=== snake_dir_ctrl_flat ===
Fig. 1: snake_dir_ctrl_flat, metal 1
The bar under the picture is 50 um long. Supply wires on this layer in gray.
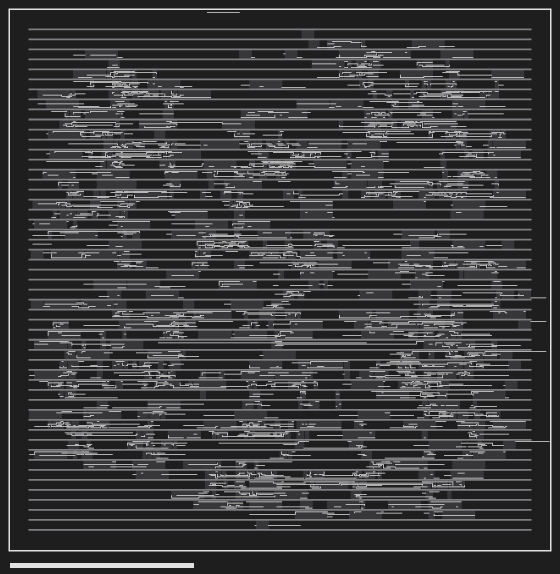

$ cat src/rtl/snake_dir_ctrl_if.sv
// Button, step and command bundle for the snake direction controller.
// master drives buttons/step; slave returns go, pulses and queue level.
interface snake_dir_ctrl_if #(
  parameter int QUEUE_DEPTH = 2,
  parameter int QW = $clog2(QUEUE_DEPTH + 1)
);
  logic          up;
  logic          down;
  logic          left;
  logic          right;
  logic          center;
  logic          step;
  logic [4:0]    go;
  logic          restart;
  logic          drop;
  logic [QW-1:0] q_level;

  modport master (
    output up, down, left, right, center, step,
    input  go, restart, drop, q_level
  );

  modport slave (
    input  up, down, left, right, center, step,
    output go, restart, drop, q_level
  );
endinterface

$ cat src/rtl/snake_dir_ctrl.sv
// Snake direction controller: sync, debounce, press edges, direction queue.
// Define SNAKE_DIR_REVERSAL_LOCK_EN to discard 180-degree reversals.
module snake_dir_ctrl #(
  parameter int SYNC_STAGES     = 2,
  parameter int DEBOUNCE_CYCLES = 1000000,
  parameter int QUEUE_DEPTH     = 2
) (
  input logic             clk,
  input logic             reset,
  snake_dir_ctrl_if.slave bus
);
  localparam int QW = $clog2(QUEUE_DEPTH + 1);
  localparam int CW = $clog2(DEBOUNCE_CYCLES + 1);
  localparam int PW = (QUEUE_DEPTH > 1) ? $clog2(QUEUE_DEPTH) : 1;
  localparam logic [4:0] GO_RST = 5'b10000;

  logic [4:0]    raw;
  logic [4:0]    sync_q [SYNC_STAGES];
  logic [4:0]    sync_d [SYNC_STAGES];
  logic [4:0]    deb_q, deb_d;
  logic [4:0]    evt_q, evt_d;
  logic [CW-1:0] cnt_q [5];
  logic [CW-1:0] cnt_d [5];
  logic [4:0]    mem_q [QUEUE_DEPTH];
  logic [4:0]    mem_d [QUEUE_DEPTH];
  logic [PW-1:0] rd_q, rd_d, wr_q, wr_d;
  logic [QW-1:0] lvl_q, lvl_d;
  logic [4:0]    go_q, go_d;
  logic          restart_q, restart_d;
  logic          drop_q, drop_d;

  logic [3:0]    dirs;
  logic [4:0]    cand, last;
  logic [PW-1:0] tail_idx;
  logic          multi, full, pop, push, rev;

  function automatic logic [PW-1:0] nxt(input logic [PW-1:0] p);
    return (p == PW'(QUEUE_DEPTH - 1)) ? '0 : p + 1'b1;
  endfunction

  assign raw = {bus.center, bus.right, bus.left, bus.down, bus.up};

  always_comb begin
    sync_d[0] = raw;
    for (int i = 1; i < SYNC_STAGES; i++) sync_d[i] = sync_q[i-1];
  end

  // Level flips only after DEBOUNCE_CYCLES consecutive disagreeing cycles.
  always_comb begin
    deb_d = deb_q;
    for (int b = 0; b < 5; b++) begin
      cnt_d[b] = '0;
      if (sync_q[SYNC_STAGES-1][b] != deb_q[b]) begin
        if (cnt_q[b] == CW'(DEBOUNCE_CYCLES - 1)) deb_d[b] = ~deb_q[b];
        else cnt_d[b] = cnt_q[b] + 1'b1;
      end
    end
    evt_d = deb_d & ~deb_q;
  end

  always_comb begin
    dirs = evt_q[3:0];
    cand = '0;
    if (dirs[0])      cand = 5'b00001;
    else if (dirs[1]) cand = 5'b00010;
    else if (dirs[2]) cand = 5'b00100;
    else if (dirs[3]) cand = 5'b01000;
    multi    = (dirs & (dirs - 4'd1)) != 4'd0;
    tail_idx = (wr_q == '0) ? PW'(QUEUE_DEPTH - 1) : wr_q - 1'b1;
    last     = (lvl_q != '0) ? mem_q[tail_idx] : go_q;
    full     = lvl_q == QW'(QUEUE_DEPTH);
    pop      = bus.step && (lvl_q != '0);
`ifdef SNAKE_DIR_REVERSAL_LOCK_EN
    rev = cand == {1'b0, last[2], last[3], last[0], last[1]};
`else
    rev = 1'b0;
`endif
    go_d      = go_q;
    restart_d = 1'b0;
    drop_d    = 1'b0;
    mem_d     = mem_q;
    rd_d      = rd_q;
    wr_d      = wr_q;
    lvl_d     = lvl_q;
    push      = 1'b0;
    if (evt_q[4]) begin
      go_d      = GO_RST;
      restart_d = 1'b1;
      drop_d    = |dirs;
      rd_d      = '0;
      wr_d      = '0;
      lvl_d     = '0;
    end else begin
      if (pop) begin
        go_d = mem_q[rd_q];
        rd_d = nxt(rd_q);
      end
      if (dirs != 4'd0) begin
        if (cand != last) begin
          if (rev || (full && !pop)) drop_d = 1'b1;
          else push = 1'b1;
        end
        if (multi) drop_d = 1'b1;
      end
      if (push) begin
        mem_d[wr_q] = cand;
        wr_d        = nxt(wr_q);
      end
      case ({push, pop})
        2'b10:   lvl_d = lvl_q + 1'b1;
        2'b01:   lvl_d = lvl_q - 1'b1;
        default: lvl_d = lvl_q;
      endcase
    end
  end

  always_ff @(posedge clk or posedge reset) begin
    if (reset) begin
      for (int i = 0; i < SYNC_STAGES; i++) sync_q[i] <= '0;
      for (int b = 0; b < 5; b++) cnt_q[b] <= '0;
      for (int i = 0; i < QUEUE_DEPTH; i++) mem_q[i] <= '0;
      deb_q     <= '0;
      evt_q     <= '0;
      rd_q      <= '0;
      wr_q      <= '0;
      lvl_q     <= '0;
      go_q      <= '0;
      restart_q <= 1'b0;
      drop_q    <= 1'b0;
    end else begin
      sync_q    <= sync_d;
      cnt_q     <= cnt_d;
      mem_q     <= mem_d;
      deb_q     <= deb_d;
      evt_q     <= evt_d;
      rd_q      <= rd_d;
      wr_q      <= wr_d;
      lvl_q     <= lvl_d;
      go_q      <= go_d;
      restart_q <= restart_d;
      drop_q    <= drop_d;
    end
  end

  assign bus.go      = go_q;
  assign bus.restart = restart_q;
  assign bus.drop    = drop_q;
  assign bus.q_level = lvl_q;
endmodule

$ cat src/flat_wrapper.sv
// flat-port wrapper written by rule: the top's interface ports become plain ports
module snake_dir_ctrl_flat 
#(
  parameter int SYNC_STAGES     = 2,
  parameter int DEBOUNCE_CYCLES = 1000000,
  parameter int QUEUE_DEPTH     = 2
)
  (clk, reset, bus_up, bus_down, bus_left, bus_right, bus_center, bus_step, bus_go, bus_restart, bus_drop, bus_q_level);
  snake_dir_ctrl_if #(.QUEUE_DEPTH(QUEUE_DEPTH)) bus_i ();
  input logic clk;
  input logic reset;
  input wire logic [$bits(bus_i.up)-1:0] bus_up;
  input wire logic [$bits(bus_i.down)-1:0] bus_down;
  input wire logic [$bits(bus_i.left)-1:0] bus_left;
  input wire logic [$bits(bus_i.right)-1:0] bus_right;
  input wire logic [$bits(bus_i.center)-1:0] bus_center;
  input wire logic [$bits(bus_i.step)-1:0] bus_step;
  output wire logic [$bits(bus_i.go)-1:0] bus_go;
  output wire logic [$bits(bus_i.restart)-1:0] bus_restart;
  output wire logic [$bits(bus_i.drop)-1:0] bus_drop;
  output wire logic [$bits(bus_i.q_level)-1:0] bus_q_level;
  assign bus_i.up = bus_up;
  assign bus_i.down = bus_down;
  assign bus_i.left = bus_left;
  assign bus_i.right = bus_right;
  assign bus_i.center = bus_center;
  assign bus_i.step = bus_step;
  assign bus_go = bus_i.go;
  assign bus_restart = bus_i.restart;
  assign bus_drop = bus_i.drop;
  assign bus_q_level = bus_i.q_level;
  snake_dir_ctrl #(.SYNC_STAGES(SYNC_STAGES), .DEBOUNCE_CYCLES(DEBOUNCE_CYCLES), .QUEUE_DEPTH(QUEUE_DEPTH)) u_core (.clk(clk), .reset(reset), .bus(bus_i));
endmodule
$ cat config.mk
export PLATFORM = sky130hd
export DESIGN_NAME = snake_dir_ctrl_flat
export DESIGN_NICKNAME = d
export VERILOG_FILES = /design/src/rtl/snake_dir_ctrl_if.sv /design/src/rtl/snake_dir_ctrl.sv /design/src/flat_wrapper.sv
export SDC_FILE = /design/constraint.sdc
export NUM_CORES = 1
export LEC_CHECK = 0
export CAP_MARGIN = 20
export CORE_MARGIN = 5
export CORE_UTILIZATION = 35
export CTS_BUF_LIST = sky130_fd_sc_hd__clkbuf_2
export DETAILED_ROUTE_END_ITERATION = 8
export HOLD_SLACK_MARGIN = 0.15
export PLACE_DENSITY_LB_ADDON = 0.05
export SYNTH_ARGS = -nofsm -noshare
export SYNTH_HDL_FRONTEND = slang
export SYNTH_SLANG_ARGS = --single-unit
$ cat constraint.sdc
create_clock -name clk -period 4.8 [get_ports clk]
set_input_delay 0.72 -clock clk [delete_from_list [all_inputs] [get_ports clk]]
set_output_delay 0.72 -clock clk [all_outputs]
set_load 0.03 [all_outputs]
=== gate_window_flat ===
File: src/rtl/gate_window_if.sv
// gate_window_if: bundle of the gate_window control and status signals.
//   strobe, gate_in, enable, max_samples, holdoff, clear_status : towards the window block
//   gate_enable, window_start, sample_count, window_count,
//   truncated, missed, state_dbg                                 : from the window block
// master drives the controls (timing/config side), slave is the gate_window itself.
interface gate_window_if #(
    parameter int unsigned CNT_W = 16
) ();
    logic             strobe;
    logic             gate_in;
    logic             enable;
    logic [CNT_W-1:0] max_samples;
    logic [CNT_W-1:0] holdoff;
    logic             clear_status;
    logic             gate_enable;
    logic             window_start;
    logic [CNT_W-1:0] sample_count;
    logic [CNT_W-1:0] window_count;
    logic             truncated;
    logic             missed;
    logic [2:0]       state_dbg;

    modport master (
        output strobe, gate_in, enable, max_samples, holdoff, clear_status,
        input  gate_enable, window_start, sample_count, window_count, truncated, missed,
               state_dbg
    );

    modport slave (
        input  strobe, gate_in, enable, max_samples, holdoff, clear_status,
        output gate_enable, window_start, sample_count, window_count, truncated, missed,
               state_dbg
    );
endinterface

File: src/rtl/gate_window.sv
// gate_window: converts the asynchronous radar range gate into a strobe-aligned
// gate_enable level for the receive FIFO, limits samples per window, enforces an
// inter-window holdoff and keeps window/sample counters plus sticky error flags.
// Ports:
//   clock  : write-domain clock, all state on its rising edge
//   reset  : synchronous active-high reset, highest priority
//   bus    : gate_window_if slave modport (controls in, status out)
module gate_window #(
    parameter int unsigned CNT_W = 16
) (
    input logic          clock,
    input logic          reset,
    gate_window_if.slave bus
);

    typedef enum logic [2:0] {
        StIdle    = 3'd0,
        StArmed   = 3'd1,
        StPending = 3'd2,
        StActive  = 3'd3,
        StHoldoff = 3'd4
    } state_e;

    localparam logic [CNT_W-1:0] CntOne = CNT_W'(1);
    localparam logic [CNT_W-1:0] CntMax = {CNT_W{1'b1}};

    state_e           state_q, state_d;
    logic             gate_meta_q, gate_s_q, gate_prev_q;
    logic             gate_enable_q, gate_enable_d;
    logic             window_start_q, window_start_d;
    logic [CNT_W-1:0] sample_count_q, sample_count_d;
    logic [CNT_W-1:0] window_count_q, window_count_d;
    logic [CNT_W-1:0] hold_cnt_q, hold_cnt_d;
    logic             truncated_q, truncated_d;
    logic             missed_q, missed_d;

    logic             gate_rise;
    logic             open_win, close_win, trunc_evt, missed_evt;
    logic [CNT_W-1:0] count_inc;

    assign gate_rise = gate_s_q & ~gate_prev_q;
    assign count_inc = sample_count_q + CntOne;

    always_comb begin
        state_d        = state_q;
        sample_count_d = sample_count_q;
        window_count_d = window_count_q;
        hold_cnt_d     = hold_cnt_q;
        window_start_d = 1'b0;
        open_win       = 1'b0;
        close_win      = 1'b0;
        trunc_evt      = 1'b0;
        missed_evt     = 1'b0;

        if (!bus.enable) begin
            // Counters hold; a window closed this way is not a truncation.
            state_d = StIdle;
        end else begin
            case (state_q)
                StIdle: state_d = StArmed;
                StArmed: begin
                    if (gate_rise) begin
                        if (bus.strobe) open_win = 1'b1;
                        else            state_d  = StPending;
                    end
                end
                StPending: begin
                    if (gate_rise) missed_evt = 1'b1;
                    // A gate that falls before the strobe is a runt: no window.
                    if (!gate_s_q)       state_d  = StArmed;
                    else if (bus.strobe) open_win = 1'b1;
                end
                StActive: begin
                    if (bus.strobe) begin
                        if (!gate_s_q) begin
                            close_win = 1'b1;
                        end else if (bus.max_samples == '0) begin
                            // Unlimited mode saturates rather than wrapping.
                            if (sample_count_q != CntMax) sample_count_d = count_inc;
                        end else begin
                            sample_count_d = count_inc;
                            if (count_inc == bus.max_samples) begin
                                close_win = 1'b1;
                                trunc_evt = 1'b1;
                            end
                        end
                    end
                end
                StHoldoff: begin
                    if (gate_rise) missed_evt = 1'b1;
                    if (hold_cnt_q == '0)  state_d    = StArmed;
                    else if (bus.strobe)   hold_cnt_d = hold_cnt_q - CntOne;
                end
                default: state_d = StIdle;
            endcase
        end

        if (open_win) begin
            state_d        = StActive;
            window_start_d = 1'b1;
            sample_count_d = '0;
            window_count_d = window_count_q + CntOne;
        end
        if (close_win) begin
            state_d    = StHoldoff;
            hold_cnt_d = bus.holdoff;
        end

        gate_enable_d = (state_d == StActive);
        // A same-cycle error event wins over clear_status.
        truncated_d   = (truncated_q & ~bus.clear_status) | trunc_evt;
        missed_d      = (missed_q & ~bus.clear_status) | missed_evt;
    end

    always_ff @(posedge clock) begin
        if (reset) begin
            state_q        <= StIdle;
            gate_meta_q    <= 1'b0;
            gate_s_q       <= 1'b0;
            gate_prev_q    <= 1'b0;
            gate_enable_q  <= 1'b0;
            window_start_q <= 1'b0;
            sample_count_q <= '0;
            window_count_q <= '0;
            hold_cnt_q     <= '0;
            truncated_q    <= 1'b0;
            missed_q       <= 1'b0;
        end else begin
            state_q        <= state_d;
            gate_meta_q    <= bus.gate_in;
            gate_s_q       <= gate_meta_q;
            gate_prev_q    <= gate_s_q;
            gate_enable_q  <= gate_enable_d;
            window_start_q <= window_start_d;
            sample_count_q <= sample_count_d;
            window_count_q <= window_count_d;
            hold_cnt_q     <= hold_cnt_d;
            truncated_q    <= truncated_d;
            missed_q       <= missed_d;
        end
    end

    assign bus.gate_enable  = gate_enable_q;
    assign bus.window_start = window_start_q;
    assign bus.sample_count = sample_count_q;
    assign bus.window_count = window_count_q;
    assign bus.truncated    = truncated_q;
    assign bus.missed       = missed_q;
    assign bus.state_dbg    = state_q;

endmodule

File: src/flat_wrapper.sv
// flat-port wrapper written by rule: the top's interface ports become plain ports
module gate_window_flat 
#(
    parameter int unsigned CNT_W = 16
)
  (clock, reset, bus_strobe, bus_gate_in, bus_enable, bus_max_samples, bus_holdoff, bus_clear_status, bus_gate_enable, bus_window_start, bus_sample_count, bus_window_count, bus_truncated, bus_missed, bus_state_dbg);
  gate_window_if #(.CNT_W(CNT_W)) bus_i ();
  input logic clock;
  input logic reset;
  input wire logic [$bits(bus_i.strobe)-1:0] bus_strobe;
  input wire logic [$bits(bus_i.gate_in)-1:0] bus_gate_in;
  input wire logic [$bits(bus_i.enable)-1:0] bus_enable;
  input wire logic [$bits(bus_i.max_samples)-1:0] bus_max_samples;
  input wire logic [$bits(bus_i.holdoff)-1:0] bus_holdoff;
  input wire logic [$bits(bus_i.clear_status)-1:0] bus_clear_status;
  output wire logic [$bits(bus_i.gate_enable)-1:0] bus_gate_enable;
  output wire logic [$bits(bus_i.window_start)-1:0] bus_window_start;
  output wire logic [$bits(bus_i.sample_count)-1:0] bus_sample_count;
  output wire logic [$bits(bus_i.window_count)-1:0] bus_window_count;
  output wire logic [$bits(bus_i.truncated)-1:0] bus_truncated;
  output wire logic [$bits(bus_i.missed)-1:0] bus_missed;
  output wire logic [$bits(bus_i.state_dbg)-1:0] bus_state_dbg;
  assign bus_i.strobe = bus_strobe;
  assign bus_i.gate_in = bus_gate_in;
  assign bus_i.enable = bus_enable;
  assign bus_i.max_samples = bus_max_samples;
  assign bus_i.holdoff = bus_holdoff;
  assign bus_i.clear_status = bus_clear_status;
  assign bus_gate_enable = bus_i.gate_enable;
  assign bus_window_start = bus_i.window_start;
  assign bus_sample_count = bus_i.sample_count;
  assign bus_window_count = bus_i.window_count;
  assign bus_truncated = bus_i.truncated;
  assign bus_missed = bus_i.missed;
  assign bus_state_dbg = bus_i.state_dbg;
  gate_window #(.CNT_W(CNT_W)) u_core (.clock(clock), .reset(reset), .bus(bus_i));
endmodule
File: config.mk
export PLATFORM = sky130hd
export DESIGN_NAME = gate_window_flat
export DESIGN_NICKNAME = d
export VERILOG_FILES = /design/src/rtl/gate_window_if.sv /design/src/rtl/gate_window.sv /design/src/flat_wrapper.sv
export SDC_FILE = /design/constraint.sdc
export NUM_CORES = 1
export LEC_CHECK = 0
export ABC_CLOCK_PERIOD_IN_PS = 3600
export CORE_MARGIN = 2
export CORE_UTILIZATION = 51
export DETAILED_ROUTE_END_ITERATION = 8
export GPL_ROUTABILITY_DRIVEN = 0
export PLACE_DENSITY = 0.81
export SYNTH_ARGS = -nofsm -noshare
export SYNTH_HDL_FRONTEND = slang
export SYNTH_SLANG_ARGS = --single-unit
File: constraint.sdc
create_clock -name clock -period 3.6 [get_ports clock]
set_input_delay 0.54 -clock clock [delete_from_list [all_inputs] [get_ports clock]]
set_output_delay 0.54 -clock clock [all_outputs]
set_load 0.05 [all_outputs]
Fig. 2: snake_dir_ctrl_flat, track usage over the die
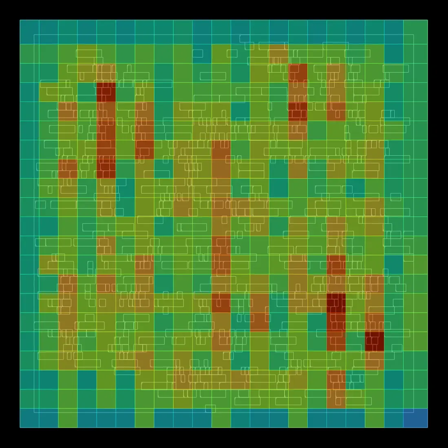
met1 usage: 16.0%
detailed-route wire length per cell: 13.7 um
post-route core utilization: 38.4%

About Fig. 1:
- longest straight run: 56.6 um
- wire length on this layer: 5,970 um
- nets with wire on the layer: 611
- share of all routed wire: 49%
- main direction: horizontal
total routed wirelength: 12,200 um
via count: 4,343

==> Changelog: implementation, snake_dir_ctrl_flat <==
## Flow update

- Clock latency on the worst-skew pair: between 0.6 and 0.7 ns
- Outcome: finished clean
- Drt via density: 4.89
- Count of input and output buffers: 16
- Synth Warn #: 0
- Cell count after placement: 857
- Proportion of register bits with asynchronous set or reset after synthesis: 100%
- Slowest stage delay, CP: approximately 0.6 ns
- Slowest CP cell: sky130_fd_sc_hd__dfrtp_1
- Critical path buffer and inverter count: 0
- Data required time at the worst endpoint: 5.39 ns
- Buffers from clock root to sink, at most: 2
- Share of cells above drive strength 1: a little under a tenth
- Hold_buf cts: 0
- Post-layout min period: about 2.7 ns
- Comb area leader: simple AND/OR/NAND/NOR gates
- Area occupied by registers: between 0.003 and 0.004 mm2
- Flip-flops with a built-in enable: 0
- Core area: ~0.019 mm2
- Global route total overflow: 0
- Combinational Area: between 0.002 and 0.003 mm2
- Cell with the most instances after synthesis: sky130_fd_sc_hd__dfrtp_1
- Sequential-cell power consumption: approximately 0.0012 W
- Family with the most delay on the worst path: simple AND/OR/NAND/NOR gates
snake_dir_ctrl_flat: state kept, by name (all words and copies together) (netlist names), 2 cells and up:
register            count
u_core.bus.q_level      2
u_core.bus.go           5
u_core.sync_d           5
u_core.evt_q            5
u_core.mem_q            8
u_core.sync_q           5
u_core.deb_q            5
u_core.cnt_q          100
snake_dir_ctrl_flat: layer usage:
metal | routed length [um] | GRT usage, %
met4 | 206 | 4.33
met2 | 5670 | 18.9
met3 | 381 | 3.55
met5 | 0 | 0
met1 | 5970 | 16.0
Fig. 3: gate_window_flat, track usage over the die
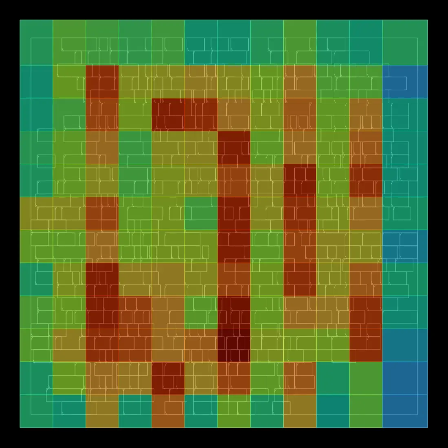
detailed-route wire length per cell: 15.6 um
met1 usage: 32.1%

==> Changelog: implementation, gate_window_flat <==
## Flow update

- Peak ir drop on the vdd network: 0.300 mV
- Class of the most critical setup path: reg -> reg
- Final hold violation count: 0
- Data required time at the worst endpoint: 3.83 ns
- CTS H-tree lvls: 3
- Die x size: around 85 um
- Hold_buf cts: 0
- Cell variety after synth: about 54
- Count of antenna-violating nets left after detailed routing: 0
- Area occupied by registers: 0.00116 mm2
- Count of input and output buffers: roughly 76
- Number of global-route vias before repair: between 3,000 and 4,000
- Total routed wirelength: around 8600 um
- Final Max-Slew Violation Tally: 0
- Number of well taps: 77
- Cts repair resizes: 0
- Number of buffers other than clock buffers in the final layout: 79
- Die footprint: 0.00729 mm2
- Slew of the pin with the lowest slew margin: between 0.6 and 0.7 ns
- Maximum fanout along the worst path: 16
- Family with the most delay on the worst path: AND-OR/OR-AND gates
- Slowest CP cell: sky130_fd_sc_hd__dfxtp_1
- Root buffer cell: sky130_fd_sc_hd__clkbuf_8
- Crit path cell chain: ha_1 > nand3_1 > nor3_2 > mux2i_1 > mux2i_1 > o21ai_1 > o31a_2 > nor2_1 > a2111oi_0
- Power per Cell Area: 297 mW/mm2
- Drt via density: roughly 5.8
- Critical path buffer and inverter count: 0
- Outcome: finished clean
- Share of the final layout cell area in multi-input gates: between 40% and 50%
- First drt pass iteration count: 5
- Xor+xnor area frac: between 10% and 20%
- Floorplan Utilization: a little over half
## gate_window_flat: metrics by stage
stage,cell area (um2),hold slack (ns),cells,setup WS [ns]
final,4350,0.446,551,0.492
after global routing,4350,0.462,551,0.163
after CTS,4350,0.450,551,0.520
after detailed placement,4170,0.434,535,0.354
after global placement,4170,0.418,535,0.438
after floorplan,3380,0.414,396,0.581

=== writeback_unit ===
### config.mk
export PLATFORM = sky130hd
export DESIGN_NAME = writeback_unit
export DESIGN_NICKNAME = d
export VERILOG_FILES = /design/src/rtl/wb_pkg.sv /design/src/rtl/wb_history.sv /design/src/rtl/writeback_unit.sv
export SDC_FILE = /design/constraint.sdc
export NUM_CORES = 1
export LEC_CHECK = 0
export CAP_MARGIN = 20
export CORE_AREA = 2 2 149 137
export CTS_CLUSTER_DIAMETER = 100
export DETAILED_ROUTE_END_ITERATION = 10
export DIE_AREA = 0 0 151 139
export PLACE_DENSITY = 0.8
export SYNTH_ARGS = -nofsm -noshare
export SYNTH_HDL_FRONTEND = slang
export SYNTH_SLANG_ARGS = --single-unit
export TNS_END_PERCENT = 10
### constraint.sdc
create_clock -name clk -period 3.3 [get_ports clk]
set_input_delay 0.66 -clock clk [delete_from_list [all_inputs] [get_ports clk]]
set_output_delay 0.66 -clock clk [all_outputs]
set_load 0.01 [all_outputs]
### src/rtl/wb_pkg.sv
// Shared definitions for the MEM/WB writeback stage: default widths, the
// hard-wired zero register index, the stage entry layout and the write mux.
package wb_pkg;

    localparam int DATA_W     = 32;
    localparam int ADDR_W     = 5;
    localparam int HIST_DEPTH = 2;

    localparam logic [ADDR_W-1:0] REG_ZERO = 5'd0;

    // One MEM-stage result as latched by the writeback stage register.
    typedef struct packed {
        logic              valid;
        logic              regWrite;
        logic              memToReg;
        logic [ADDR_W-1:0] rd;
        logic [DATA_W-1:0] aluResult;
        logic [DATA_W-1:0] readData;
    } wb_entry_t;

    // Data the entry would write; an empty stage presents zero.
    function automatic logic [DATA_W-1:0] wb_select(input wb_entry_t e);
        logic [DATA_W-1:0] r;
        r = '0;
        if (e.valid) begin
            r = e.memToReg ? e.readData : e.aluResult;
        end
        return r;
    endfunction

endpackage

### src/rtl/wb_history.sv
// Shift register of the most recent committed regfile writes. Slot 0 is the
// newest. Two independent lookup ports return the newest matching slot.
module wb_history #(
    parameter int DEPTH  = wb_pkg::HIST_DEPTH,
    parameter int DATA_W = wb_pkg::DATA_W,
    parameter int ADDR_W = wb_pkg::ADDR_W
) (
    input  logic              clk,
    input  logic              rst_n,
    input  logic              push_i,
    input  logic [ADDR_W-1:0] push_rd_i,
    input  logic [DATA_W-1:0] push_data_i,
    input  logic [ADDR_W-1:0] lk1_rd_i,
    output logic              lk1_hit_o,
    output logic [DATA_W-1:0] lk1_data_o,
    input  logic [ADDR_W-1:0] lk2_rd_i,
    output logic              lk2_hit_o,
    output logic [DATA_W-1:0] lk2_data_o
);

    logic [DEPTH-1:0]  vld_q;
    logic [ADDR_W-1:0] rd_q   [DEPTH];
    logic [DATA_W-1:0] data_q [DEPTH];

    // Push a commit into slot 0 and age every other slot by one; the oldest falls off.
    always_ff @(posedge clk or negedge rst_n) begin
        if (!rst_n) begin
            vld_q <= '0;
            for (int i = 0; i < DEPTH; i++) begin
                rd_q[i]   <= '0;
                data_q[i] <= '0;
            end
        end else if (push_i) begin
            vld_q[0]  <= 1'b1;
            rd_q[0]   <= push_rd_i;
            data_q[0] <= push_data_i;
            for (int i = 1; i < DEPTH; i++) begin
                vld_q[i]  <= vld_q[i-1];
                rd_q[i]   <= rd_q[i-1];
                data_q[i] <= data_q[i-1];
            end
        end
    end

    // Port 1 lookup: scan oldest to newest so the newest match overwrites.
    always_comb begin
        lk1_hit_o  = 1'b0;
        lk1_data_o = '0;
        for (int i = DEPTH - 1; i >= 0; i--) begin
            if (vld_q[i] && (rd_q[i] == lk1_rd_i)) begin
                lk1_hit_o  = 1'b1;
                lk1_data_o = data_q[i];
            end
        end
    end

    // Port 2 lookup: same priority rule as port 1.
    always_comb begin
        lk2_hit_o  = 1'b0;
        lk2_data_o = '0;
        for (int i = DEPTH - 1; i >= 0; i--) begin
            if (vld_q[i] && (rd_q[i] == lk2_rd_i)) begin
                lk2_hit_o  = 1'b1;
                lk2_data_o = data_q[i];
            end
        end
    end

endmodule

### src/rtl/writeback_unit.sv
// MEM/WB stage: latches MEM results, drives the regfile write port once per
// entry, counts commits and forwards pending/recent writes to decode.
// The stage entry layout comes from wb_pkg, so DATA_W/ADDR_W are expected to
// match the package defaults.
module writeback_unit #(
    parameter int DATA_W     = wb_pkg::DATA_W,
    parameter int ADDR_W     = wb_pkg::ADDR_W,
    parameter int HIST_DEPTH = wb_pkg::HIST_DEPTH
) (
    input  logic              clk,
    input  logic              rst_n,
    input  logic              stall,
    input  logic              mem_valid,
    input  logic              mem_regWrite,
    input  logic              mem_memToReg,
    input  logic [ADDR_W-1:0] mem_rd,
    input  logic [DATA_W-1:0] mem_aluResult,
    input  logic [DATA_W-1:0] mem_readData,
    output logic              WB,
    output logic [ADDR_W-1:0] writeReg,
    output logic [DATA_W-1:0] writeData,
    input  logic [ADDR_W-1:0] fwdReg1,
    input  logic [ADDR_W-1:0] fwdReg2,
    output logic              fwdHit1,
    output logic              fwdHit2,
    output logic [DATA_W-1:0] fwdData1,
    output logic [DATA_W-1:0] fwdData2,
    output logic [31:0]       commitCount
);

    import wb_pkg::*;

    wb_entry_t         entry_q, entry_d;
    logic              done_q, done_d;
    logic [31:0]       commit_cnt_q, commit_cnt_d;
    logic              wb_en;
    logic [ADDR_W-1:0] wr_reg;
    logic [DATA_W-1:0] wr_data;
    logic              h1_hit, h2_hit;
    logic [DATA_W-1:0] h1_data, h2_data;

    // done marks an entry that already wrote while held, so a stall never writes twice.
    assign wb_en   = entry_q.valid & entry_q.regWrite & (entry_q.rd != REG_ZERO) & ~done_q;
    assign wr_reg  = entry_q.valid ? entry_q.rd : REG_ZERO;
    assign wr_data = wb_select(entry_q);

    assign WB          = wb_en;
    assign writeReg    = wr_reg;
    assign writeData   = wr_data;
    assign commitCount = commit_cnt_q;

    // Next stage contents: load on any unstalled edge (even while committing), else hold.
    always_comb begin
        entry_d      = entry_q;
        done_d       = done_q;
        commit_cnt_d = commit_cnt_q;
        if (!stall) begin
            entry_d.valid     = mem_valid;
            entry_d.regWrite  = mem_regWrite;
            entry_d.memToReg  = mem_memToReg;
            entry_d.rd        = mem_rd;
            entry_d.aluResult = mem_aluResult;
            entry_d.readData  = mem_readData;
            done_d            = 1'b0;
        end else if (wb_en) begin
            done_d = 1'b1;
        end
        if (wb_en) begin
            commit_cnt_d = commit_cnt_q + 32'd1;
        end
    end

    // Stage register, single-write flag and commit counter.
    always_ff @(posedge clk or negedge rst_n) begin
        if (!rst_n) begin
            entry_q      <= '0;
            done_q       <= 1'b0;
            commit_cnt_q <= '0;
        end else begin
            entry_q      <= entry_d;
            done_q       <= done_d;
            commit_cnt_q <= commit_cnt_d;
        end
    end

    wb_history #(
        .DEPTH  (HIST_DEPTH),
        .DATA_W (DATA_W),
        .ADDR_W (ADDR_W)
    ) u_hist (
        .clk         (clk),
        .rst_n       (rst_n),
        .push_i      (wb_en),
        .push_rd_i   (wr_reg),
        .push_data_i (wr_data),
        .lk1_rd_i    (fwdReg1),
        .lk1_hit_o   (h1_hit),
        .lk1_data_o  (h1_data),
        .lk2_rd_i    (fwdReg2),
        .lk2_hit_o   (h2_hit),
        .lk2_data_o  (h2_data)
    );

    // Port 1 forwarding: r0 never hits; the pending write outranks history.
    always_comb begin
        fwdHit1  = 1'b0;
        fwdData1 = '0;
        if (fwdReg1 != REG_ZERO) begin
            if (wb_en && (wr_reg == fwdReg1)) begin
                fwdHit1  = 1'b1;
                fwdData1 = wr_data;
            end else if (h1_hit) begin
                fwdHit1  = 1'b1;
                fwdData1 = h1_data;
            end
        end
    end

    // Port 2 forwarding: same rules as port 1.
    always_comb begin
        fwdHit2  = 1'b0;
        fwdData2 = '0;
        if (fwdReg2 != REG_ZERO) begin
            if (wb_en && (wr_reg == fwdReg2)) begin
                fwdHit2  = 1'b1;
                fwdData2 = wr_data;
            end else if (h2_hit) begin
                fwdHit2  = 1'b1;
                fwdData2 = h2_data;
            end
        end
    end

endmodule

=== moving_rank_filter ===
**config.mk**
```make
export PLATFORM = sky130hd
export DESIGN_NAME = moving_rank_filter
export DESIGN_NICKNAME = d
export VERILOG_FILES = /design/src/rtl/moving_rank_filter_pkg.sv /design/src/rtl/moving_rank_filter_cmp_swap.sv /design/src/rtl/moving_rank_filter.sv
export SDC_FILE = /design/constraint.sdc
export NUM_CORES = 1
export LEC_CHECK = 0
export CORE_MARGIN = 3
export CORE_UTILIZATION = 30
export DETAILED_ROUTE_END_ITERATION = 6
export HOLD_SLACK_MARGIN = 0.15
export PLACE_DENSITY_LB_ADDON = 0.25
export RECOVER_POWER = 25
export SETUP_SLACK_MARGIN = 0.05
export SYNTH_ARGS = -nofsm -noshare
export SYNTH_HDL_FRONTEND = slang
export SYNTH_SLANG_ARGS = --single-unit
```
**constraint.sdc**
```tcl
create_clock -name Clk -period 2.25 [get_ports Clk]
set_input_delay 0.5625 -clock Clk [delete_from_list [all_inputs] [get_ports Clk]]
set_output_delay 0.5625 -clock Clk [all_outputs]
set_load 0.02 [all_outputs]
```
**src/rtl/moving_rank_filter_pkg.sv**
```systemverilog
// ---------------------------------------------------------------------------
// moving_rank_pkg
//   Shared types and helpers for the moving rank filter.
//   - sample_t        : the 16-bit signed sample used on the instrument path.
//                       The filter itself uses a local type of its own WIDTH.
//   - depth_is_legal  : elaboration-time check of the window length.
//   - clamp_rank      : maps an out-of-range rank onto the maximum.
// ---------------------------------------------------------------------------
package moving_rank_pkg;

  localparam int SAMPLE_WIDTH = 16;
  localparam int DEPTH_MIN    = 3;
  localparam int DEPTH_MAX    = 15;

  typedef logic signed [SAMPLE_WIDTH-1:0] sample_t;

  // The odd window length makes the median a single element.
  function automatic bit depth_is_legal(input int depth);
    return (depth >= DEPTH_MIN) && (depth <= DEPTH_MAX) && ((depth % 2) == 1);
  endfunction

  // Ranks from depth up to the top of the port range select the maximum.
  function automatic int clamp_rank(input int rank, input int depth);
    return (rank >= depth) ? (depth - 1) : rank;
  endfunction

endpackage

```
**src/rtl/moving_rank_filter_cmp_swap.sv**
```systemverilog
// ---------------------------------------------------------------------------
// cmp_swap
//   Combinational signed compare-exchange used by every sorting lane.
//   Ports:
//     a, b   : input pair (a sits at the lower index)
//     lo, hi : smaller value, larger value
//   Equal values keep their order, so ties never swap.
// ---------------------------------------------------------------------------
module cmp_swap
  import moving_rank_pkg::*;
#(
  parameter int WIDTH = 16
) (
  input  logic signed [WIDTH-1:0] a,
  input  logic signed [WIDTH-1:0] b,
  output logic signed [WIDTH-1:0] lo,
  output logic signed [WIDTH-1:0] hi
);

  logic swap;

  // Both operands are declared signed, so this is a two's-complement compare.
  assign swap = (b < a);
  assign lo   = swap ? b : a;
  assign hi   = swap ? a : b;

endmodule

```
**src/rtl/moving_rank_filter.sv**
```systemverilog
// ---------------------------------------------------------------------------
// moving_rank_filter
//   Sliding window of the last DEPTH accepted samples, sorted every cycle by
//   a fully pipelined odd-even transposition network, with the element at a
//   runtime-selected rank (0 = min, (DEPTH-1)/2 = median, DEPTH-1 = max)
//   presented on Output.
//
//   Ports:
//     Clk      : clock, rising edge
//     Reset    : synchronous, active-high
//     InValid  : Input is accepted in this cycle
//     Input    : signed sample
//     Rank     : order statistic; values >= DEPTH select the maximum
//     OutValid : one-cycle pulse for a new Output
//     Output   : selected element, held between pulses
//     Primed   : DEPTH samples have been accepted since reset
//
//   Pipeline: window -> snapshot (stage 0) -> sort stages 1..DEPTH -> output.
//   InValid in cycle c gives OutValid in cycle c+DEPTH+3.
//
//   Build option MOVING_RANK_WARMUP_EN: when defined, snapshots taken before
//   Primed carry a cleared valid tag, so zero-filled warm-up windows never
//   reach Output. When undefined, every accepted sample produces a result and
//   missing window slots read as 0.
// ---------------------------------------------------------------------------
module moving_rank_filter
  import moving_rank_pkg::*;
#(
  parameter  int WIDTH = 16,
  parameter  int DEPTH = 5,
  localparam int RW    = $clog2(DEPTH)
) (
  input  logic                    Clk,
  input  logic                    Reset,
  input  logic                    InValid,
  input  logic signed [WIDTH-1:0] Input,
  input  logic        [RW-1:0]    Rank,
  output logic                    OutValid,
  output logic signed [WIDTH-1:0] Output,
  output logic                    Primed
);

  if (!depth_is_legal(DEPTH)) begin : g_bad_depth
    $error("moving_rank_filter: DEPTH=%0d must be odd and within 3..15", DEPTH);
  end

  localparam int             CW         = $clog2(DEPTH + 1);
  localparam logic [CW-1:0]  COUNT_FULL = CW'(DEPTH);

  typedef logic signed [WIDTH-1:0] elem_t;

  elem_t           window   [DEPTH];
  logic            valid_d1;
  logic [CW-1:0]   count;
  logic            primed;
  logic            snap_tag;

  // stg_*[0] is the snapshot; stg_*[k] is the output of sort stage k.
  elem_t           stg_data  [DEPTH+1][DEPTH];
  logic [DEPTH:0]  stg_valid;
  logic [RW-1:0]   stg_rank  [DEPTH+1];

  // net[k-1] is the combinational result of sort stage k.
  elem_t           net       [DEPTH][DEPTH];

  logic [RW-1:0]   sel;

  assign primed = (count == COUNT_FULL);
  assign Primed = primed;

`ifdef MOVING_RANK_WARMUP_EN
  assign snap_tag = valid_d1 & primed;
`else
  assign snap_tag = valid_d1;
`endif

  // Odd stages pair (0,1),(2,3)...; even stages pair (1,2),(3,4)...
  // DEPTH alternating stages fully sort DEPTH elements.
  for (genvar k = 1; k <= DEPTH; k++) begin : g_stage
    localparam int FIRST = (k % 2 == 1) ? 0 : 1;
    for (genvar i = 0; i < DEPTH; i++) begin : g_lane
      localparam bit IS_LOWER = (i >= FIRST) && (((i - FIRST) % 2) == 0) &&
                                (i + 1 < DEPTH);
      localparam bit IS_UPPER = (i - 1 >= FIRST) && (((i - 1 - FIRST) % 2) == 0);
      if (IS_LOWER) begin : g_pair
        cmp_swap #(.WIDTH(WIDTH)) u_cmp (
          .a  (stg_data[k-1][i]),
          .b  (stg_data[k-1][i+1]),
          .lo (net[k-1][i]),
          .hi (net[k-1][i+1])
        );
      end else if (!IS_UPPER) begin : g_pass
        assign net[k-1][i] = stg_data[k-1][i];
      end
    end
  end

  assign sel = RW'(clamp_rank(int'(stg_rank[DEPTH]), DEPTH));

  // NOTE: every register here uses <= so all stages sample the values from
  // before the edge; a blocking assignment would let a token skip stages.
  always_ff @(posedge Clk) begin
    if (Reset) begin
      // NOTE: the window and sort stages are real state, not scratch memory:
      // zero-fill during warm-up and dropping in-flight tokens both rely on
      // clearing them here.
      for (int i = 0; i < DEPTH; i++) window[i] <= '0;
      for (int k = 0; k <= DEPTH; k++) begin
        for (int i = 0; i < DEPTH; i++) stg_data[k][i] <= '0;
        stg_rank[k] <= '0;
      end
      stg_valid <= '0;
      valid_d1  <= 1'b0;
      count     <= '0;
      OutValid  <= 1'b0;
      Output    <= '0;
    end else begin
      valid_d1 <= InValid;
      if (InValid) begin
        window[0] <= Input;
        for (int i = 1; i < DEPTH; i++) window[i] <= window[i-1];
        if (count != COUNT_FULL) count <= count + CW'(1);
      end

      // Rank is captured with the snapshot so it follows that token only.
      stg_data[0]  <= window;
      stg_valid[0] <= snap_tag;
      stg_rank[0]  <= Rank;

      for (int k = 1; k <= DEPTH; k++) begin
        stg_data[k]  <= net[k-1];
        stg_valid[k] <= stg_valid[k-1];
        stg_rank[k]  <= stg_rank[k-1];
      end

      OutValid <= stg_valid[DEPTH];
      if (stg_valid[DEPTH]) Output <= stg_data[DEPTH][sel];
    end
  end

endmodule

```
=== game_flow_controller ===
## src/rtl/game_flow_controller.sv

```systemverilog
// Central game sequencer: game state, power-pellet countdown, dot counter, score and ghost respawn requests.
// Optional feature macro LIVES_EN adds a 3-life counter (o_lives, o_player_respawn).
module game_flow_controller #(
    parameter int MAX_DOTS      = 240,
    parameter int POWER_TICKS   = 40,
    parameter int DOT_POINTS    = 10,
    parameter int BIGDOT_POINTS = 50,
    parameter int GHOST_POINTS  = 200,
    parameter int SCORE_W       = 20
) (
    input  logic               clk_25MHz,
    input  logic               reset,
    input  logic               i_tick,
    input  logic               i_start_req,
    input  logic               i_dot_eaten,
    input  logic               i_big_dot_eaten,
    input  logic [3:0]         i_ghost_hit,
    output logic [2:0]         o_game_state,
    output logic               o_freeze,
    output logic [3:0]         o_ghost_respawn,
    output logic [SCORE_W-1:0] o_score,
    output logic [8:0]         o_dots_eaten,
    output logic [7:0]         o_power_remaining
`ifdef LIVES_EN
    ,
    output logic [1:0]         o_lives,
    output logic               o_player_respawn
`endif
);

    // state    | meaning
    // STANDBY  | waiting for a direction key, characters frozen
    // PLAYING  | normal play, any ghost contact is a collision
    // POWER    | power pellet active, ghosts can be eaten
    // GAMEOVER | terminal, only reset exits
    // WIN      | terminal, all dots eaten
    typedef enum logic [2:0] {
        ST_STANDBY  = 3'd0,
        ST_PLAYING  = 3'd1,
        ST_POWER    = 3'd2,
        ST_GAMEOVER = 3'd3,
        ST_WIN      = 3'd4
    } state_t;

    localparam logic [SCORE_W:0] SCORE_MAX = (SCORE_W+1)'(999999);
    localparam logic [8:0]       DOTS_MAX  = 9'(MAX_DOTS);

    state_t               r_state, w_state_n;
    logic [SCORE_W-1:0]   r_score, w_score_n;
    logic [8:0]           r_dots, w_dots_n;
    logic [7:0]           r_power, w_power_n;
    logic [3:0]           r_respawn, w_respawn_n;
    logic                 r_freeze, w_freeze_n;
    logic [3:0]           r_ghost_hit_d;
    logic [1:0]           r_lives, w_lives_n;
    logic                 r_player_respawn, w_player_respawn_n;

    logic [3:0]           w_rise;
    logic [11:0]          w_add;
    logic [SCORE_W:0]     w_score_sum;
    logic [9:0]           w_dots_sum;

    assign w_rise = i_ghost_hit & ~r_ghost_hit_d;

    // Ghost points only count while the pellet is active.
    always_comb begin
        w_add = (i_dot_eaten     ? 12'(DOT_POINTS)    : 12'd0)
              + (i_big_dot_eaten ? 12'(BIGDOT_POINTS) : 12'd0);
        if (r_state == ST_POWER)
            w_add = w_add + 12'(GHOST_POINTS) * 12'($countones(w_rise));
    end

    assign w_score_sum = {1'b0, r_score} + (SCORE_W+1)'(w_add);
    assign w_dots_sum  = {1'b0, r_dots} + 10'(i_dot_eaten) + 10'(i_big_dot_eaten);

    always_comb begin
        w_state_n          = r_state;
        w_score_n          = r_score;
        w_dots_n           = r_dots;
        w_power_n          = r_power;
        w_respawn_n        = 4'd0;
        w_lives_n          = r_lives;
        w_player_respawn_n = 1'b0;

        case (r_state)
            ST_STANDBY: begin
                if (i_start_req)
                    w_state_n = ST_PLAYING;
            end
            ST_PLAYING, ST_POWER: begin
                w_score_n = (w_score_sum > SCORE_MAX) ? SCORE_MAX[SCORE_W-1:0] : w_score_sum[SCORE_W-1:0];
                w_dots_n  = (w_dots_sum >= {1'b0, DOTS_MAX}) ? DOTS_MAX : w_dots_sum[8:0];
                if (r_state == ST_POWER)
                    w_respawn_n = w_rise;

                // Edge priority: collision, then win, then pellet (re)load, then expiry.
                if (r_state == ST_PLAYING && |i_ghost_hit) begin
`ifdef LIVES_EN
                    if (r_lives > 2'd1) begin
                        w_lives_n          = r_lives - 2'd1;
                        w_player_respawn_n = 1'b1;
                        w_respawn_n        = 4'hF;
                        w_state_n          = ST_STANDBY;
                    end else begin
                        w_lives_n = 2'd0;
                        w_state_n = ST_GAMEOVER;
                    end
`else
                    w_state_n = ST_GAMEOVER;
`endif
                    w_power_n = 8'd0;
                end else if (w_dots_n == DOTS_MAX) begin
                    w_state_n = ST_WIN;
                    w_power_n = 8'd0;
                end else if (i_big_dot_eaten) begin
                    w_state_n = ST_POWER;
                    w_power_n = 8'(POWER_TICKS);
                end else if (r_state == ST_POWER && i_tick) begin
                    if (r_power <= 8'd1) begin
                        w_power_n = 8'd0;
                        w_state_n = ST_PLAYING;
                    end else begin
                        w_power_n = r_power - 8'd1;
                    end
                end
            end
            default: begin
                w_power_n = 8'd0;
            end
        endcase

        w_freeze_n = !(w_state_n == ST_PLAYING || w_state_n == ST_POWER);
    end

    always_ff @(posedge clk_25MHz or negedge reset) begin
        if (!reset) begin
            r_state          <= ST_STANDBY;
            r_score          <= '0;
            r_dots           <= 9'd0;
            r_power          <= 8'd0;
            r_respawn        <= 4'd0;
            r_freeze         <= 1'b1;
            r_ghost_hit_d    <= 4'd0;
            r_lives          <= 2'd3;
            r_player_respawn <= 1'b0;
        end else begin
            r_state          <= w_state_n;
            r_score          <= w_score_n;
            r_dots           <= w_dots_n;
            r_power          <= w_power_n;
            r_respawn        <= w_respawn_n;
            r_freeze         <= w_freeze_n;
            r_ghost_hit_d    <= i_ghost_hit;
            r_lives          <= w_lives_n;
            r_player_respawn <= w_player_respawn_n;
        end
    end

    assign o_game_state      = r_state;
    assign o_freeze          = r_freeze;
    assign o_ghost_respawn   = r_respawn;
    assign o_score           = r_score;
    assign o_dots_eaten      = r_dots;
    assign o_power_remaining = r_power;
`ifdef LIVES_EN
    assign o_lives           = r_lives;
    assign o_player_respawn  = r_player_respawn;
`else
    logic w_unused;
    assign w_unused = &{1'b0, r_lives, r_player_respawn, w_lives_n, w_player_respawn_n};
`endif

endmodule

```

## config.mk

```make
export PLATFORM = sky130hd
export DESIGN_NAME = game_flow_controller
export DESIGN_NICKNAME = d
export VERILOG_FILES = /design/src/rtl/game_flow_controller.sv
export SDC_FILE = /design/constraint.sdc
export NUM_CORES = 1
export LEC_CHECK = 0
export CELL_PAD_IN_SITES_DETAIL_PLACEMENT = 0
export CELL_PAD_IN_SITES_GLOBAL_PLACEMENT = 1
export CORE_MARGIN = 2
export CORE_UTILIZATION = 25
export CTS_BUF_LIST = sky130_fd_sc_hd__clkbuf_16
export CTS_CLUSTER_DIAMETER = 50
export DETAILED_ROUTE_END_ITERATION = 12
export PLACE_DENSITY_LB_ADDON = 0.05
export RECOVER_POWER = 25
export SETUP_SLACK_MARGIN = 0.2
export SLEW_MARGIN = 40
export SYNTH_ARGS = -nofsm -noshare
export SYNTH_HDL_FRONTEND = slang
export SYNTH_SLANG_ARGS = --single-unit
```

## constraint.sdc

```tcl
create_clock -name clk_25MHz -period 11.81 [get_ports clk_25MHz]
set_input_delay 2.362 -clock clk_25MHz [delete_from_list [all_inputs] [get_ports clk_25MHz]]
set_output_delay 2.362 -clock clk_25MHz [all_outputs]
set_load 0.1 [all_outputs]
```

=== dmem_port_arbiter ===
### src/rtl/dmem_port_arbiter.sv
// -----------------------------------------------------------------------------
// dmem_port_arbiter
//
// Shares the single data-memory/LSU port between the pipeline MEM stage
// (core) and a debug/loader requester. The core has priority. When the
// optional starvation guard is built in, a debug request that has waited
// STARVE_MAX consecutive cycles is forced through. The core is stalled for
// that one cycle. Debug reads return registered data one cycle after grant.
//
// Build option:
//   DMEM_ARB_STARVE_EN  - when defined, enables the starvation counter,
//                         forced grants, core_stall and stall_cnt. When
//                         undefined, the core has strict priority,
//                         core_stall is 0 and stall_cnt reads 0.
//
// Ports:
//   clk, reset           rising-edge clock, asynchronous active-high reset
//   core_rd/wr/addr/
//   core_wdata/func3     MEM-stage access from the pipeline
//   core_rdata           load data to the pipeline (straight from mem_rdata)
//   core_stall           hold MEM and earlier stages this cycle
//   dbg_req/we/addr/
//   dbg_wdata            debug access request, held until granted
//   dbg_gnt              debug access performed this cycle
//   dbg_rvalid/rdata     registered read response, one cycle after grant
//   mem_*                LSU port (mem_rdata is the combinational response)
//   stall_cnt            saturating count of forced-stall cycles
// -----------------------------------------------------------------------------
module dmem_port_arbiter #(
    parameter int ADDR_W     = 10,
    parameter int DATA_W     = 32,
    parameter int STARVE_MAX = 4,
    parameter int SCNT_W     = 16
) (
    input  logic              clk,
    input  logic              reset,
    input  logic              core_rd,
    input  logic              core_wr,
    input  logic [ADDR_W-1:0] core_addr,
    input  logic [DATA_W-1:0] core_wdata,
    input  logic [2:0]        core_func3,
    output logic [DATA_W-1:0] core_rdata,
    output logic              core_stall,
    input  logic              dbg_req,
    input  logic              dbg_we,
    input  logic [ADDR_W-1:0] dbg_addr,
    input  logic [DATA_W-1:0] dbg_wdata,
    output logic              dbg_gnt,
    output logic              dbg_rvalid,
    output logic [DATA_W-1:0] dbg_rdata,
    output logic              mem_rd,
    output logic              mem_wr,
    output logic [ADDR_W-1:0] mem_addr,
    output logic [DATA_W-1:0] mem_wdata,
    output logic [2:0]        mem_func3,
    input  logic [DATA_W-1:0] mem_rdata,
    output logic [SCNT_W-1:0] stall_cnt
);

    typedef enum logic {
        S_IDLE = 1'b0,
        S_RESP = 1'b1
    } state_t;

    localparam logic [2:0] LP_FUNC3_WORD = 3'b010;

    logic              w_core_act;
    logic              w_dbg_gnt;
    logic              w_dbg_rd_gnt;
    state_t            r_state;
    logic              r_dbg_rvalid;
    logic [DATA_W-1:0] r_dbg_rdata;

    assign w_core_act   = core_rd | core_wr;
    assign w_dbg_rd_gnt = w_dbg_gnt & ~dbg_we;

`ifdef DMEM_ARB_STARVE_EN
    localparam logic [3:0] LP_STARVE_MAX = 4'(STARVE_MAX);

    logic [3:0]        r_starve;
    logic [SCNT_W-1:0] r_stall_cnt;
    logic              w_forced;

    assign w_forced   = (r_starve == LP_STARVE_MAX);
    assign w_dbg_gnt  = dbg_req & (~w_core_act | w_forced);
    assign core_stall = w_core_act & w_dbg_gnt;
    assign stall_cnt  = r_stall_cnt;

    // Counts consecutive cycles of a pending, ungranted request. Reaching
    // STARVE_MAX forces a grant, which clears it again, so the core always
    // gets at least STARVE_MAX cycles between forced stalls.
    always_ff @(posedge clk or posedge reset) begin
        if (reset) begin
            r_starve <= '0;
        end else if (w_dbg_gnt || !dbg_req) begin
            r_starve <= '0;
        end else if (r_starve != LP_STARVE_MAX) begin
            r_starve <= r_starve + 4'd1;
        end
    end

    always_ff @(posedge clk or posedge reset) begin
        if (reset) begin
            r_stall_cnt <= '0;
        end else if (core_stall && (r_stall_cnt != {SCNT_W{1'b1}})) begin
            r_stall_cnt <= r_stall_cnt + 1'b1;
        end
    end
`else
    // Strict core priority: debug only gets the idle cycles.
    assign w_dbg_gnt  = dbg_req & ~w_core_act;
    assign core_stall = 1'b0;
    assign stall_cnt  = '0;
`endif

    assign dbg_gnt    = w_dbg_gnt;
    assign core_rdata = mem_rdata;

    // Port mux. The core fields pass through untouched, including the
    // illegal rd&wr combination, so the LSU sees exactly what the pipeline
    // asked for.
    always_comb begin
        mem_rd    = core_rd;
        mem_wr    = core_wr;
        mem_addr  = core_addr;
        mem_wdata = core_wdata;
        mem_func3 = core_func3;
        if (w_dbg_gnt) begin
            mem_rd    = ~dbg_we;
            mem_wr    = dbg_we;
            mem_addr  = dbg_addr;
            mem_wdata = dbg_wdata;
            mem_func3 = LP_FUNC3_WORD;
        end
    end

    // Read response: capture the LSU data on a read grant and present it for
    // one cycle. A new read grant while responding recaptures and stays in
    // RESP, so back-to-back reads give a continuous rvalid.
    always_ff @(posedge clk or posedge reset) begin
        if (reset) begin
            r_state      <= S_IDLE;
            r_dbg_rvalid <= 1'b0;
            r_dbg_rdata  <= '0;
        end else begin
            case (r_state)
                S_IDLE: begin
                    if (w_dbg_rd_gnt) begin
                        r_state      <= S_RESP;
                        r_dbg_rvalid <= 1'b1;
                        r_dbg_rdata  <= mem_rdata;
                    end
                end
                S_RESP: begin
                    if (w_dbg_rd_gnt) begin
                        r_state      <= S_RESP;
                        r_dbg_rvalid <= 1'b1;
                        r_dbg_rdata  <= mem_rdata;
                    end else begin
                        r_state      <= S_IDLE;
                        r_dbg_rvalid <= 1'b0;
                    end
                end
                default: begin
                    r_state      <= S_IDLE;
                    r_dbg_rvalid <= 1'b0;
                end
            endcase
        end
    end

    assign dbg_rvalid = r_dbg_rvalid;
    assign dbg_rdata  = r_dbg_rdata;

endmodule

### config.mk
export PLATFORM = sky130hd
export DESIGN_NAME = dmem_port_arbiter
export DESIGN_NICKNAME = d
export VERILOG_FILES = /design/src/rtl/dmem_port_arbiter.sv
export SDC_FILE = /design/constraint.sdc
export NUM_CORES = 1
export LEC_CHECK = 0
export ABC_AREA = 1
export ABC_CLOCK_PERIOD_IN_PS = 2000
export CORE_AREA = 2 2 98 100
export CTS_CLUSTER_SIZE = 12
export DETAILED_ROUTE_END_ITERATION = 16
export DIE_AREA = 0 0 100 102
export PLACE_DENSITY = 0.81
export SYNTH_ARGS = -nofsm -noshare
export SYNTH_HDL_FRONTEND = slang
export SYNTH_SLANG_ARGS = --single-unit
### constraint.sdc
create_clock -name clk -period 2 [get_ports clk]
set_clock_uncertainty 0.05 [all_clocks]
set_input_delay 0.3 -clock clk [delete_from_list [all_inputs] [get_ports clk]]
set_output_delay 0.3 -clock clk [all_outputs]
set_load 0.05 [all_outputs]
Fig. 4: moving_rank_filter, the metal 2 layer
The bar under the picture is 100 um long.
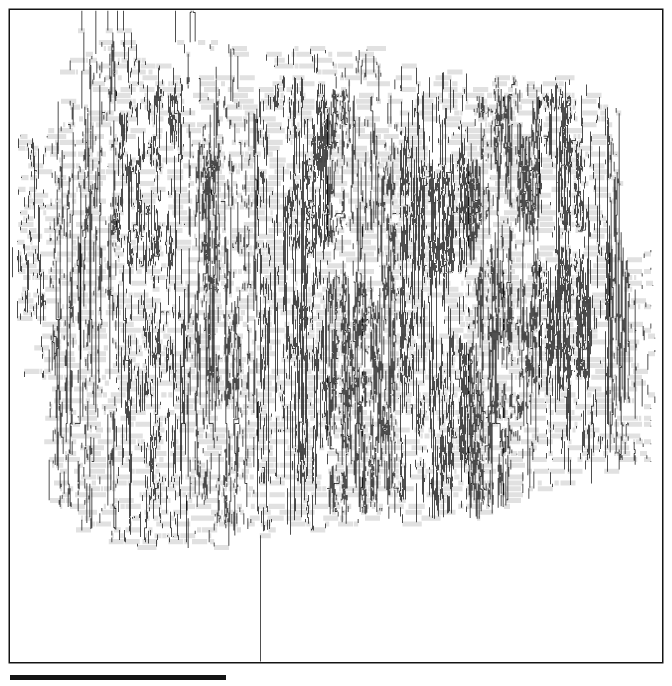
- longest straight run: 99.5 um
- main direction: vertical
- nets with wire on the layer: 2,655
via count: 21,160
met2 Resource Use GR: 25.3%
total routed wirelength: 73,400 um

Fig. 5: moving_rank_filter, metal 1
The bar under the picture is 100 um long. Supply wires on this layer in gray.
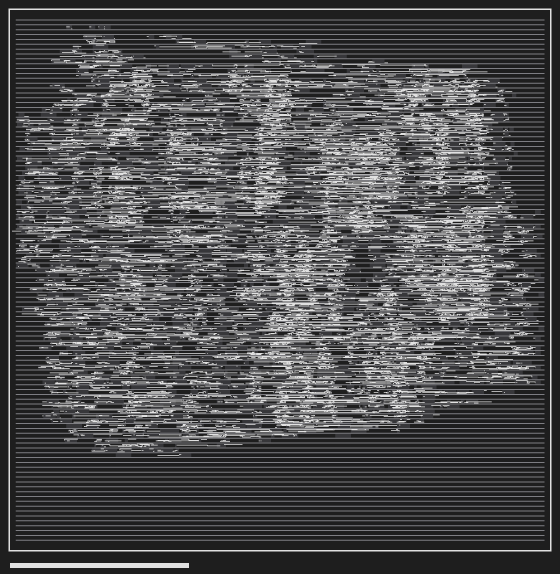
- share of all routed wire: 47%
- longest straight run: 60.3 um
- nets with wire on the layer: 3,202
- wire length on this layer: 34.3 mm
- main direction: horizontal
met1 usage: 20.6%

==> Changelog: implementation, moving_rank_filter <==
## Flow update

- Outcome: finished, violations left
- Violated checks: capacitance limit, slew limit, setup timing
- Final Skew: roughly 0.019 ns
- TritonCTS buffer count: 66
- Largest registers in the final layout: stg_data (480), window (80), stg_rank (18)
- Maximum achievable frequency: 430 MHz
- Dominant logic cell types in the final layout: 485 x sky130_fd_sc_hd__dfxtp_1, 267 x sky130_fd_sc_hd__buf_4, 208 x sky130_fd_sc_hd__nor2b_1
- Floorplan Utilization: a little under a third
- Minimum setup slack among reg-to-reg paths: -0.08 ns
- Max_cap viols: 2
- First element of the critical path: stg_data[2][37]$_SDFF_PP0_
- Final setup margin: -0.0779 ns
- Final hold violation count: 0
- Slew of the pin with the lowest slew margin: 2.10 ns
- Slew headroom: -40.0%
- Class of the most critical setup path: reg -> reg
- Final Max-Slew Violation Tally: 152
- Yosys synthesis chip area: about 0.026 mm2
- Count of antenna-violating nets left after detailed routing: 0
- Number of global-route vias before repair: roughly 20,000
- Most used routing layer: met2
- Setup-violating endpoint count in the final report: 26
- Detailed-route wire length per cell: between 15 and 20 um
- Crit path cell chain: inv_4 > ha_4 > a21o_1 > a21oi_2 > o22ai_2 > or2_4 > buf_12 > buf_8 > buf_12 > or3_1 > a31oi_1
- GRT Util Overall: approximately 15%
- Synth Register Bits: just over 600
## moving_rank_filter: area by class of cell
class	count	area, um2
clock inverters	25	318
multi-input cells	1916	14800
inverters	168	639
clock buffers	88	1880
flip-flops and latches	605	12300
repair buffers	431	4510
well taps	1144	1430
fillers	8343	50200
## moving_rank_filter: kinds of logic (layout without fill, tap and decap cells)
logic type	count (synthesis)	in the layout
flops	605	605
xor+xnor	1	1
mux	216	216
compound gates	641	641
buf+inv	380	712
fa+ha+maj	152	152
simple gates	906	906
Fig. 6: dmem_port_arbiter, zoomed window
The bar under the picture is 10 um long. Window x 30 to 70, y 11 to 51 um. Cells in gray, sequential cells in the stronger gray; small squares are vias.
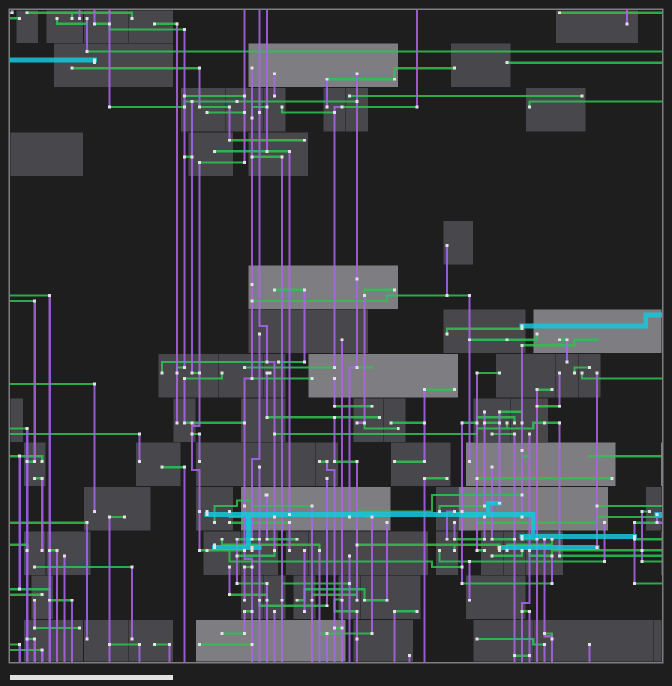
- cyan: met3
- purple: met2
- green: met1
- most frequent: nand2_1 (18), clkdlybuf4s50_1 (10), buf_4 (10)
- sequential cells in the window: 8
- cells with their middle in the window: 70
- netlist names of flops here include: `dbg_rdata` (6)

==> Changelog: implementation, dmem_port_arbiter <==
## Flow update

- GPL Wtd Cong: just under 1
- Worst-path clk slew: 0.07 ns
- Final setup margin: 0.141 ns
- Category of the worst setup path capture point: primary output
- Met2 routed WL: 5310 um
- Family with the most delay on the worst path: buffers and inverters
- Chip Height: ~100 um
- Standard-cell row count: 35
- First element of the critical path: dbg_req
- Cell variety after synth: 15
- TritonCTS buffer count: 5
- Top-area cell share: between 30% and 40%
- Number of cells produced by synthesis: 345
- Critical path endpoint: mem_wdata[18]
- Final hold violation count: 0
- Half-perimeter wire length after detailed placement: between 8000 and 9000 um
- Top-level I/O count: ~260
- Detailed-routed wire length on met3: roughly 840 um
- Slowest stage delay, CP: approximately 0.3 ns
- Count of input and output buffers: 237
- Cell area after synthesis: roughly 0.0023 mm2
- Number of remaining DRC errors: 0
- Number of fillers in the final layout: 827
- Number of global-route vias before repair: between 2,000 and 3,000
- Core area: between 0.009 and 0.01 mm2
- Area share of and-or/or-and cells after synthesis: less than 1%
- Unrepaired setup endpoints after global routing: false
- Area added between synthesis and finish: 115%
- Minimum setup slack among reg-to-reg paths: roughly 1.3 ns
- Drt via density: around 4.5
- Dominant logic cell type in the layout: sky130_fd_sc_hd__nand2_1
- Class of the most critical setup path: in -> out
- Xor+xnor area frac: 0%
- Area occupied by registers: between 800 and 900 um2
- Reg-to-reg critical path startpoint: dbg_rdata[16]$_DFFE_PP0P_
- Outcome: finished clean
- Die x size: around 100 um
- Final Non-Filler Cells: about 670
- Cell with the most instances after synthesis: sky130_fd_sc_hd__nand2_1
- Cts repair resizes: 14
- Area share of fa/ha/maj cells after synthesis: 0%
==> dmem_port_arbiter: registers in the layout, summed over array words and instances, names as in the netlist <==
name,count
dbg_rdata,32
r_state,1
dbg_rvalid,1
==> dmem_port_arbiter: layer usage <==
layer	global-route usage [%]	vias to the layer above
met2	35.2	164
met3	4.79	10
met4	5.06	0
met1	21.4	1361
li1	-	1429
met5	0	-
==> dmem_port_arbiter: final cells by class <==
type	count	area share, %
clock buffers	6	1.64
clock inverters	2	0.248
inverters	7	0.521
multi-input cells	250	20.8
flip-flops and latches	34	16.9
well taps	111	2.75
repair buffers	255	57.1
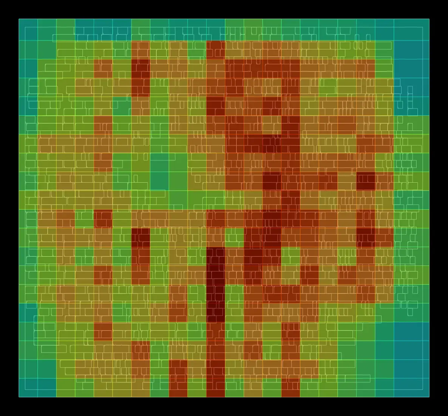
Fig. 7. Track usage over the die (writeback_unit).
detailed-route wire length per cell: 20.2 um
GRT Util Overall: 28.5%
most used routing layer: met2

Fig. 8: writeback_unit, the metal 2 layer
The bar under the picture is 50 um long.
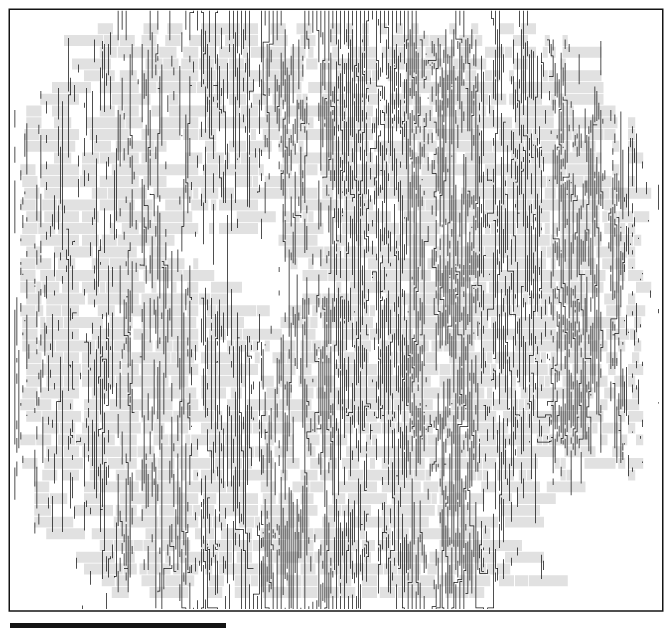
- main direction: vertical
- nets with wire on the layer: 1,152
total routed wirelength: 30,900 um
met2 Resource Use GR: 43.4%
via count: 8,745

==> Changelog: implementation, writeback_unit <==
## Flow update

- Setup-violating endpoint count in the final report: between 50 and 60
- Category of the worst setup path capture point: primary output
- Synthesized area divided by synthesized cell count: around 10 um2
- CTS H-tree lvls: 4
- Final setup margin: -0.125 ns
- Outcome: finished, violations left
- Portion of the post-synthesis area used by sequential elements: between 40% and 50%
- Sequential cell count: ~180
- Post-layout min period: around 3.4 ns
- Commonest cells in the synthesized netlist: 198 x sky130_fd_sc_hd__nand2_1, 181 x sky130_fd_sc_hd__dfrtp_1, 100 x sky130_fd_sc_hd__mux2_2, 70 x sky130_fd_sc_hd__mux2i_1, 62 x sky130_fd_sc_hd__o31ai_1
- Depth of the most critical reg-to-reg path: 6
- Standard-cell row count: about 49
- Violated checks: setup timing
- Combinational Area: about 0.0053 mm2
- Maximum achievable frequency: 292 MHz
- Slew of the pin with the lowest slew margin: between 0.9 and 1 ns
- Top layer used by detailed routing: met4
- Count of input and output buffers: between 200 and 250
- Destination of the worst register-to-register timing path: u_hist.rd_q[6]$_DFFE_PN0P_
- Sinks on the clock net: between 150 and 200
- Antenna violations before repair: 1
- TritonCTS clock tree: built
- Detailed-routed wire length on met3: around 2400 um
- Slew headroom: 38.2%
- Critical path buffer and inverter count: 4
- Die footprint: ~0.021 mm2
- First element of the critical path: entry_q[68]$_DFFE_PN0N_
- Largest register by flop count: entry_q
- Proportion of register bits with asynchronous set or reset after synthesis: 100%
- Main flop type after synthesis: sky130_fd_sc_hd__dfrtp_1
-- writeback_unit: repair_timing --
action | CTS | global route
pin swaps | 17 | 12
buffers inserted | 10 | 13
endpoints found under the setup margin | 68 | 72
gates cloned | 2 | 1
resized | 264 | 125
-- writeback_unit: kinds of logic after synthesis --
group,Yosys count,share of synthesized area [%]
flops,181,46.3
simple gates,343,16.8
buf+inv,102,4.56
mux,170,18.7
fa+ha+maj,1,0.128
compound gates,118,8.41
xor+xnor,57,5.11
Fig. 9: game_flow_controller, the metal 2 layer
The bar under the picture is 50 um long.
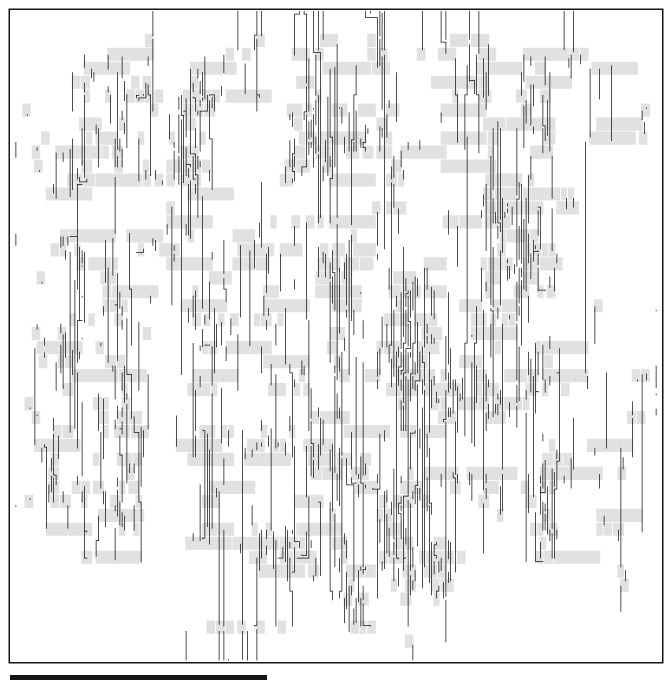
- main direction: vertical
- wire length on this layer: 5,160 um
- share of all routed wire: 46%
- longest straight run: 49.6 um
- nets with wire on the layer: 431
total routed wirelength: 11,200 um
via count: 3,391
met2 Resource Use GR: 23.2%

Fig. 10: game_flow_controller, zoomed window
The bar under the picture is 10 um long. Window x 43 to 83, y 18 to 58 um. Cells in gray, sequential cells in the stronger gray; small squares are vias.
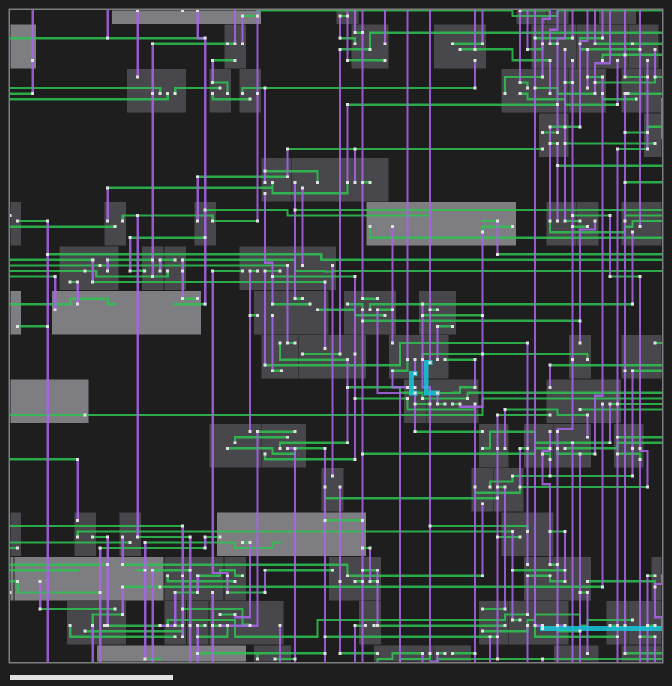
- green: met1
- purple: met2
- cyan: met3
- sequential cells in the window: 5
- netlist names of flops here include: `o_score` (5)
- most frequent: nand2_1 (12), nor2_1 (7), dfrtp_1 (5)
- cells with their middle in the window: 66

==> Changelog: implementation, game_flow_controller <==
## Flow update

- Min-delay worst type: reg -> reg
- Maximum number of pins on one net before global-route repair: 50
- GPL Wtd Cong: roughly 0.85
- Slowest CP cell: sky130_fd_sc_hd__a21boi_2
- Sinks on the clock net: between 40 and 50
- Flip-flop count of the largest register after layout: 20
- Max_cap viols: 1
- Outcome: finished, violations left
- Area added between synthesis and finish: 16.1%
- Most used routing layer: met2
- Met1 WL: 5640 um
- Post-layout min period: 8.02 ns
- Reg-to-reg critical path startpoint: r_ghost_hit_d[0]$_DFF_PN0_
- Synthesized area divided by synthesized cell count: approximately 8.6 um2
- Synth Register Bits: between 40 and 50
- OpenROAD warning count: 32
- Met2 routed WL: just over 5000 um
- Yosys synthesis chip area: 0.00378 mm2
- Violated checks: capacitance limit, slew limit
- Number of buffers added for setup after CTS: 0
- TritonCTS clock tree: built
- Die x size: roughly 130 um
- Detailed-routed wire length on met3: ~330 um
- Synth Warn #: 0
- Area share of and-or/or-and cells after synthesis: a little under a quarter
- CTS H-tree lvls: 2
- Top cells by area: sky130_fd_sc_hd__dfrtp_1 32%, sky130_fd_sc_hd__ha_1 7.3%, sky130_fd_sc_hd__nor2_1 4.6%
- Total Negative Setup Slacks: 0 ns
- Final Max-Slew Violation Tally: around 50
- Post-synthesis cell count from yosys: 440
- Cell taking the most area after synthesis: sky130_fd_sc_hd__dfrtp_1
- Drt via density: ~5
- Class of the most critical setup path: in -> reg
- Final Non-Filler Cells: about 670
- Final setup margin: ~3.8 ns
- Crit path cell chain: dlygate4sd3_1 > nor2b_1 > fa_1 > ha_1 > inv_1 > ha_1 > ha_1 > a21oi_1 > nor2_1 > o21ai_0 > o21ai_0 > nand3_1 > xnor2_1 > nor2_1 > ha_1 > and3_4 > and4_1 > a211oi_2 > xor2_1 > o2111a_1 > a32oi_2 > a21boi_2 > a22o_2
- Slowest stage delay, CP: approximately 0.57 ns
- Number of nets at floorplan: around 480
==> game_flow_controller: area by class of cell <==
| cell class | instances | area [um2] |
|---|---|---|
| repair buffers | 58 | 333 |
| inverters | 20 | 75.1 |
| clock buffers | 5 | 125 |
| flip-flops and latches | 49 | 1230 |
| multi-input cells | 353 | 2350 |
| fillers | 1604 | 10300 |
| well taps | 184 | 230 |
| clock inverters | 3 | 43.8 |

=== inst_decode ===
Fig. 11: inst_decode, track usage over the die
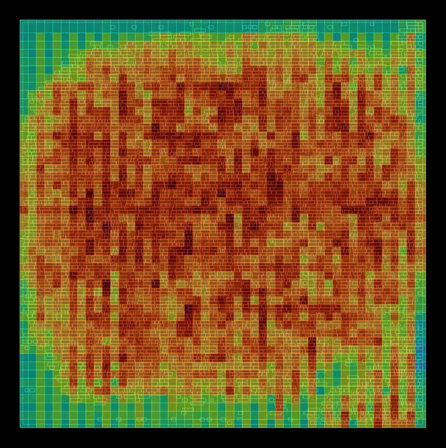

$ cat config.mk
export PLATFORM = sky130hd
export DESIGN_NAME = inst_decode
export DESIGN_NICKNAME = d
export VERILOG_FILES = /design/src/rtl/mips_pkg.sv /design/src/rtl/reg_file.sv /design/src/rtl/inst_decode.sv
export SDC_FILE = /design/constraint.sdc
export NUM_CORES = 2
export LEC_CHECK = 0
export ABC_AREA = 0
export CORE_AREA = 2 2 338 340
export DETAILED_ROUTE_END_ITERATION = 6
export DIE_AREA = 0 0 340 342
export PLACE_DENSITY_LB_ADDON = 0.3
export SLEW_MARGIN = 20
export SYNTH_ARGS = -nofsm -noshare
export SYNTH_HDL_FRONTEND = slang
export SYNTH_SLANG_ARGS = --single-unit
$ cat constraint.sdc
create_clock -name clk -period 58.3 [get_ports clk]
set_input_delay 11.66 -clock clk [delete_from_list [all_inputs] [get_ports clk]]
set_output_delay 11.66 -clock clk [all_outputs]
set_load 0.01 [all_outputs]
$ cat src/rtl/mips_pkg.sv
// Shared MIPS ID-stage definitions: opcodes, ALUOp codes, ID/EX bus layout and decode helpers.
package mips_pkg;

  localparam int ID_BUS_W = 152;
  localparam int CTRL_W   = 9;

  localparam logic [5:0] OP_RTYPE = 6'h00;
  localparam logic [5:0] OP_BEQ   = 6'h04;
  localparam logic [5:0] OP_ADDI  = 6'h08;
  localparam logic [5:0] OP_ANDI  = 6'h0C;
  localparam logic [5:0] OP_ORI   = 6'h0D;
  localparam logic [5:0] OP_LUI   = 6'h0F;
  localparam logic [5:0] OP_LW    = 6'h23;
  localparam logic [5:0] OP_SW    = 6'h2B;

  localparam logic [1:0] ALUOP_ADD   = 2'b00;
  localparam logic [1:0] ALUOP_SUB   = 2'b01;
  localparam logic [1:0] ALUOP_FUNCT = 2'b10;
  localparam logic [1:0] ALUOP_IMM   = 2'b11;

  // ID_out field offsets (LSB position) and widths
  localparam int OFF_RD    = 0;
  localparam int OFF_RT    = 5;
  localparam int OFF_RS    = 10;
  localparam int OFF_IMM   = 15;
  localparam int OFF_RTD   = 47;
  localparam int OFF_RSD   = 79;
  localparam int OFF_PC4   = 111;
  localparam int OFF_CTRL  = 143;
  localparam int W_REGIDX  = 5;
  localparam int W_WORD    = 32;

  typedef struct packed {
    logic       reg_dst;
    logic       alu_src;
    logic [1:0] alu_op;
    logic       branch;
    logic       mem_read;
    logic       mem_write;
    logic       mem_to_reg;
    logic       reg_write;
  } ctrl_t;

  typedef struct packed {
    ctrl_t       ctrl;
    logic [31:0] pc4;
    logic [31:0] rs_data;
    logic [31:0] rt_data;
    logic [31:0] imm;
    logic [4:0]  rs;
    logic [4:0]  rt;
    logic [4:0]  rd;
  } id_bus_t;

  function automatic ctrl_t decode_ctrl(input logic [5:0] op);
    ctrl_t c;
    c = '0;
    case (op)
      OP_RTYPE: begin c.reg_dst = 1'b1; c.alu_op = ALUOP_FUNCT; c.reg_write = 1'b1; end
      OP_LW:    begin c.alu_src = 1'b1; c.alu_op = ALUOP_ADD; c.mem_read = 1'b1;
                      c.mem_to_reg = 1'b1; c.reg_write = 1'b1; end
      OP_SW:    begin c.alu_src = 1'b1; c.alu_op = ALUOP_ADD; c.mem_write = 1'b1; end
      OP_BEQ:   begin c.alu_op = ALUOP_SUB; c.branch = 1'b1; end
      OP_ADDI:  begin c.alu_src = 1'b1; c.alu_op = ALUOP_ADD; c.reg_write = 1'b1; end
      OP_ANDI, OP_ORI, OP_LUI:
                begin c.alu_src = 1'b1; c.alu_op = ALUOP_IMM; c.reg_write = 1'b1; end
      default:  c = '0;
    endcase
    return c;
  endfunction

  function automatic logic [31:0] ext_imm(input logic [5:0] op, input logic [15:0] imm16);
    case (op)
      OP_ANDI, OP_ORI: return {16'h0, imm16};
      OP_LUI:          return {imm16, 16'h0};
      default:         return {{16{imm16[15]}}, imm16};
    endcase
  endfunction

endpackage

$ cat src/rtl/reg_file.sv
// 32x32 register file: two async read ports, one sync write port, debug read port.
// Build with ID_WB_BYPASS_EN to forward a same-cycle write onto the rs/rt read ports.
module reg_file #(
  parameter int DATA_W = 32,
  parameter int NREG   = 32,
  parameter int AW     = $clog2(NREG)
) (
  input  logic              clk,
  input  logic              rst,
  input  logic              i_we,
  input  logic              i_en,
  input  logic [AW-1:0]     i_waddr,
  input  logic [DATA_W-1:0] i_wdata,
  input  logic [AW-1:0]     i_raddr_a,
  input  logic [AW-1:0]     i_raddr_b,
  input  logic [AW-1:0]     i_dbg_addr,
  output logic [DATA_W-1:0] o_rdata_a,
  output logic [DATA_W-1:0] o_rdata_b,
  output logic [DATA_W-1:0] o_dbg_data
);

  logic [DATA_W-1:0] r_regs [NREG];
  logic              w_wr_nz;
  logic [DATA_W-1:0] w_arr_a;
  logic [DATA_W-1:0] w_arr_b;

  assign w_wr_nz = i_we && (i_waddr != '0);

  always_ff @(posedge clk or posedge rst) begin
    if (rst) begin
      for (int i = 0; i < NREG; i++) r_regs[i] <= '0;
    end else if (w_wr_nz && i_en) begin
      r_regs[i_waddr] <= i_wdata;
    end
  end

  // R0 is hardwired; never trust the array slot for it
  assign w_arr_a    = (i_raddr_a  == '0) ? '0 : r_regs[i_raddr_a];
  assign w_arr_b    = (i_raddr_b  == '0) ? '0 : r_regs[i_raddr_b];
  assign o_dbg_data = (i_dbg_addr == '0) ? '0 : r_regs[i_dbg_addr];

`ifdef ID_WB_BYPASS_EN
  assign o_rdata_a = (w_wr_nz && i_waddr == i_raddr_a) ? i_wdata : w_arr_a;
  assign o_rdata_b = (w_wr_nz && i_waddr == i_raddr_b) ? i_wdata : w_arr_b;
`else
  assign o_rdata_a = w_arr_a;
  assign o_rdata_b = w_arr_b;
`endif

endmodule

$ cat src/rtl/inst_decode.sv
// MIPS ID stage: register file, control decode, immediate extend, load-use hazard, ID/EX latch.
// Optional ID_WB_BYPASS_EN forwards a same-cycle WB write to the rs/rt read data.
module inst_decode
  import mips_pkg::*;
#(
  parameter int DATA_W = 32,
  parameter int NREG   = 32
) (
  input  logic                clk,
  input  logic                reset,
  input  logic                DB_WE,
  input  logic [63:0]         IF_in,
  input  logic                flush,
  input  logic                ex_mem_read,
  input  logic [4:0]          ex_rt,
  input  logic                wb_reg_write,
  input  logic [4:0]          wb_write_reg,
  input  logic [DATA_W-1:0]   wb_write_data,
  input  logic [4:0]          dbg_reg_addr,
  output logic                PC_Write,
  output logic                IFID_Write,
  output logic [ID_BUS_W-1:0] ID_out,
  output logic [DATA_W-1:0]   dbg_reg_data
);

  logic [31:0]       w_instr;
  logic [5:0]        w_op;
  logic [4:0]        w_rs;
  logic [4:0]        w_rt;
  logic [4:0]        w_rd;
  logic [DATA_W-1:0] w_rs_data;
  logic [DATA_W-1:0] w_rt_data;
  logic              w_stall;
  id_bus_t           w_next;
  id_bus_t           r_id;

  assign w_instr = IF_in[31:0];
  assign w_op    = w_instr[31:26];
  assign w_rs    = w_instr[25:21];
  assign w_rt    = w_instr[20:16];
  assign w_rd    = w_instr[15:11];

  reg_file #(.DATA_W(DATA_W), .NREG(NREG)) u_rf (
    .clk        (clk),
    .rst        (reset),
    .i_we       (wb_reg_write),
    .i_en       (DB_WE),
    .i_waddr    (wb_write_reg),
    .i_wdata    (wb_write_data),
    .i_raddr_a  (w_rs),
    .i_raddr_b  (w_rt),
    .i_dbg_addr (dbg_reg_addr),
    .o_rdata_a  (w_rs_data),
    .o_rdata_b  (w_rt_data),
    .o_dbg_data (dbg_reg_data)
  );

  // Conservative: both source fields are checked whatever the opcode
  assign w_stall = ex_mem_read && (ex_rt != 5'd0) && ((ex_rt == w_rs) || (ex_rt == w_rt));

  // A taken branch overrides the stall so the target fetch proceeds
  assign PC_Write   = ~w_stall | flush;
  assign IFID_Write = ~w_stall | flush;

  always_comb begin
    w_next         = '0;
    w_next.ctrl    = decode_ctrl(w_op);
    w_next.pc4     = IF_in[63:32];
    w_next.rs_data = w_rs_data;
    w_next.rt_data = w_rt_data;
    w_next.imm     = ext_imm(w_op, w_instr[15:0]);
    w_next.rs      = w_rs;
    w_next.rt      = w_rt;
    w_next.rd      = w_rd;
    if (flush || w_stall) w_next.ctrl = '0;
  end

  always_ff @(posedge clk or posedge reset) begin
    if (reset)      r_id <= '0;
    else if (DB_WE) r_id <= w_next;
  end

  assign ID_out = r_id;

endmodule
=== portas_arbitro ===
===== src/rtl/portas_arbitro.sv =====
// Round-robin arbiter/sequencer sharing one portasLogicas gate unit between two
// requesters: latch the winner, drive a/b, wait the settle time, return the result.
module portas_arbitro #(
    parameter int LATENCIA = 1
) (
    input  logic       clk,
    input  logic       rst_n,
    input  logic       req0,
    input  logic [2:0] op0,
    input  logic [2:0] a0,
    input  logic [2:0] b0,
    output logic       gnt0,
    input  logic       req1,
    input  logic [2:0] op1,
    input  logic [2:0] a1,
    input  logic [2:0] b1,
    output logic       gnt1,
    output logic [2:0] pl_a,
    output logic [2:0] pl_b,
    input  logic [2:0] pl_s1,
    input  logic [2:0] pl_s2,
    input  logic [2:0] pl_s3,
    input  logic [2:0] pl_s4,
    input  logic [2:0] pl_s5,
    input  logic [2:0] pl_s6,
    input  logic [2:0] pl_s7,
    input  logic       pl_s8,
    output logic       resp_valid,
    output logic       resp_id,
    output logic [2:0] resp_dado,
    input  logic       resp_ack,
    output logic       ocupado
);
    typedef enum logic [1:0] {OCIOSO, ESPERA, RESPOSTA} estado_t;

    estado_t    estado, estado_n;
    logic [3:0] cnt, cnt_n;
    logic [2:0] op_q, op_n;
    logic [2:0] pl_a_n, pl_b_n, resp_dado_n;
    logic       gnt0_n, gnt1_n, resp_valid_n, resp_id_n;
    logic       ultimo, ultimo_n;
    logic       vencedor;
    logic [2:0] saida;

    assign ocupado = (estado != OCIOSO);

    // On contention the requester that did not win last time goes first.
    assign vencedor = (req0 && req1) ? ~ultimo : req1;

    always_comb begin
        saida = 3'b000;
        case (op_q)
            3'd0:    saida = pl_s1;
            3'd1:    saida = pl_s2;
            3'd2:    saida = pl_s3;
            3'd3:    saida = pl_s4;
            3'd4:    saida = pl_s5;
            3'd5:    saida = pl_s6;
            3'd6:    saida = pl_s7;
            default: saida = {2'b00, pl_s8};
        endcase
    end

    always_comb begin
        estado_n     = estado;
        cnt_n        = cnt;
        op_n         = op_q;
        pl_a_n       = pl_a;
        pl_b_n       = pl_b;
        ultimo_n     = ultimo;
        gnt0_n       = 1'b0;
        gnt1_n       = 1'b0;
        resp_valid_n = resp_valid;
        resp_id_n    = resp_id;
        resp_dado_n  = resp_dado;
        case (estado)
            OCIOSO: begin
                if (req0 || req1) begin
                    op_n     = vencedor ? op1 : op0;
                    pl_a_n   = vencedor ? a1 : a0;
                    pl_b_n   = vencedor ? b1 : b0;
                    ultimo_n = vencedor;
                    gnt0_n   = ~vencedor;
                    gnt1_n   = vencedor;
                    cnt_n    = 4'(LATENCIA);
                    estado_n = ESPERA;
                end
            end
            ESPERA: begin
                // The counter runs down to zero, so the capture lands LATENCIA+1 edges after accept.
                if (cnt == 4'd0) begin
                    resp_dado_n  = saida;
                    resp_valid_n = 1'b1;
                    resp_id_n    = ultimo;
                    estado_n     = RESPOSTA;
                end else begin
                    cnt_n = cnt - 4'd1;
                end
            end
            RESPOSTA: begin
                if (resp_ack) begin
                    resp_valid_n = 1'b0;
                    estado_n     = OCIOSO;
                end
            end
            default: estado_n = OCIOSO;
        endcase
    end

    always_ff @(posedge clk or negedge rst_n) begin
        if (!rst_n) begin
            estado     <= OCIOSO;
            cnt        <= 4'd0;
            op_q       <= 3'd0;
            pl_a       <= 3'd0;
            pl_b       <= 3'd0;
            ultimo     <= 1'b1;
            gnt0       <= 1'b0;
            gnt1       <= 1'b0;
            resp_valid <= 1'b0;
            resp_id    <= 1'b0;
            resp_dado  <= 3'd0;
        end else begin
            estado     <= estado_n;
            cnt        <= cnt_n;
            op_q       <= op_n;
            pl_a       <= pl_a_n;
            pl_b       <= pl_b_n;
            ultimo     <= ultimo_n;
            gnt0       <= gnt0_n;
            gnt1       <= gnt1_n;
            resp_valid <= resp_valid_n;
            resp_id    <= resp_id_n;
            resp_dado  <= resp_dado_n;
        end
    end
endmodule


===== config.mk =====
export PLATFORM = sky130hd
export DESIGN_NAME = portas_arbitro
export DESIGN_NICKNAME = d
export VERILOG_FILES = /design/src/rtl/portas_arbitro.sv
export SDC_FILE = /design/constraint.sdc
export NUM_CORES = 1
export LEC_CHECK = 0
export CAP_MARGIN = 40
export CORE_MARGIN = 1
export CORE_UTILIZATION = 25
export CTS_CLUSTER_SIZE = 20
export DETAILED_ROUTE_END_ITERATION = 6
export PLACE_DENSITY = 0.51
export REMOVE_ABC_BUFFERS = 1
export SYNTH_ARGS = -nofsm -noshare
export SYNTH_HDL_FRONTEND = slang
export SYNTH_SLANG_ARGS = --single-unit

===== constraint.sdc =====
create_clock -name clk -period 3.32 [get_ports clk]
set_clock_uncertainty 0.05 [all_clocks]
set_input_delay 0.498 -clock clk [delete_from_list [all_inputs] [get_ports clk]]
set_output_delay 0.498 -clock clk [all_outputs]
set_load 0.03 [all_outputs]

=== dpram_rr_arbiter ===
**src/rtl/dpram_rr_arbiter.sv**
```systemverilog
`default_nettype none
// ============================================================================
// Module  : dpram_rr_arbiter
// Brief   : Round-robin sharing of both DpRam ports among N requesters, with
//           registered response steering back to the issuing requester.
// Revision: 1.0 - initial release
// ============================================================================
module dpram_rr_arbiter #(
  parameter  int N     = 4,
  parameter  int DW    = 8,
  parameter  int WORDS = 256,
  localparam int AW    = $clog2(WORDS),
  localparam int PW    = $clog2(N)
) (
  input  logic            clk,
  input  logic            rst_n,
  input  logic [N-1:0]    req_valid,
  output logic [N-1:0]    req_ready,
  input  logic [N-1:0]    req_wr,
  input  logic [N*AW-1:0] req_addr,
  input  logic [N*DW-1:0] req_wdata,
  output logic [N-1:0]    rsp_valid,
  output logic [N*DW-1:0] rsp_rdata,
  output logic [AW-1:0]   ram_addr_a,
  output logic [AW-1:0]   ram_addr_b,
  output logic            ram_wr_a,
  output logic            ram_wr_b,
  output logic [DW-1:0]   ram_din_a,
  output logic [DW-1:0]   ram_din_b,
  input  logic [DW-1:0]   ram_qout_a,
  input  logic [DW-1:0]   ram_qout_b
);

  logic [PW-1:0] r_ptr;
  logic          r_rsp_vld_a;
  logic          r_rsp_vld_b;
  logic [PW-1:0] r_rsp_idx_a;
  logic [PW-1:0] r_rsp_idx_b;

  logic          w_gnt_a;
  logic          w_gnt_b;
  logic [PW-1:0] w_idx_a;
  logic [PW-1:0] w_idx_b;
  logic [PW-1:0] w_cand;
  logic [PW-1:0] w_ptr_nxt;

  // Scan from ptr; first valid takes A, the next non-conflicting valid takes B.
  always_comb begin
    w_gnt_a = 1'b0;
    w_gnt_b = 1'b0;
    w_idx_a = '0;
    w_idx_b = '0;
    w_cand  = '0;
    for (int k = 0; k < N; k++) begin
      w_cand = PW'((int'(r_ptr) + k) % N);
      if (req_valid[w_cand]) begin
        if (!w_gnt_a) begin
          w_gnt_a = 1'b1;
          w_idx_a = w_cand;
        end else if (!w_gnt_b &&
                     !((req_addr[w_cand*AW +: AW] == req_addr[w_idx_a*AW +: AW]) &&
                       (req_wr[w_cand] || req_wr[w_idx_a]))) begin
          w_gnt_b = 1'b1;
          w_idx_b = w_cand;
        end
      end
    end
  end

  // B always follows A in rotation, so it is the furthest grant when present.
  always_comb begin
    w_ptr_nxt = r_ptr;
    if (w_gnt_b) begin
      w_ptr_nxt = (w_idx_b == PW'(N-1)) ? '0 : w_idx_b + 1'b1;
    end else if (w_gnt_a) begin
      w_ptr_nxt = (w_idx_a == PW'(N-1)) ? '0 : w_idx_a + 1'b1;
    end
  end

  assign ram_addr_a = w_gnt_a ? req_addr[w_idx_a*AW +: AW]  : '0;
  assign ram_wr_a   = w_gnt_a ? req_wr[w_idx_a]             : 1'b0;
  assign ram_din_a  = w_gnt_a ? req_wdata[w_idx_a*DW +: DW] : '0;
  assign ram_addr_b = w_gnt_b ? req_addr[w_idx_b*AW +: AW]  : '0;
  assign ram_wr_b   = w_gnt_b ? req_wr[w_idx_b]             : 1'b0;
  assign ram_din_b  = w_gnt_b ? req_wdata[w_idx_b*DW +: DW] : '0;

  always_ff @(posedge clk or negedge rst_n) begin
    if (!rst_n) begin
      r_ptr       <= '0;
      r_rsp_vld_a <= 1'b0;
      r_rsp_vld_b <= 1'b0;
      r_rsp_idx_a <= '0;
      r_rsp_idx_b <= '0;
    end else begin
      r_ptr       <= w_ptr_nxt;
      r_rsp_vld_a <= w_gnt_a;
      r_rsp_vld_b <= w_gnt_b;
      r_rsp_idx_a <= w_idx_a;
      r_rsp_idx_b <= w_idx_b;
    end
  end

  generate
    for (genvar gi = 0; gi < N; gi++) begin : g_req
      logic w_own_a;
      logic w_own_b;

      assign w_own_a = r_rsp_vld_a && (r_rsp_idx_a == PW'(gi));
      assign w_own_b = r_rsp_vld_b && (r_rsp_idx_b == PW'(gi));

      assign req_ready[gi] = (w_gnt_a && (w_idx_a == PW'(gi))) ||
                             (w_gnt_b && (w_idx_b == PW'(gi)));
      assign rsp_valid[gi] = w_own_a || w_own_b;
      assign rsp_rdata[gi*DW +: DW] = w_own_a ? ram_qout_a :
                                      (w_own_b ? ram_qout_b : '0);
    end
  endgenerate

endmodule
`default_nettype wire

```
**config.mk**
```make
export PLATFORM = sky130hd
export DESIGN_NAME = dpram_rr_arbiter
export DESIGN_NICKNAME = d
export VERILOG_FILES = /design/src/rtl/dpram_rr_arbiter.sv
export SDC_FILE = /design/constraint.sdc
export NUM_CORES = 1
export LEC_CHECK = 0
export ABC_AREA = 0
export CORE_UTILIZATION = 46
export CTS_CLUSTER_DIAMETER = 40
export DETAILED_ROUTE_END_ITERATION = 7
export PLACE_DENSITY = 0.84
export SKIP_CTS_REPAIR_TIMING = 1
export SLEW_MARGIN = 25
export SYNTH_ARGS = -nofsm -noshare
export SYNTH_HDL_FRONTEND = slang
export SYNTH_SLANG_ARGS = --single-unit
```
**constraint.sdc**
```tcl
create_clock -name clk -period 8.2 [get_ports clk]
set_input_delay 1.64 -clock clk [delete_from_list [all_inputs] [get_ports clk]]
set_output_delay 1.64 -clock clk [all_outputs]
set_load 0.01 [all_outputs]
```
=== epass_reader ===
==> src/rtl/epass_reader.sv <==
// Roadside E-pass tag reader: UART-framed tag packet receiver, checksum/balance check and verdict handshake.
// Optional feature macro: EPASS_BLACKLIST_EN (rejects the tag whose ID equals BLACKLIST_ID).
module epass_reader #(
  parameter int          CLKS_PER_BIT = 16,
  parameter logic [15:0] TOLL         = 16'd25,
  parameter int          WINDOW_CYC   = 4096
`ifdef EPASS_BLACKLIST_EN
  , parameter logic [15:0] BLACKLIST_ID = 16'hFFFF
`endif
) (
  input  logic        clk,
  input  logic        reset,
  input  logic        trigger,
  input  logic        rx_serial,
  input  logic        ack,
  output logic [1:0]  valid_Epass,
  output logic        result_vld,
  output logic [15:0] tag_id,
  output logic [15:0] new_balance,
  output logic        busy
);

  localparam int CNT_W = (CLKS_PER_BIT > 1) ? $clog2(CLKS_PER_BIT) : 1;
  localparam int WIN_W = $clog2(WINDOW_CYC + 1);
  localparam logic [CNT_W-1:0] HALF_CNT = CNT_W'(CLKS_PER_BIT / 2 - 1);
  localparam logic [CNT_W-1:0] FULL_CNT = CNT_W'(CLKS_PER_BIT - 1);
  localparam logic [WIN_W-1:0] WIN_LOAD = WIN_W'(WINDOW_CYC);

  typedef enum logic [1:0] {RX_IDLE, RX_START, RX_DATA, RX_STOP} rxState_t;
  typedef enum logic [2:0] {IDLE, WAIT_SOF, RX_BODY, CHECK, RESULT} state_t;

  rxState_t          r_rxState, w_rxNext;
  state_t            r_state, w_next;

  logic              r_rxMeta, r_rxSync, r_rxPrev;
  logic [CNT_W-1:0]  r_clkCnt;
  logic [2:0]        r_bitIdx;
  logic [7:0]        r_shift;
  logic              r_byteVld, r_frameErr;

  logic [WIN_W-1:0]  r_winCnt;
  logic [2:0]        r_byteIdx;
  logic [7:0]        r_body [5];
  logic [1:0]        r_validEpass;
  logic [15:0]       r_tagId, r_newBalance;

  logic              w_fallEdge, w_sample, w_timeout, w_csumOk, w_blacklisted;
  logic [15:0]       w_rxId, w_rxBalance, w_newBal;
  logic [1:0]        w_verdict;
  logic              w_verdictLoad, w_checkLoad;

  assign w_fallEdge = r_rxPrev & ~r_rxSync;
  assign w_sample   = ((r_rxState == RX_START) && (r_clkCnt == HALF_CNT)) ||
                      (((r_rxState == RX_DATA) || (r_rxState == RX_STOP)) && (r_clkCnt == FULL_CNT));

  // Synchroniser flops idle high so that reset never looks like a start edge
  always_ff @(posedge clk or posedge reset) begin
    if (reset) begin
      r_rxMeta <= 1'b1;
      r_rxSync <= 1'b1;
      r_rxPrev <= 1'b1;
      r_rxState <= RX_IDLE;
    end else begin
      r_rxMeta <= rx_serial;
      r_rxSync <= r_rxMeta;
      r_rxPrev <= r_rxSync;
      r_rxState <= w_rxNext;
    end
  end

  always_comb begin
    w_rxNext = r_rxState;
    case (r_rxState)
      RX_IDLE:  if (w_fallEdge) w_rxNext = RX_START;
      RX_START: if (w_sample) w_rxNext = r_rxSync ? RX_IDLE : RX_DATA;
      RX_DATA:  if (w_sample && (r_bitIdx == 3'd7)) w_rxNext = RX_STOP;
      RX_STOP:  if (w_sample) w_rxNext = RX_IDLE;
      default:  w_rxNext = RX_IDLE;
    endcase
  end

  always_ff @(posedge clk or posedge reset) begin
    if (reset) begin
      r_clkCnt   <= '0;
      r_bitIdx   <= '0;
      r_shift    <= '0;
      r_byteVld  <= 1'b0;
      r_frameErr <= 1'b0;
    end else begin
      r_byteVld  <= 1'b0;
      r_frameErr <= 1'b0;
      if ((r_rxState == RX_IDLE) || w_sample) r_clkCnt <= '0;
      else r_clkCnt <= r_clkCnt + 1'b1;
      if (r_rxState == RX_START) r_bitIdx <= '0;
      if ((r_rxState == RX_DATA) && w_sample) begin
        r_shift  <= {r_rxSync, r_shift[7:1]};
        r_bitIdx <= r_bitIdx + 1'b1;
      end
      if ((r_rxState == RX_STOP) && w_sample) begin
        r_byteVld  <= r_rxSync;
        r_frameErr <= ~r_rxSync;
      end
    end
  end

  assign w_rxId      = {r_body[0], r_body[1]};
  assign w_rxBalance = {r_body[2], r_body[3]};
  assign w_csumOk    = ((r_body[0] ^ r_body[1] ^ r_body[2] ^ r_body[3]) == r_body[4]);
  assign w_timeout   = (r_winCnt == '0);

`ifdef EPASS_BLACKLIST_EN
  assign w_blacklisted = (w_rxId == BLACKLIST_ID);
`else
  assign w_blacklisted = 1'b0;
`endif

  always_ff @(posedge clk or posedge reset) begin
    if (reset) r_state <= IDLE;
    else       r_state <= w_next;
  end

  // The final frame byte is tested before the timeout so a simultaneous expiry still reaches CHECK
  always_comb begin
    w_next        = r_state;
    w_verdict     = 2'b00;
    w_verdictLoad = 1'b0;
    w_checkLoad   = 1'b0;
    w_newBal      = w_rxBalance;
    case (r_state)
      IDLE: if (trigger) w_next = WAIT_SOF;
      WAIT_SOF: begin
        if (r_frameErr || w_timeout) begin
          w_next = RESULT;
          w_verdict = 2'b11;
          w_verdictLoad = 1'b1;
        end else if (r_byteVld && (r_shift == 8'hA5)) begin
          w_next = RX_BODY;
        end
      end
      RX_BODY: begin
        if (r_byteVld && (r_byteIdx == 3'd4)) begin
          w_next = CHECK;
        end else if (r_frameErr || w_timeout) begin
          w_next = RESULT;
          w_verdict = 2'b11;
          w_verdictLoad = 1'b1;
        end
      end
      CHECK: begin
        w_next = RESULT;
        w_verdictLoad = 1'b1;
        w_checkLoad = 1'b1;
        if (!w_csumOk || w_blacklisted) begin
          w_verdict = 2'b11;
        end else if (w_rxBalance < TOLL) begin
          w_verdict = 2'b10;
        end else begin
          w_verdict = 2'b01;
          w_newBal = w_rxBalance - TOLL;
        end
      end
      RESULT: if (ack) w_next = IDLE;
      default: w_next = IDLE;
    endcase
  end

  always_ff @(posedge clk or posedge reset) begin
    if (reset) begin
      r_winCnt     <= '0;
      r_byteIdx    <= '0;
      for (int i = 0; i < 5; i++) r_body[i] <= '0;
      r_validEpass <= 2'b00;
      r_tagId      <= '0;
      r_newBalance <= '0;
    end else begin
      if ((r_state == IDLE) && trigger) r_winCnt <= WIN_LOAD;
      else if (((r_state == WAIT_SOF) || (r_state == RX_BODY)) && !w_timeout)
        r_winCnt <= r_winCnt - 1'b1;
      if (r_state == WAIT_SOF) r_byteIdx <= '0;
      if ((r_state == RX_BODY) && r_byteVld) begin
        r_body[r_byteIdx] <= r_shift;
        r_byteIdx <= r_byteIdx + 1'b1;
      end
      if (w_verdictLoad) r_validEpass <= w_verdict;
      else if ((r_state == IDLE) || ((r_state == RESULT) && ack)) r_validEpass <= 2'b00;
      if (w_checkLoad) begin
        r_tagId      <= w_rxId;
        r_newBalance <= w_newBal;
      end
    end
  end

  assign valid_Epass = r_validEpass;
  assign result_vld  = (r_state == RESULT);
  assign tag_id      = r_tagId;
  assign new_balance = r_newBalance;
  assign busy        = (r_state == WAIT_SOF) || (r_state == RX_BODY) || (r_state == CHECK);

endmodule

==> config.mk <==
export PLATFORM = sky130hd
export DESIGN_NAME = epass_reader
export DESIGN_NICKNAME = d
export VERILOG_FILES = /design/src/rtl/epass_reader.sv
export SDC_FILE = /design/constraint.sdc
export NUM_CORES = 1
export LEC_CHECK = 0
export CORE_MARGIN = 1.5
export CORE_UTILIZATION = 55
export CTS_CLUSTER_SIZE = 30
export DETAILED_ROUTE_END_ITERATION = 6
export PLACE_DENSITY = 0.82
export SYNTH_ARGS = -nofsm -noshare
export SYNTH_HDL_FRONTEND = slang
export SYNTH_SLANG_ARGS = --single-unit
==> constraint.sdc <==
create_clock -name clk -period 9.6 [get_ports clk]
set_input_delay 0.96 -clock clk [delete_from_list [all_inputs] [get_ports clk]]
set_output_delay 0.96 -clock clk [all_outputs]
set_load 0.05 [all_outputs]

==> gallery <==
The metal 2 layer.
image #1
The bar under the picture is 20 um long.
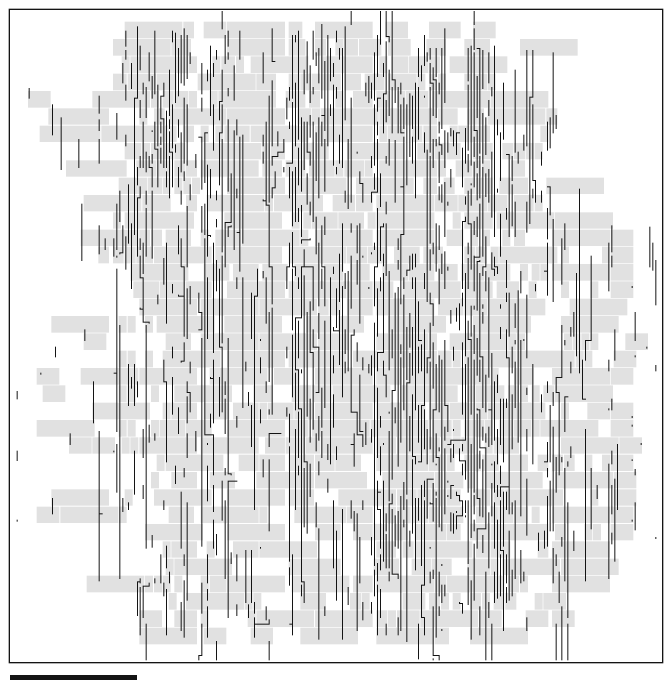
image #2
The bar under the picture is 20 um long.
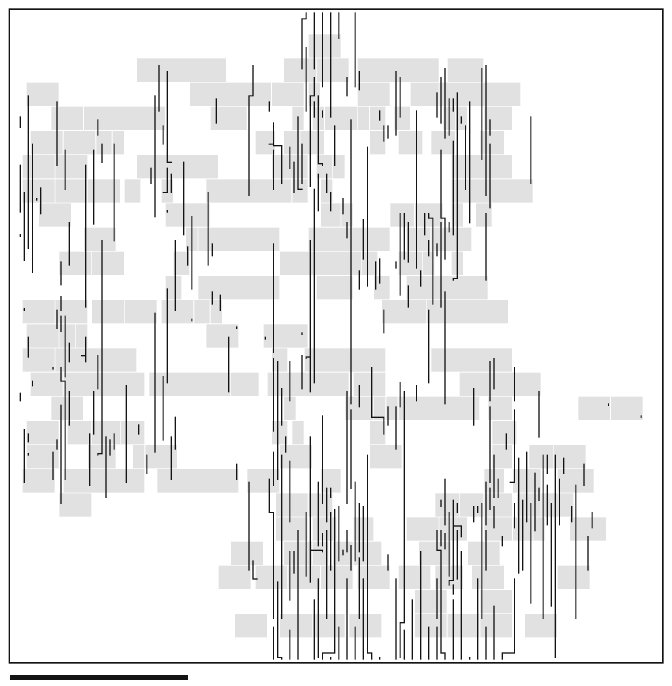
image #3
The bar under the picture is 20 um long.
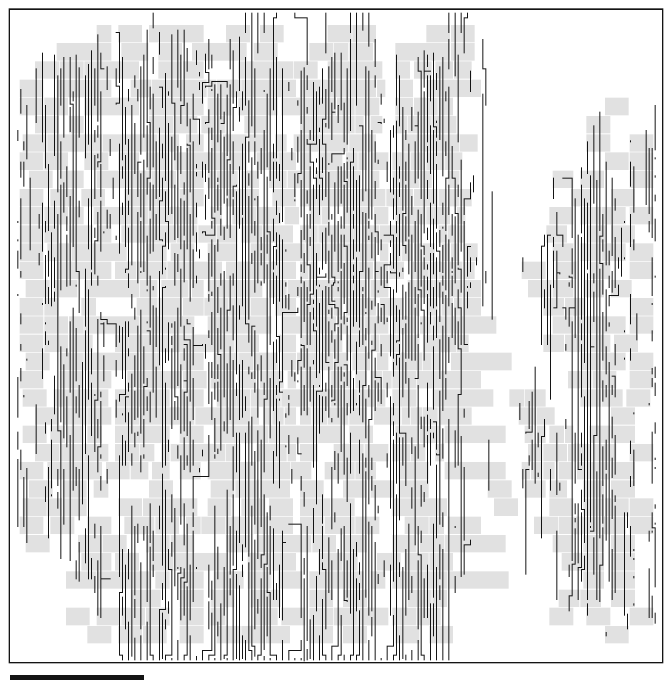
image #4
The bar under the picture is 100 um long.
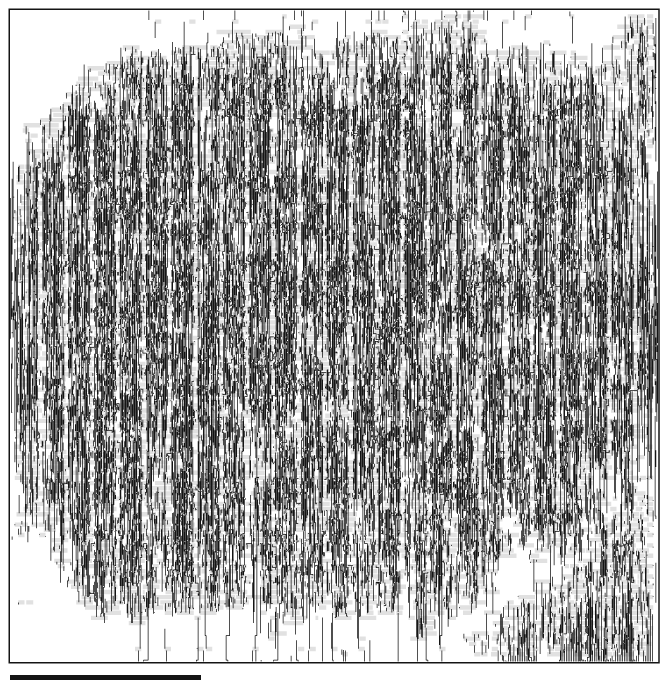
- image #4 = inst_decode
- image #2 = portas_arbitro
- image #3 = dpram_rr_arbiter
- image #1 = epass_reader

Key to image #1:
- nets with wire on the layer: 473
- share of all routed wire: 47%
- main direction: vertical
- longest straight run: 39.8 um
- wire length on this layer: 5,360 um

Fig. 12: epass_reader, metal 1
The bar under the picture is 20 um long. Supply wires on this layer in gray.
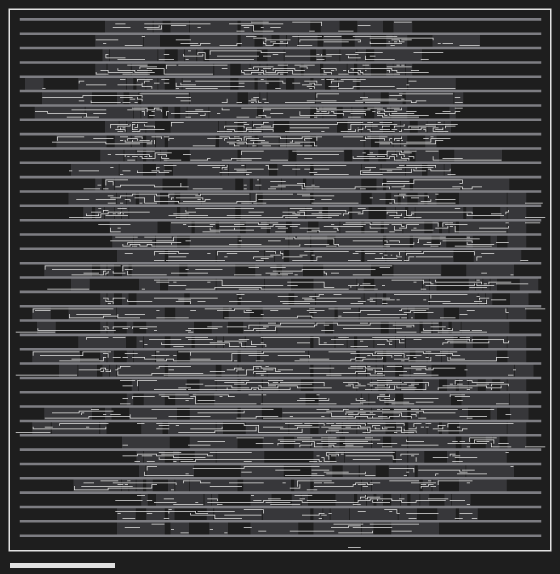
- longest straight run: 51.1 um
- main direction: horizontal
- nets with wire on the layer: 498
- wire length on this layer: 5,060 um
- share of all routed wire: 45%
via count: 3,796
met1 usage: 32.3%

Fig. 13: epass_reader, sizing map
The bar under the picture is 20 um long.
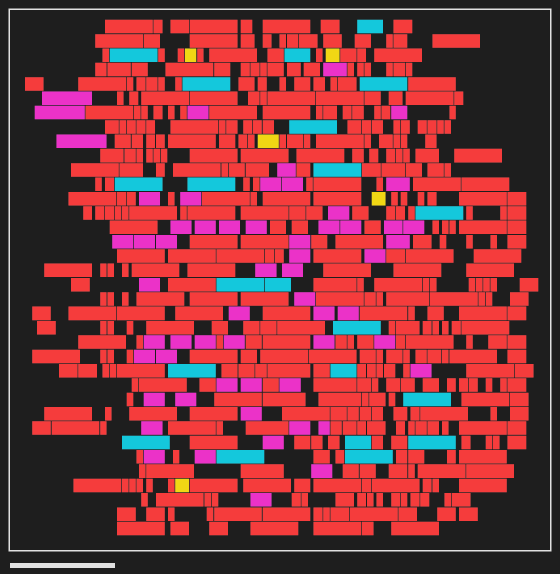
- yellow: drive 3 to 4 (cells 5; share 0.91%; most used buf_4)
- magenta: drive 2 (cells 58; share 11%; most used mux2_2)
- red: drive 1 or less (cells 466; share 85%; most used dfrtp_1)
- cyan: drive 6 and up (cells 21; share 3.8%; most used clkbuf_16)
final standard cell area without fillers: 0.00643 mm2
area added between synthesis and finish: 18.4%
number of buffers other than clock buffers in the final layout: 43
final setup margin: 6.31 ns

==> Changelog: implementation, epass_reader <==
## Flow update

- Class of the most critical setup path: reg -> reg
- Cell variety after synth: approximately 46
- Sequential cell count: about 120
- Dominant logic cell type in the layout: sky130_fd_sc_hd__dfrtp_1
- Outcome: finished clean
- Logic inverters: 13
- MI comb cells: ~350
- Slew of the pin with the lowest slew margin: approximately 1.2 ns
- Crit path cell chain: or4_1 > a311o_1 > nor3_1 > or2_0 > mux2_2 > o21ai_0
- Startpoint Class: register
- Count of inserted antenna diode cells: 0
- Number of buffers added for setup after CTS: 0
- Synthesized area divided by synthesized cell count: around 11 um2
- Most used routing layer: met2
- Internal power: between 0.0009 and 0.001 W
- Number of cells produced by synthesis: about 500
- Post-layout min period: ~3.3 ns
- Flip-flops with a built-in enable: 0
- Synth Register Bits: roughly 120
- Cell taking the most area after synthesis: sky130_fd_sc_hd__dfrtp_1
- Cell with the most instances after synthesis: sky130_fd_sc_hd__dfrtp_1
- Min-Delay Path Depth: 0
- Number of nets at floorplan: about 510
- Final Non-Filler Cells: a little under 700
- Data required time at the worst endpoint: roughly 10 ns
- Post-route core utilization: between 60 and 70%
- Chip Height: 102 um
- Sinks on the clock net: about 120
- Maximum number of pins on one net before global-route repair: 74
- Area occupied by registers: about 0.0029 mm2
- Data-path buffer share of cell area in the final layout: between 6 and 7%
- TritonCTS clock tree: built
- Root buffer cell: sky130_fd_sc_hd__clkbuf_8
- Unrepaired setup endpoints after global routing: false
- Count of input and output buffers: 40
## epass_reader: cells by family after synthesis
logic type               synth area share, %
AND-OR/OR-AND                           6.19
flip-flops                              53.0
multiplexers                            9.94
AND/OR/NAND/NOR                         16.5
adder cells (fa/ha/maj)                 1.61
XOR/XNOR                                9.92
buffers and inverters                   2.81
## epass_reader: per-stage QoR
| stage | setup WS (ns) | total power, W |
|---|---|---|
| floorplan | 5.60 | 0.000834 |
| global placement | 6.62 | 0.000884 |
| detailed placement | 6.44 | 0.000899 |
| CTS | 6.29 | 0.00145 |
| global route | 6.17 | 0.00151 |
| finish | 6.31 | 0.00144 |
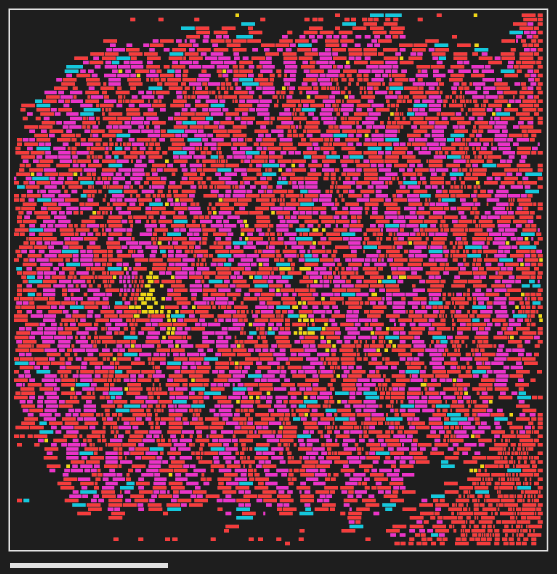
Fig. 14. Sizing map (inst_decode).
The bar under the picture is 100 um long.
- red: drive 1 or less (cells 2,787; share 56%; most used dfrtp_1)
- yellow: drive 3 to 4 (cells 149; share 3.0%; most used buf_4)
- magenta: drive 2 (cells 1,830; share 37%; most used mux2_2)
- cyan: drive 6 and up (cells 193; share 3.9%; most used clkbuf_16)
number of buffers other than clock buffers in the final layout: 427
final standard cell area without fillers: 0.0767 mm2

Fig. 15: inst_decode, metal 1
The bar under the picture is 100 um long. Supply wires on this layer in gray.
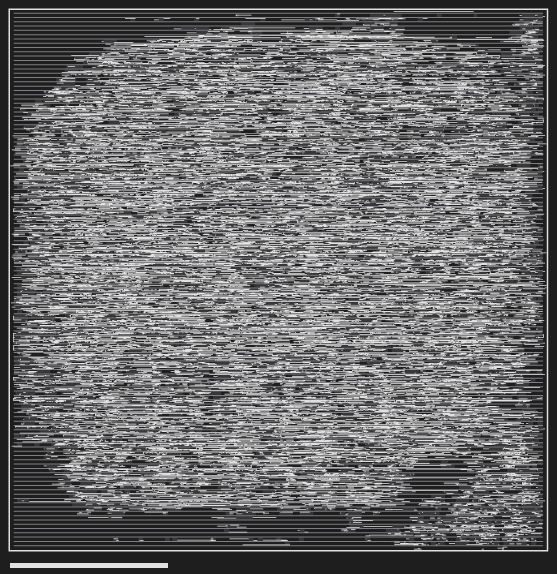
- nets with wire on the layer: 4,590
- wire length on this layer: 83.2 mm
met1 usage: 53.5%
via count: 50,641
total routed wirelength: 243,000 um

Notes on Fig. 11 above:
post-route core utilization: 67.8%
most used routing layer: met2
detailed-route wire length per cell: 37.5 um
GRT Util Overall: 41.8%

==> Changelog: implementation, inst_decode <==
## Flow update

- Reported clock group power: ~0.00085 W
- Depth of the most critical reg-to-reg path: 4
- Met3 track demand over resource: 15.9%
- Dominant logic cell type in the layout: sky130_fd_sc_hd__dfrtp_1
- Critical path buffer and inverter count: 4
- Root buffer cell: sky130_fd_sc_hd__clkbuf_16
- Critical path endpoint: dbg_reg_data[5]
- Count of input and output buffers: slightly above 300
- First element of the critical path: dbg_reg_addr[3]
- Outcome: finished clean
- Portion of the post-synthesis area used by sequential elements: a little over two fifths
- Crit path cell chain: buf_4 > buf_4 > nor2_2 > nand2_2 > buf_4 > o221ai_1 > a211oi_1 > clkdlybuf4s50_1
- Cell with the most instances after synthesis: sky130_fd_sc_hd__dfrtp_1
- Leading power group: sequential cells
- Sinks on the clock net: about 1,200
- Signal arrival time at the worst endpoint: 16.34 ns
inst_decode: cell type report:
| class | count | area [um2] | share of cell area [%] |
|---|---|---|---|
| multi-input cells | 3082 | 36800 | 48.0 |
| flip-flops and latches | 1175 | 29400 | 38.3 |
| repair buffers | 427 | 4020 | 5.23 |
| clock buffers | 168 | 3590 | 4.68 |
| well taps | 1512 | 1890 | 2.47 |
| clock inverters | 55 | 762 | 0.993 |
| inverters | 52 | 203 | 0.264 |
| diodes | 18 | 45.0 | 0.0587 |
inst_decode: registers in the layout, indices dropped and copies added (netlist names):
signal       cells
ID_out         151
u_rf.r_regs   1024
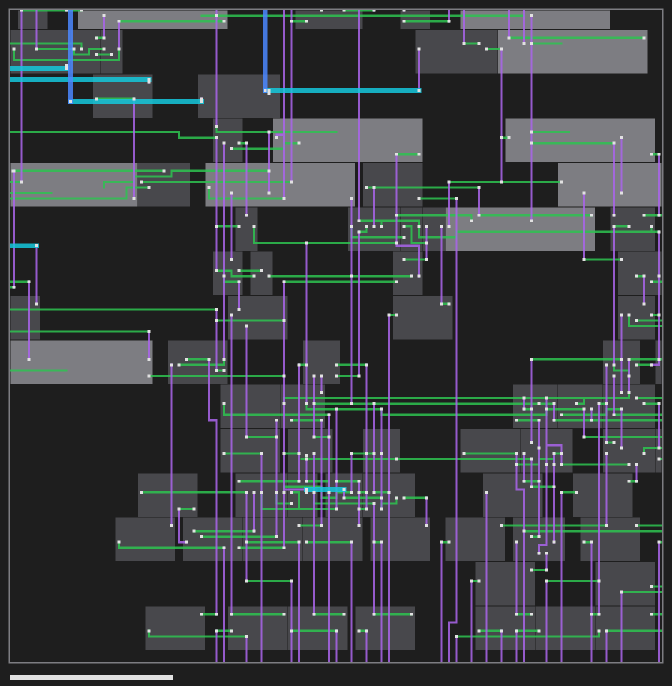
Fig. 16. Zoomed window (portas_arbitro).
The bar under the picture is 10 um long. Window x 17 to 57, y 2 to 42 um. Cells in gray, sequential cells in the stronger gray; small squares are vias.
- purple: met2
- cyan: met3
- blue: met4
- green: met1
- cells with their middle in the window: 68
- most frequent: clkdlybuf4s50_1 (26), dfrtp_1 (8), a32oi_1 (4)
- netlist names of flops here include: `op_q` (3), `resp_dado` (3)
- sequential cells in the window: 8

==> Changelog: implementation, portas_arbitro <==
## Flow update

- Synthesized area divided by synthesized cell count: between 10 and 15 um2
- Flop share of the area: between 20% and 30%
- TritonCTS buffer count: 3
- Die x size: roughly 73 um
- Total routed wirelength: approximately 3300 um
- Hold Worst Slack: ~0.44 ns
- Xor+xnor area frac: about 1.4%
- Post-layout min period: between 2 and 2.5 ns
- Global route total overflow: 0
- Unrepaired setup endpoints after global routing: false
- Cell count after placement: 245
- Top layer used by detailed routing: met4
- Most used routing layer: met2
- Detailed-routed wire length on met3: approximately 180 um
- Power per Cell Area: roughly 800 mW/mm2
- Largest register by flop count: cnt
- Cell taking the most area after synthesis: sky130_fd_sc_hd__dfrtp_1
- Signal arrival time at the worst endpoint: roughly 1.6 ns
- MUX share of area: under 10%
- Drt via density: between 4 and 5
- Cell area after synthesis: between 0.001 and 0.0015 mm2
- Cell class with the largest area share: logic gates
- Outcome: finished clean
- Number of cells produced by synthesis: roughly 130
- Total Negative Setup Slacks: 0 ns
- Crit path cell chain: nor2_4 > inv_1 > clkdlybuf4s50_1
- Worst-path clk slew: about 0.080 ns
- Final clock period utilization by the worst path: 65.2%
- Critical path endpoint: ocupado
- Die footprint: 0.00539 mm2
[portas_arbitro: power by group through the flow]
| stage | logic [W] | registers (W) | clock network [W] |
|---|---|---|---|
| 2_1_floorplan | 0.000411 | 0.000661 | 0 |
| 6_report | 0.000825 | 0.000561 | 0.000173 |
| 3_3_place_gp | 0.000809 | 0.000562 | 0 |
| 3_5_place_dp | 0.000831 | 0.000564 | 0 |
| 5_1_grt | 0.000907 | 0.000585 | 0.000196 |
| 4_1_cts | 0.000835 | 0.000561 | 0.000182 |
Fig. 17: dpram_rr_arbiter, track usage over the die
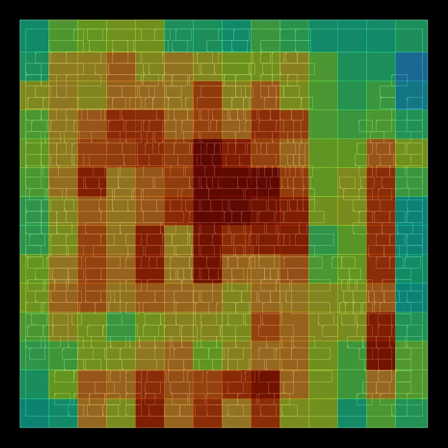
met2 Resource Use GR: 51.2%
detailed-route wire length per cell: 20.7 um
GRT Util Overall: 29.3%

Fig. 18: dpram_rr_arbiter, metal 1
The bar under the picture is 20 um long. Supply wires on this layer in gray.
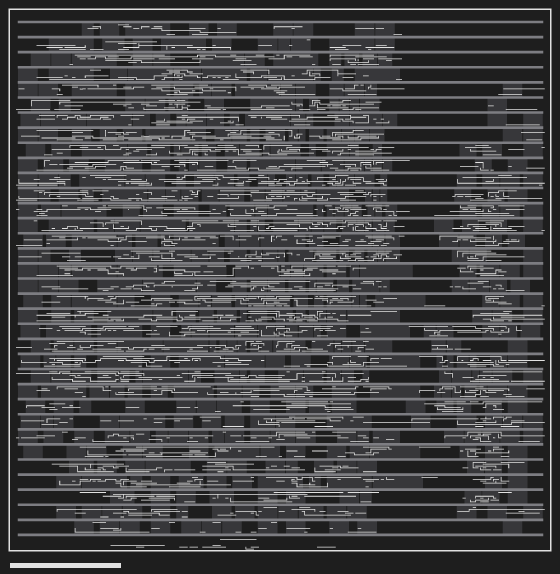
- nets with wire on the layer: 588
- main direction: horizontal
total routed wirelength: 14,500 um
via count: 4,753

==> Changelog: implementation, dpram_rr_arbiter <==
## Flow update

- Outcome: finished clean
- Area share of and-or/or-and cells after synthesis: between 20% and 30%
- Maximum fanout along the worst path: 10
- Yosys synthesis chip area: around 0.0042 mm2
- Flip-flops with a built-in enable: 0
- GPL Wtd Cong: between 0.9 and 1
- Leakage power: between 2 and 2.5 nW
- Dominant logic cell types in the final layout: 163 x sky130_fd_sc_hd__clkdlybuf4s50_1, 67 x sky130_fd_sc_hd__mux2i_1, 51 x sky130_fd_sc_hd__mux4_2
- Sequential-cell power consumption: ~0.00011 W
- Power, Total: 0.00292 W
- Slew headroom: 34.8%
- Die footprint: around 0.0095 mm2
- Antenna violations before repair: 0
- Share of power burned in registers: under 10%
- Synth Register Bits: 8
- Area occupied by registers: approximately 200 um2
- Data required time at the worst endpoint: 6.56 ns
- Share of cells above drive strength 1: 19.5%
- Sinks on the clock net: 8
- Leading power group: combinational cells
- Startpoint Class: input pin
- Maximum achievable frequency: approximately 120 MHz
- Top-level I/O count: between 150 and 200
- Sw power: around 0.0014 W
- Max_cap viols: 0
- Main flop type after synthesis: sky130_fd_sc_hd__dfrtp_1
- Core area: 0.00876 mm2
dpram_rr_arbiter: worst reg2reg max path, delay by kind of cell (launching register included):
family | cells | cell delay, ns
multiplexers | 4 | 1.26
adder cells (fa/ha/maj) | 2 | 0.61
buffers and inverters | 2 | 0.49
flip-flops | 1 | 0.65
AND/OR/NAND/NOR | 3 | 0.46
AND-OR/OR-AND | 5 | 1.05
dpram_rr_arbiter: flip-flops by register name (all words and copies together) (netlist names):
name,count
r_rsp_vld_b,1
r_rsp_idx_b,2
r_rsp_vld_a,1
r_ptr,2
r_rsp_idx_a,2


==> screenshots <==
Track usage over the die.
Plate I
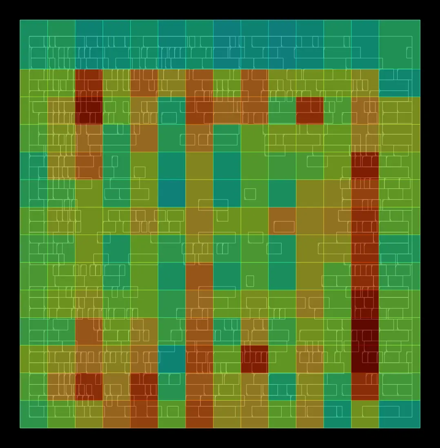
Plate II
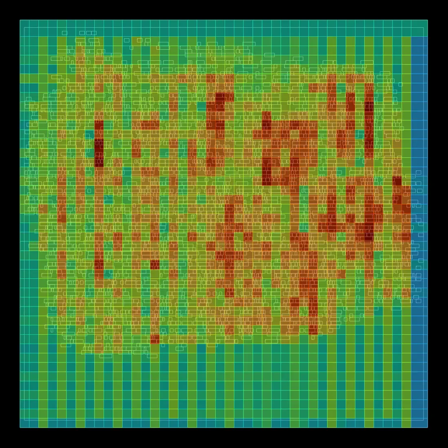
Plate III
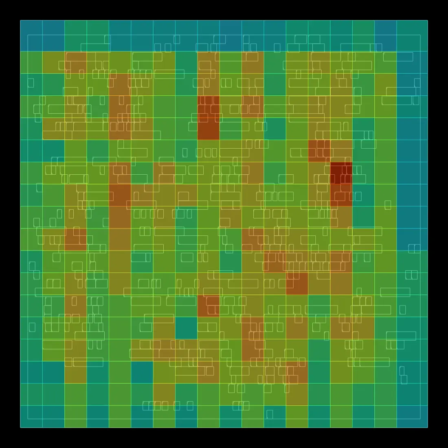
Plate IV
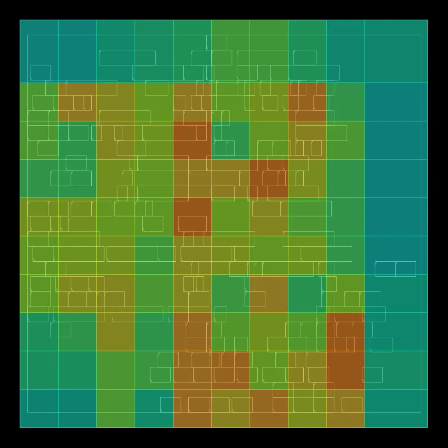
Plate V
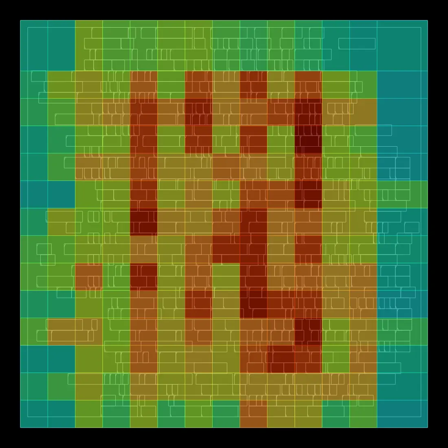
For dmem_port_arbiter, see Plate I.
For portas_arbitro, see Plate IV.
For game_flow_controller, see Plate III.
For moving_rank_filter, see Plate II.
For epass_reader, see Plate V.
The one with the highest utilization is Plate V.
The one with the highest track usage is Plate V.


==> gallery <==
Metal 1.
panel A
The bar under the picture is 50 um long. Supply wires on this layer in gray.
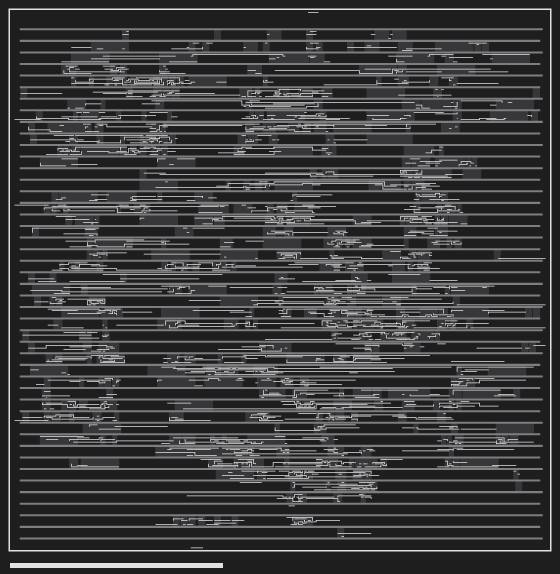
panel B
The bar under the picture is 20 um long. Supply wires on this layer in gray.
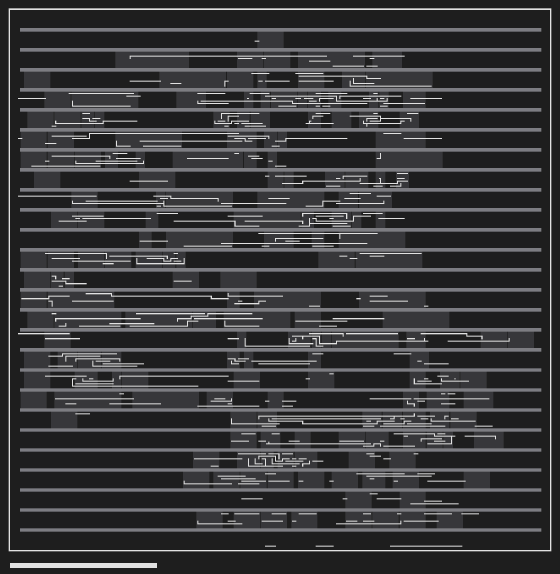
panel C
The bar under the picture is 50 um long. Supply wires on this layer in gray.
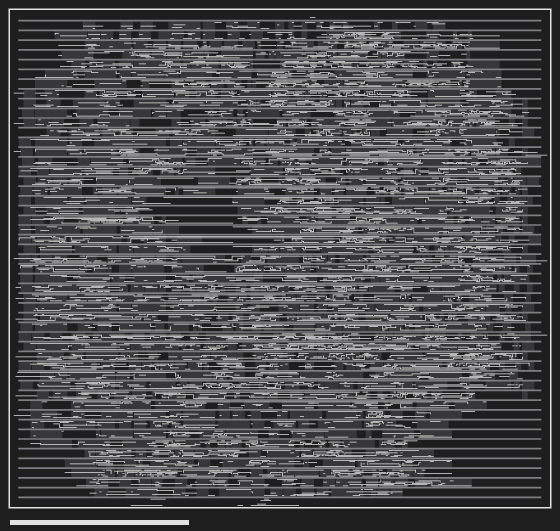
panel D
The bar under the picture is 20 um long. Supply wires on this layer in gray.
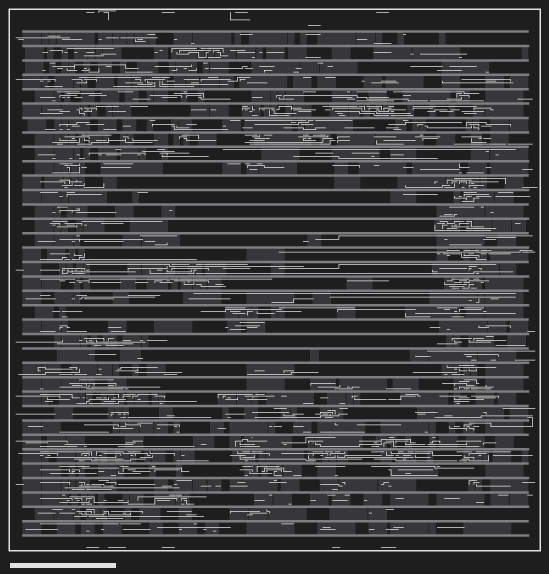
panel E
The bar under the picture is 20 um long. Supply wires on this layer in gray.
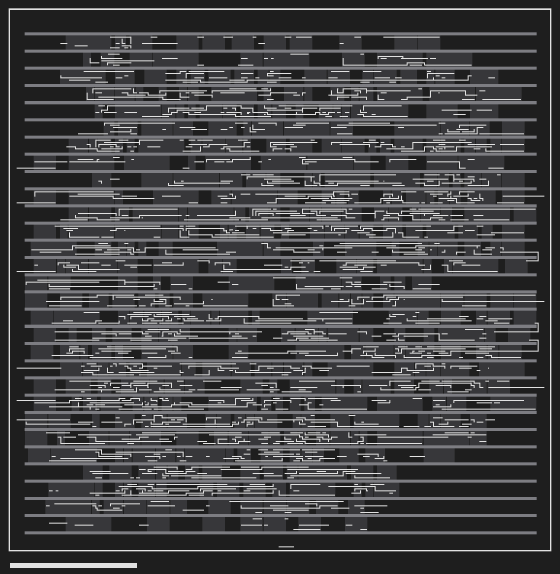
| from | picture |
|---|---|
| gate_window_flat | panel E |
| game_flow_controller | panel A |
| dmem_port_arbiter | panel D |
| writeback_unit | panel C |
| portas_arbitro | panel B |
The one with the largest die is panel C.
The one with the smallest die is panel B.

Key to panel C:
- share of all routed wire: 43%
- wire length on this layer: 13,300 um
- longest straight run: 69.9 um
- nets with wire on the layer: 1,202
- main direction: horizontal

No activity file was given, so power comes from the tool's default toggle rates.
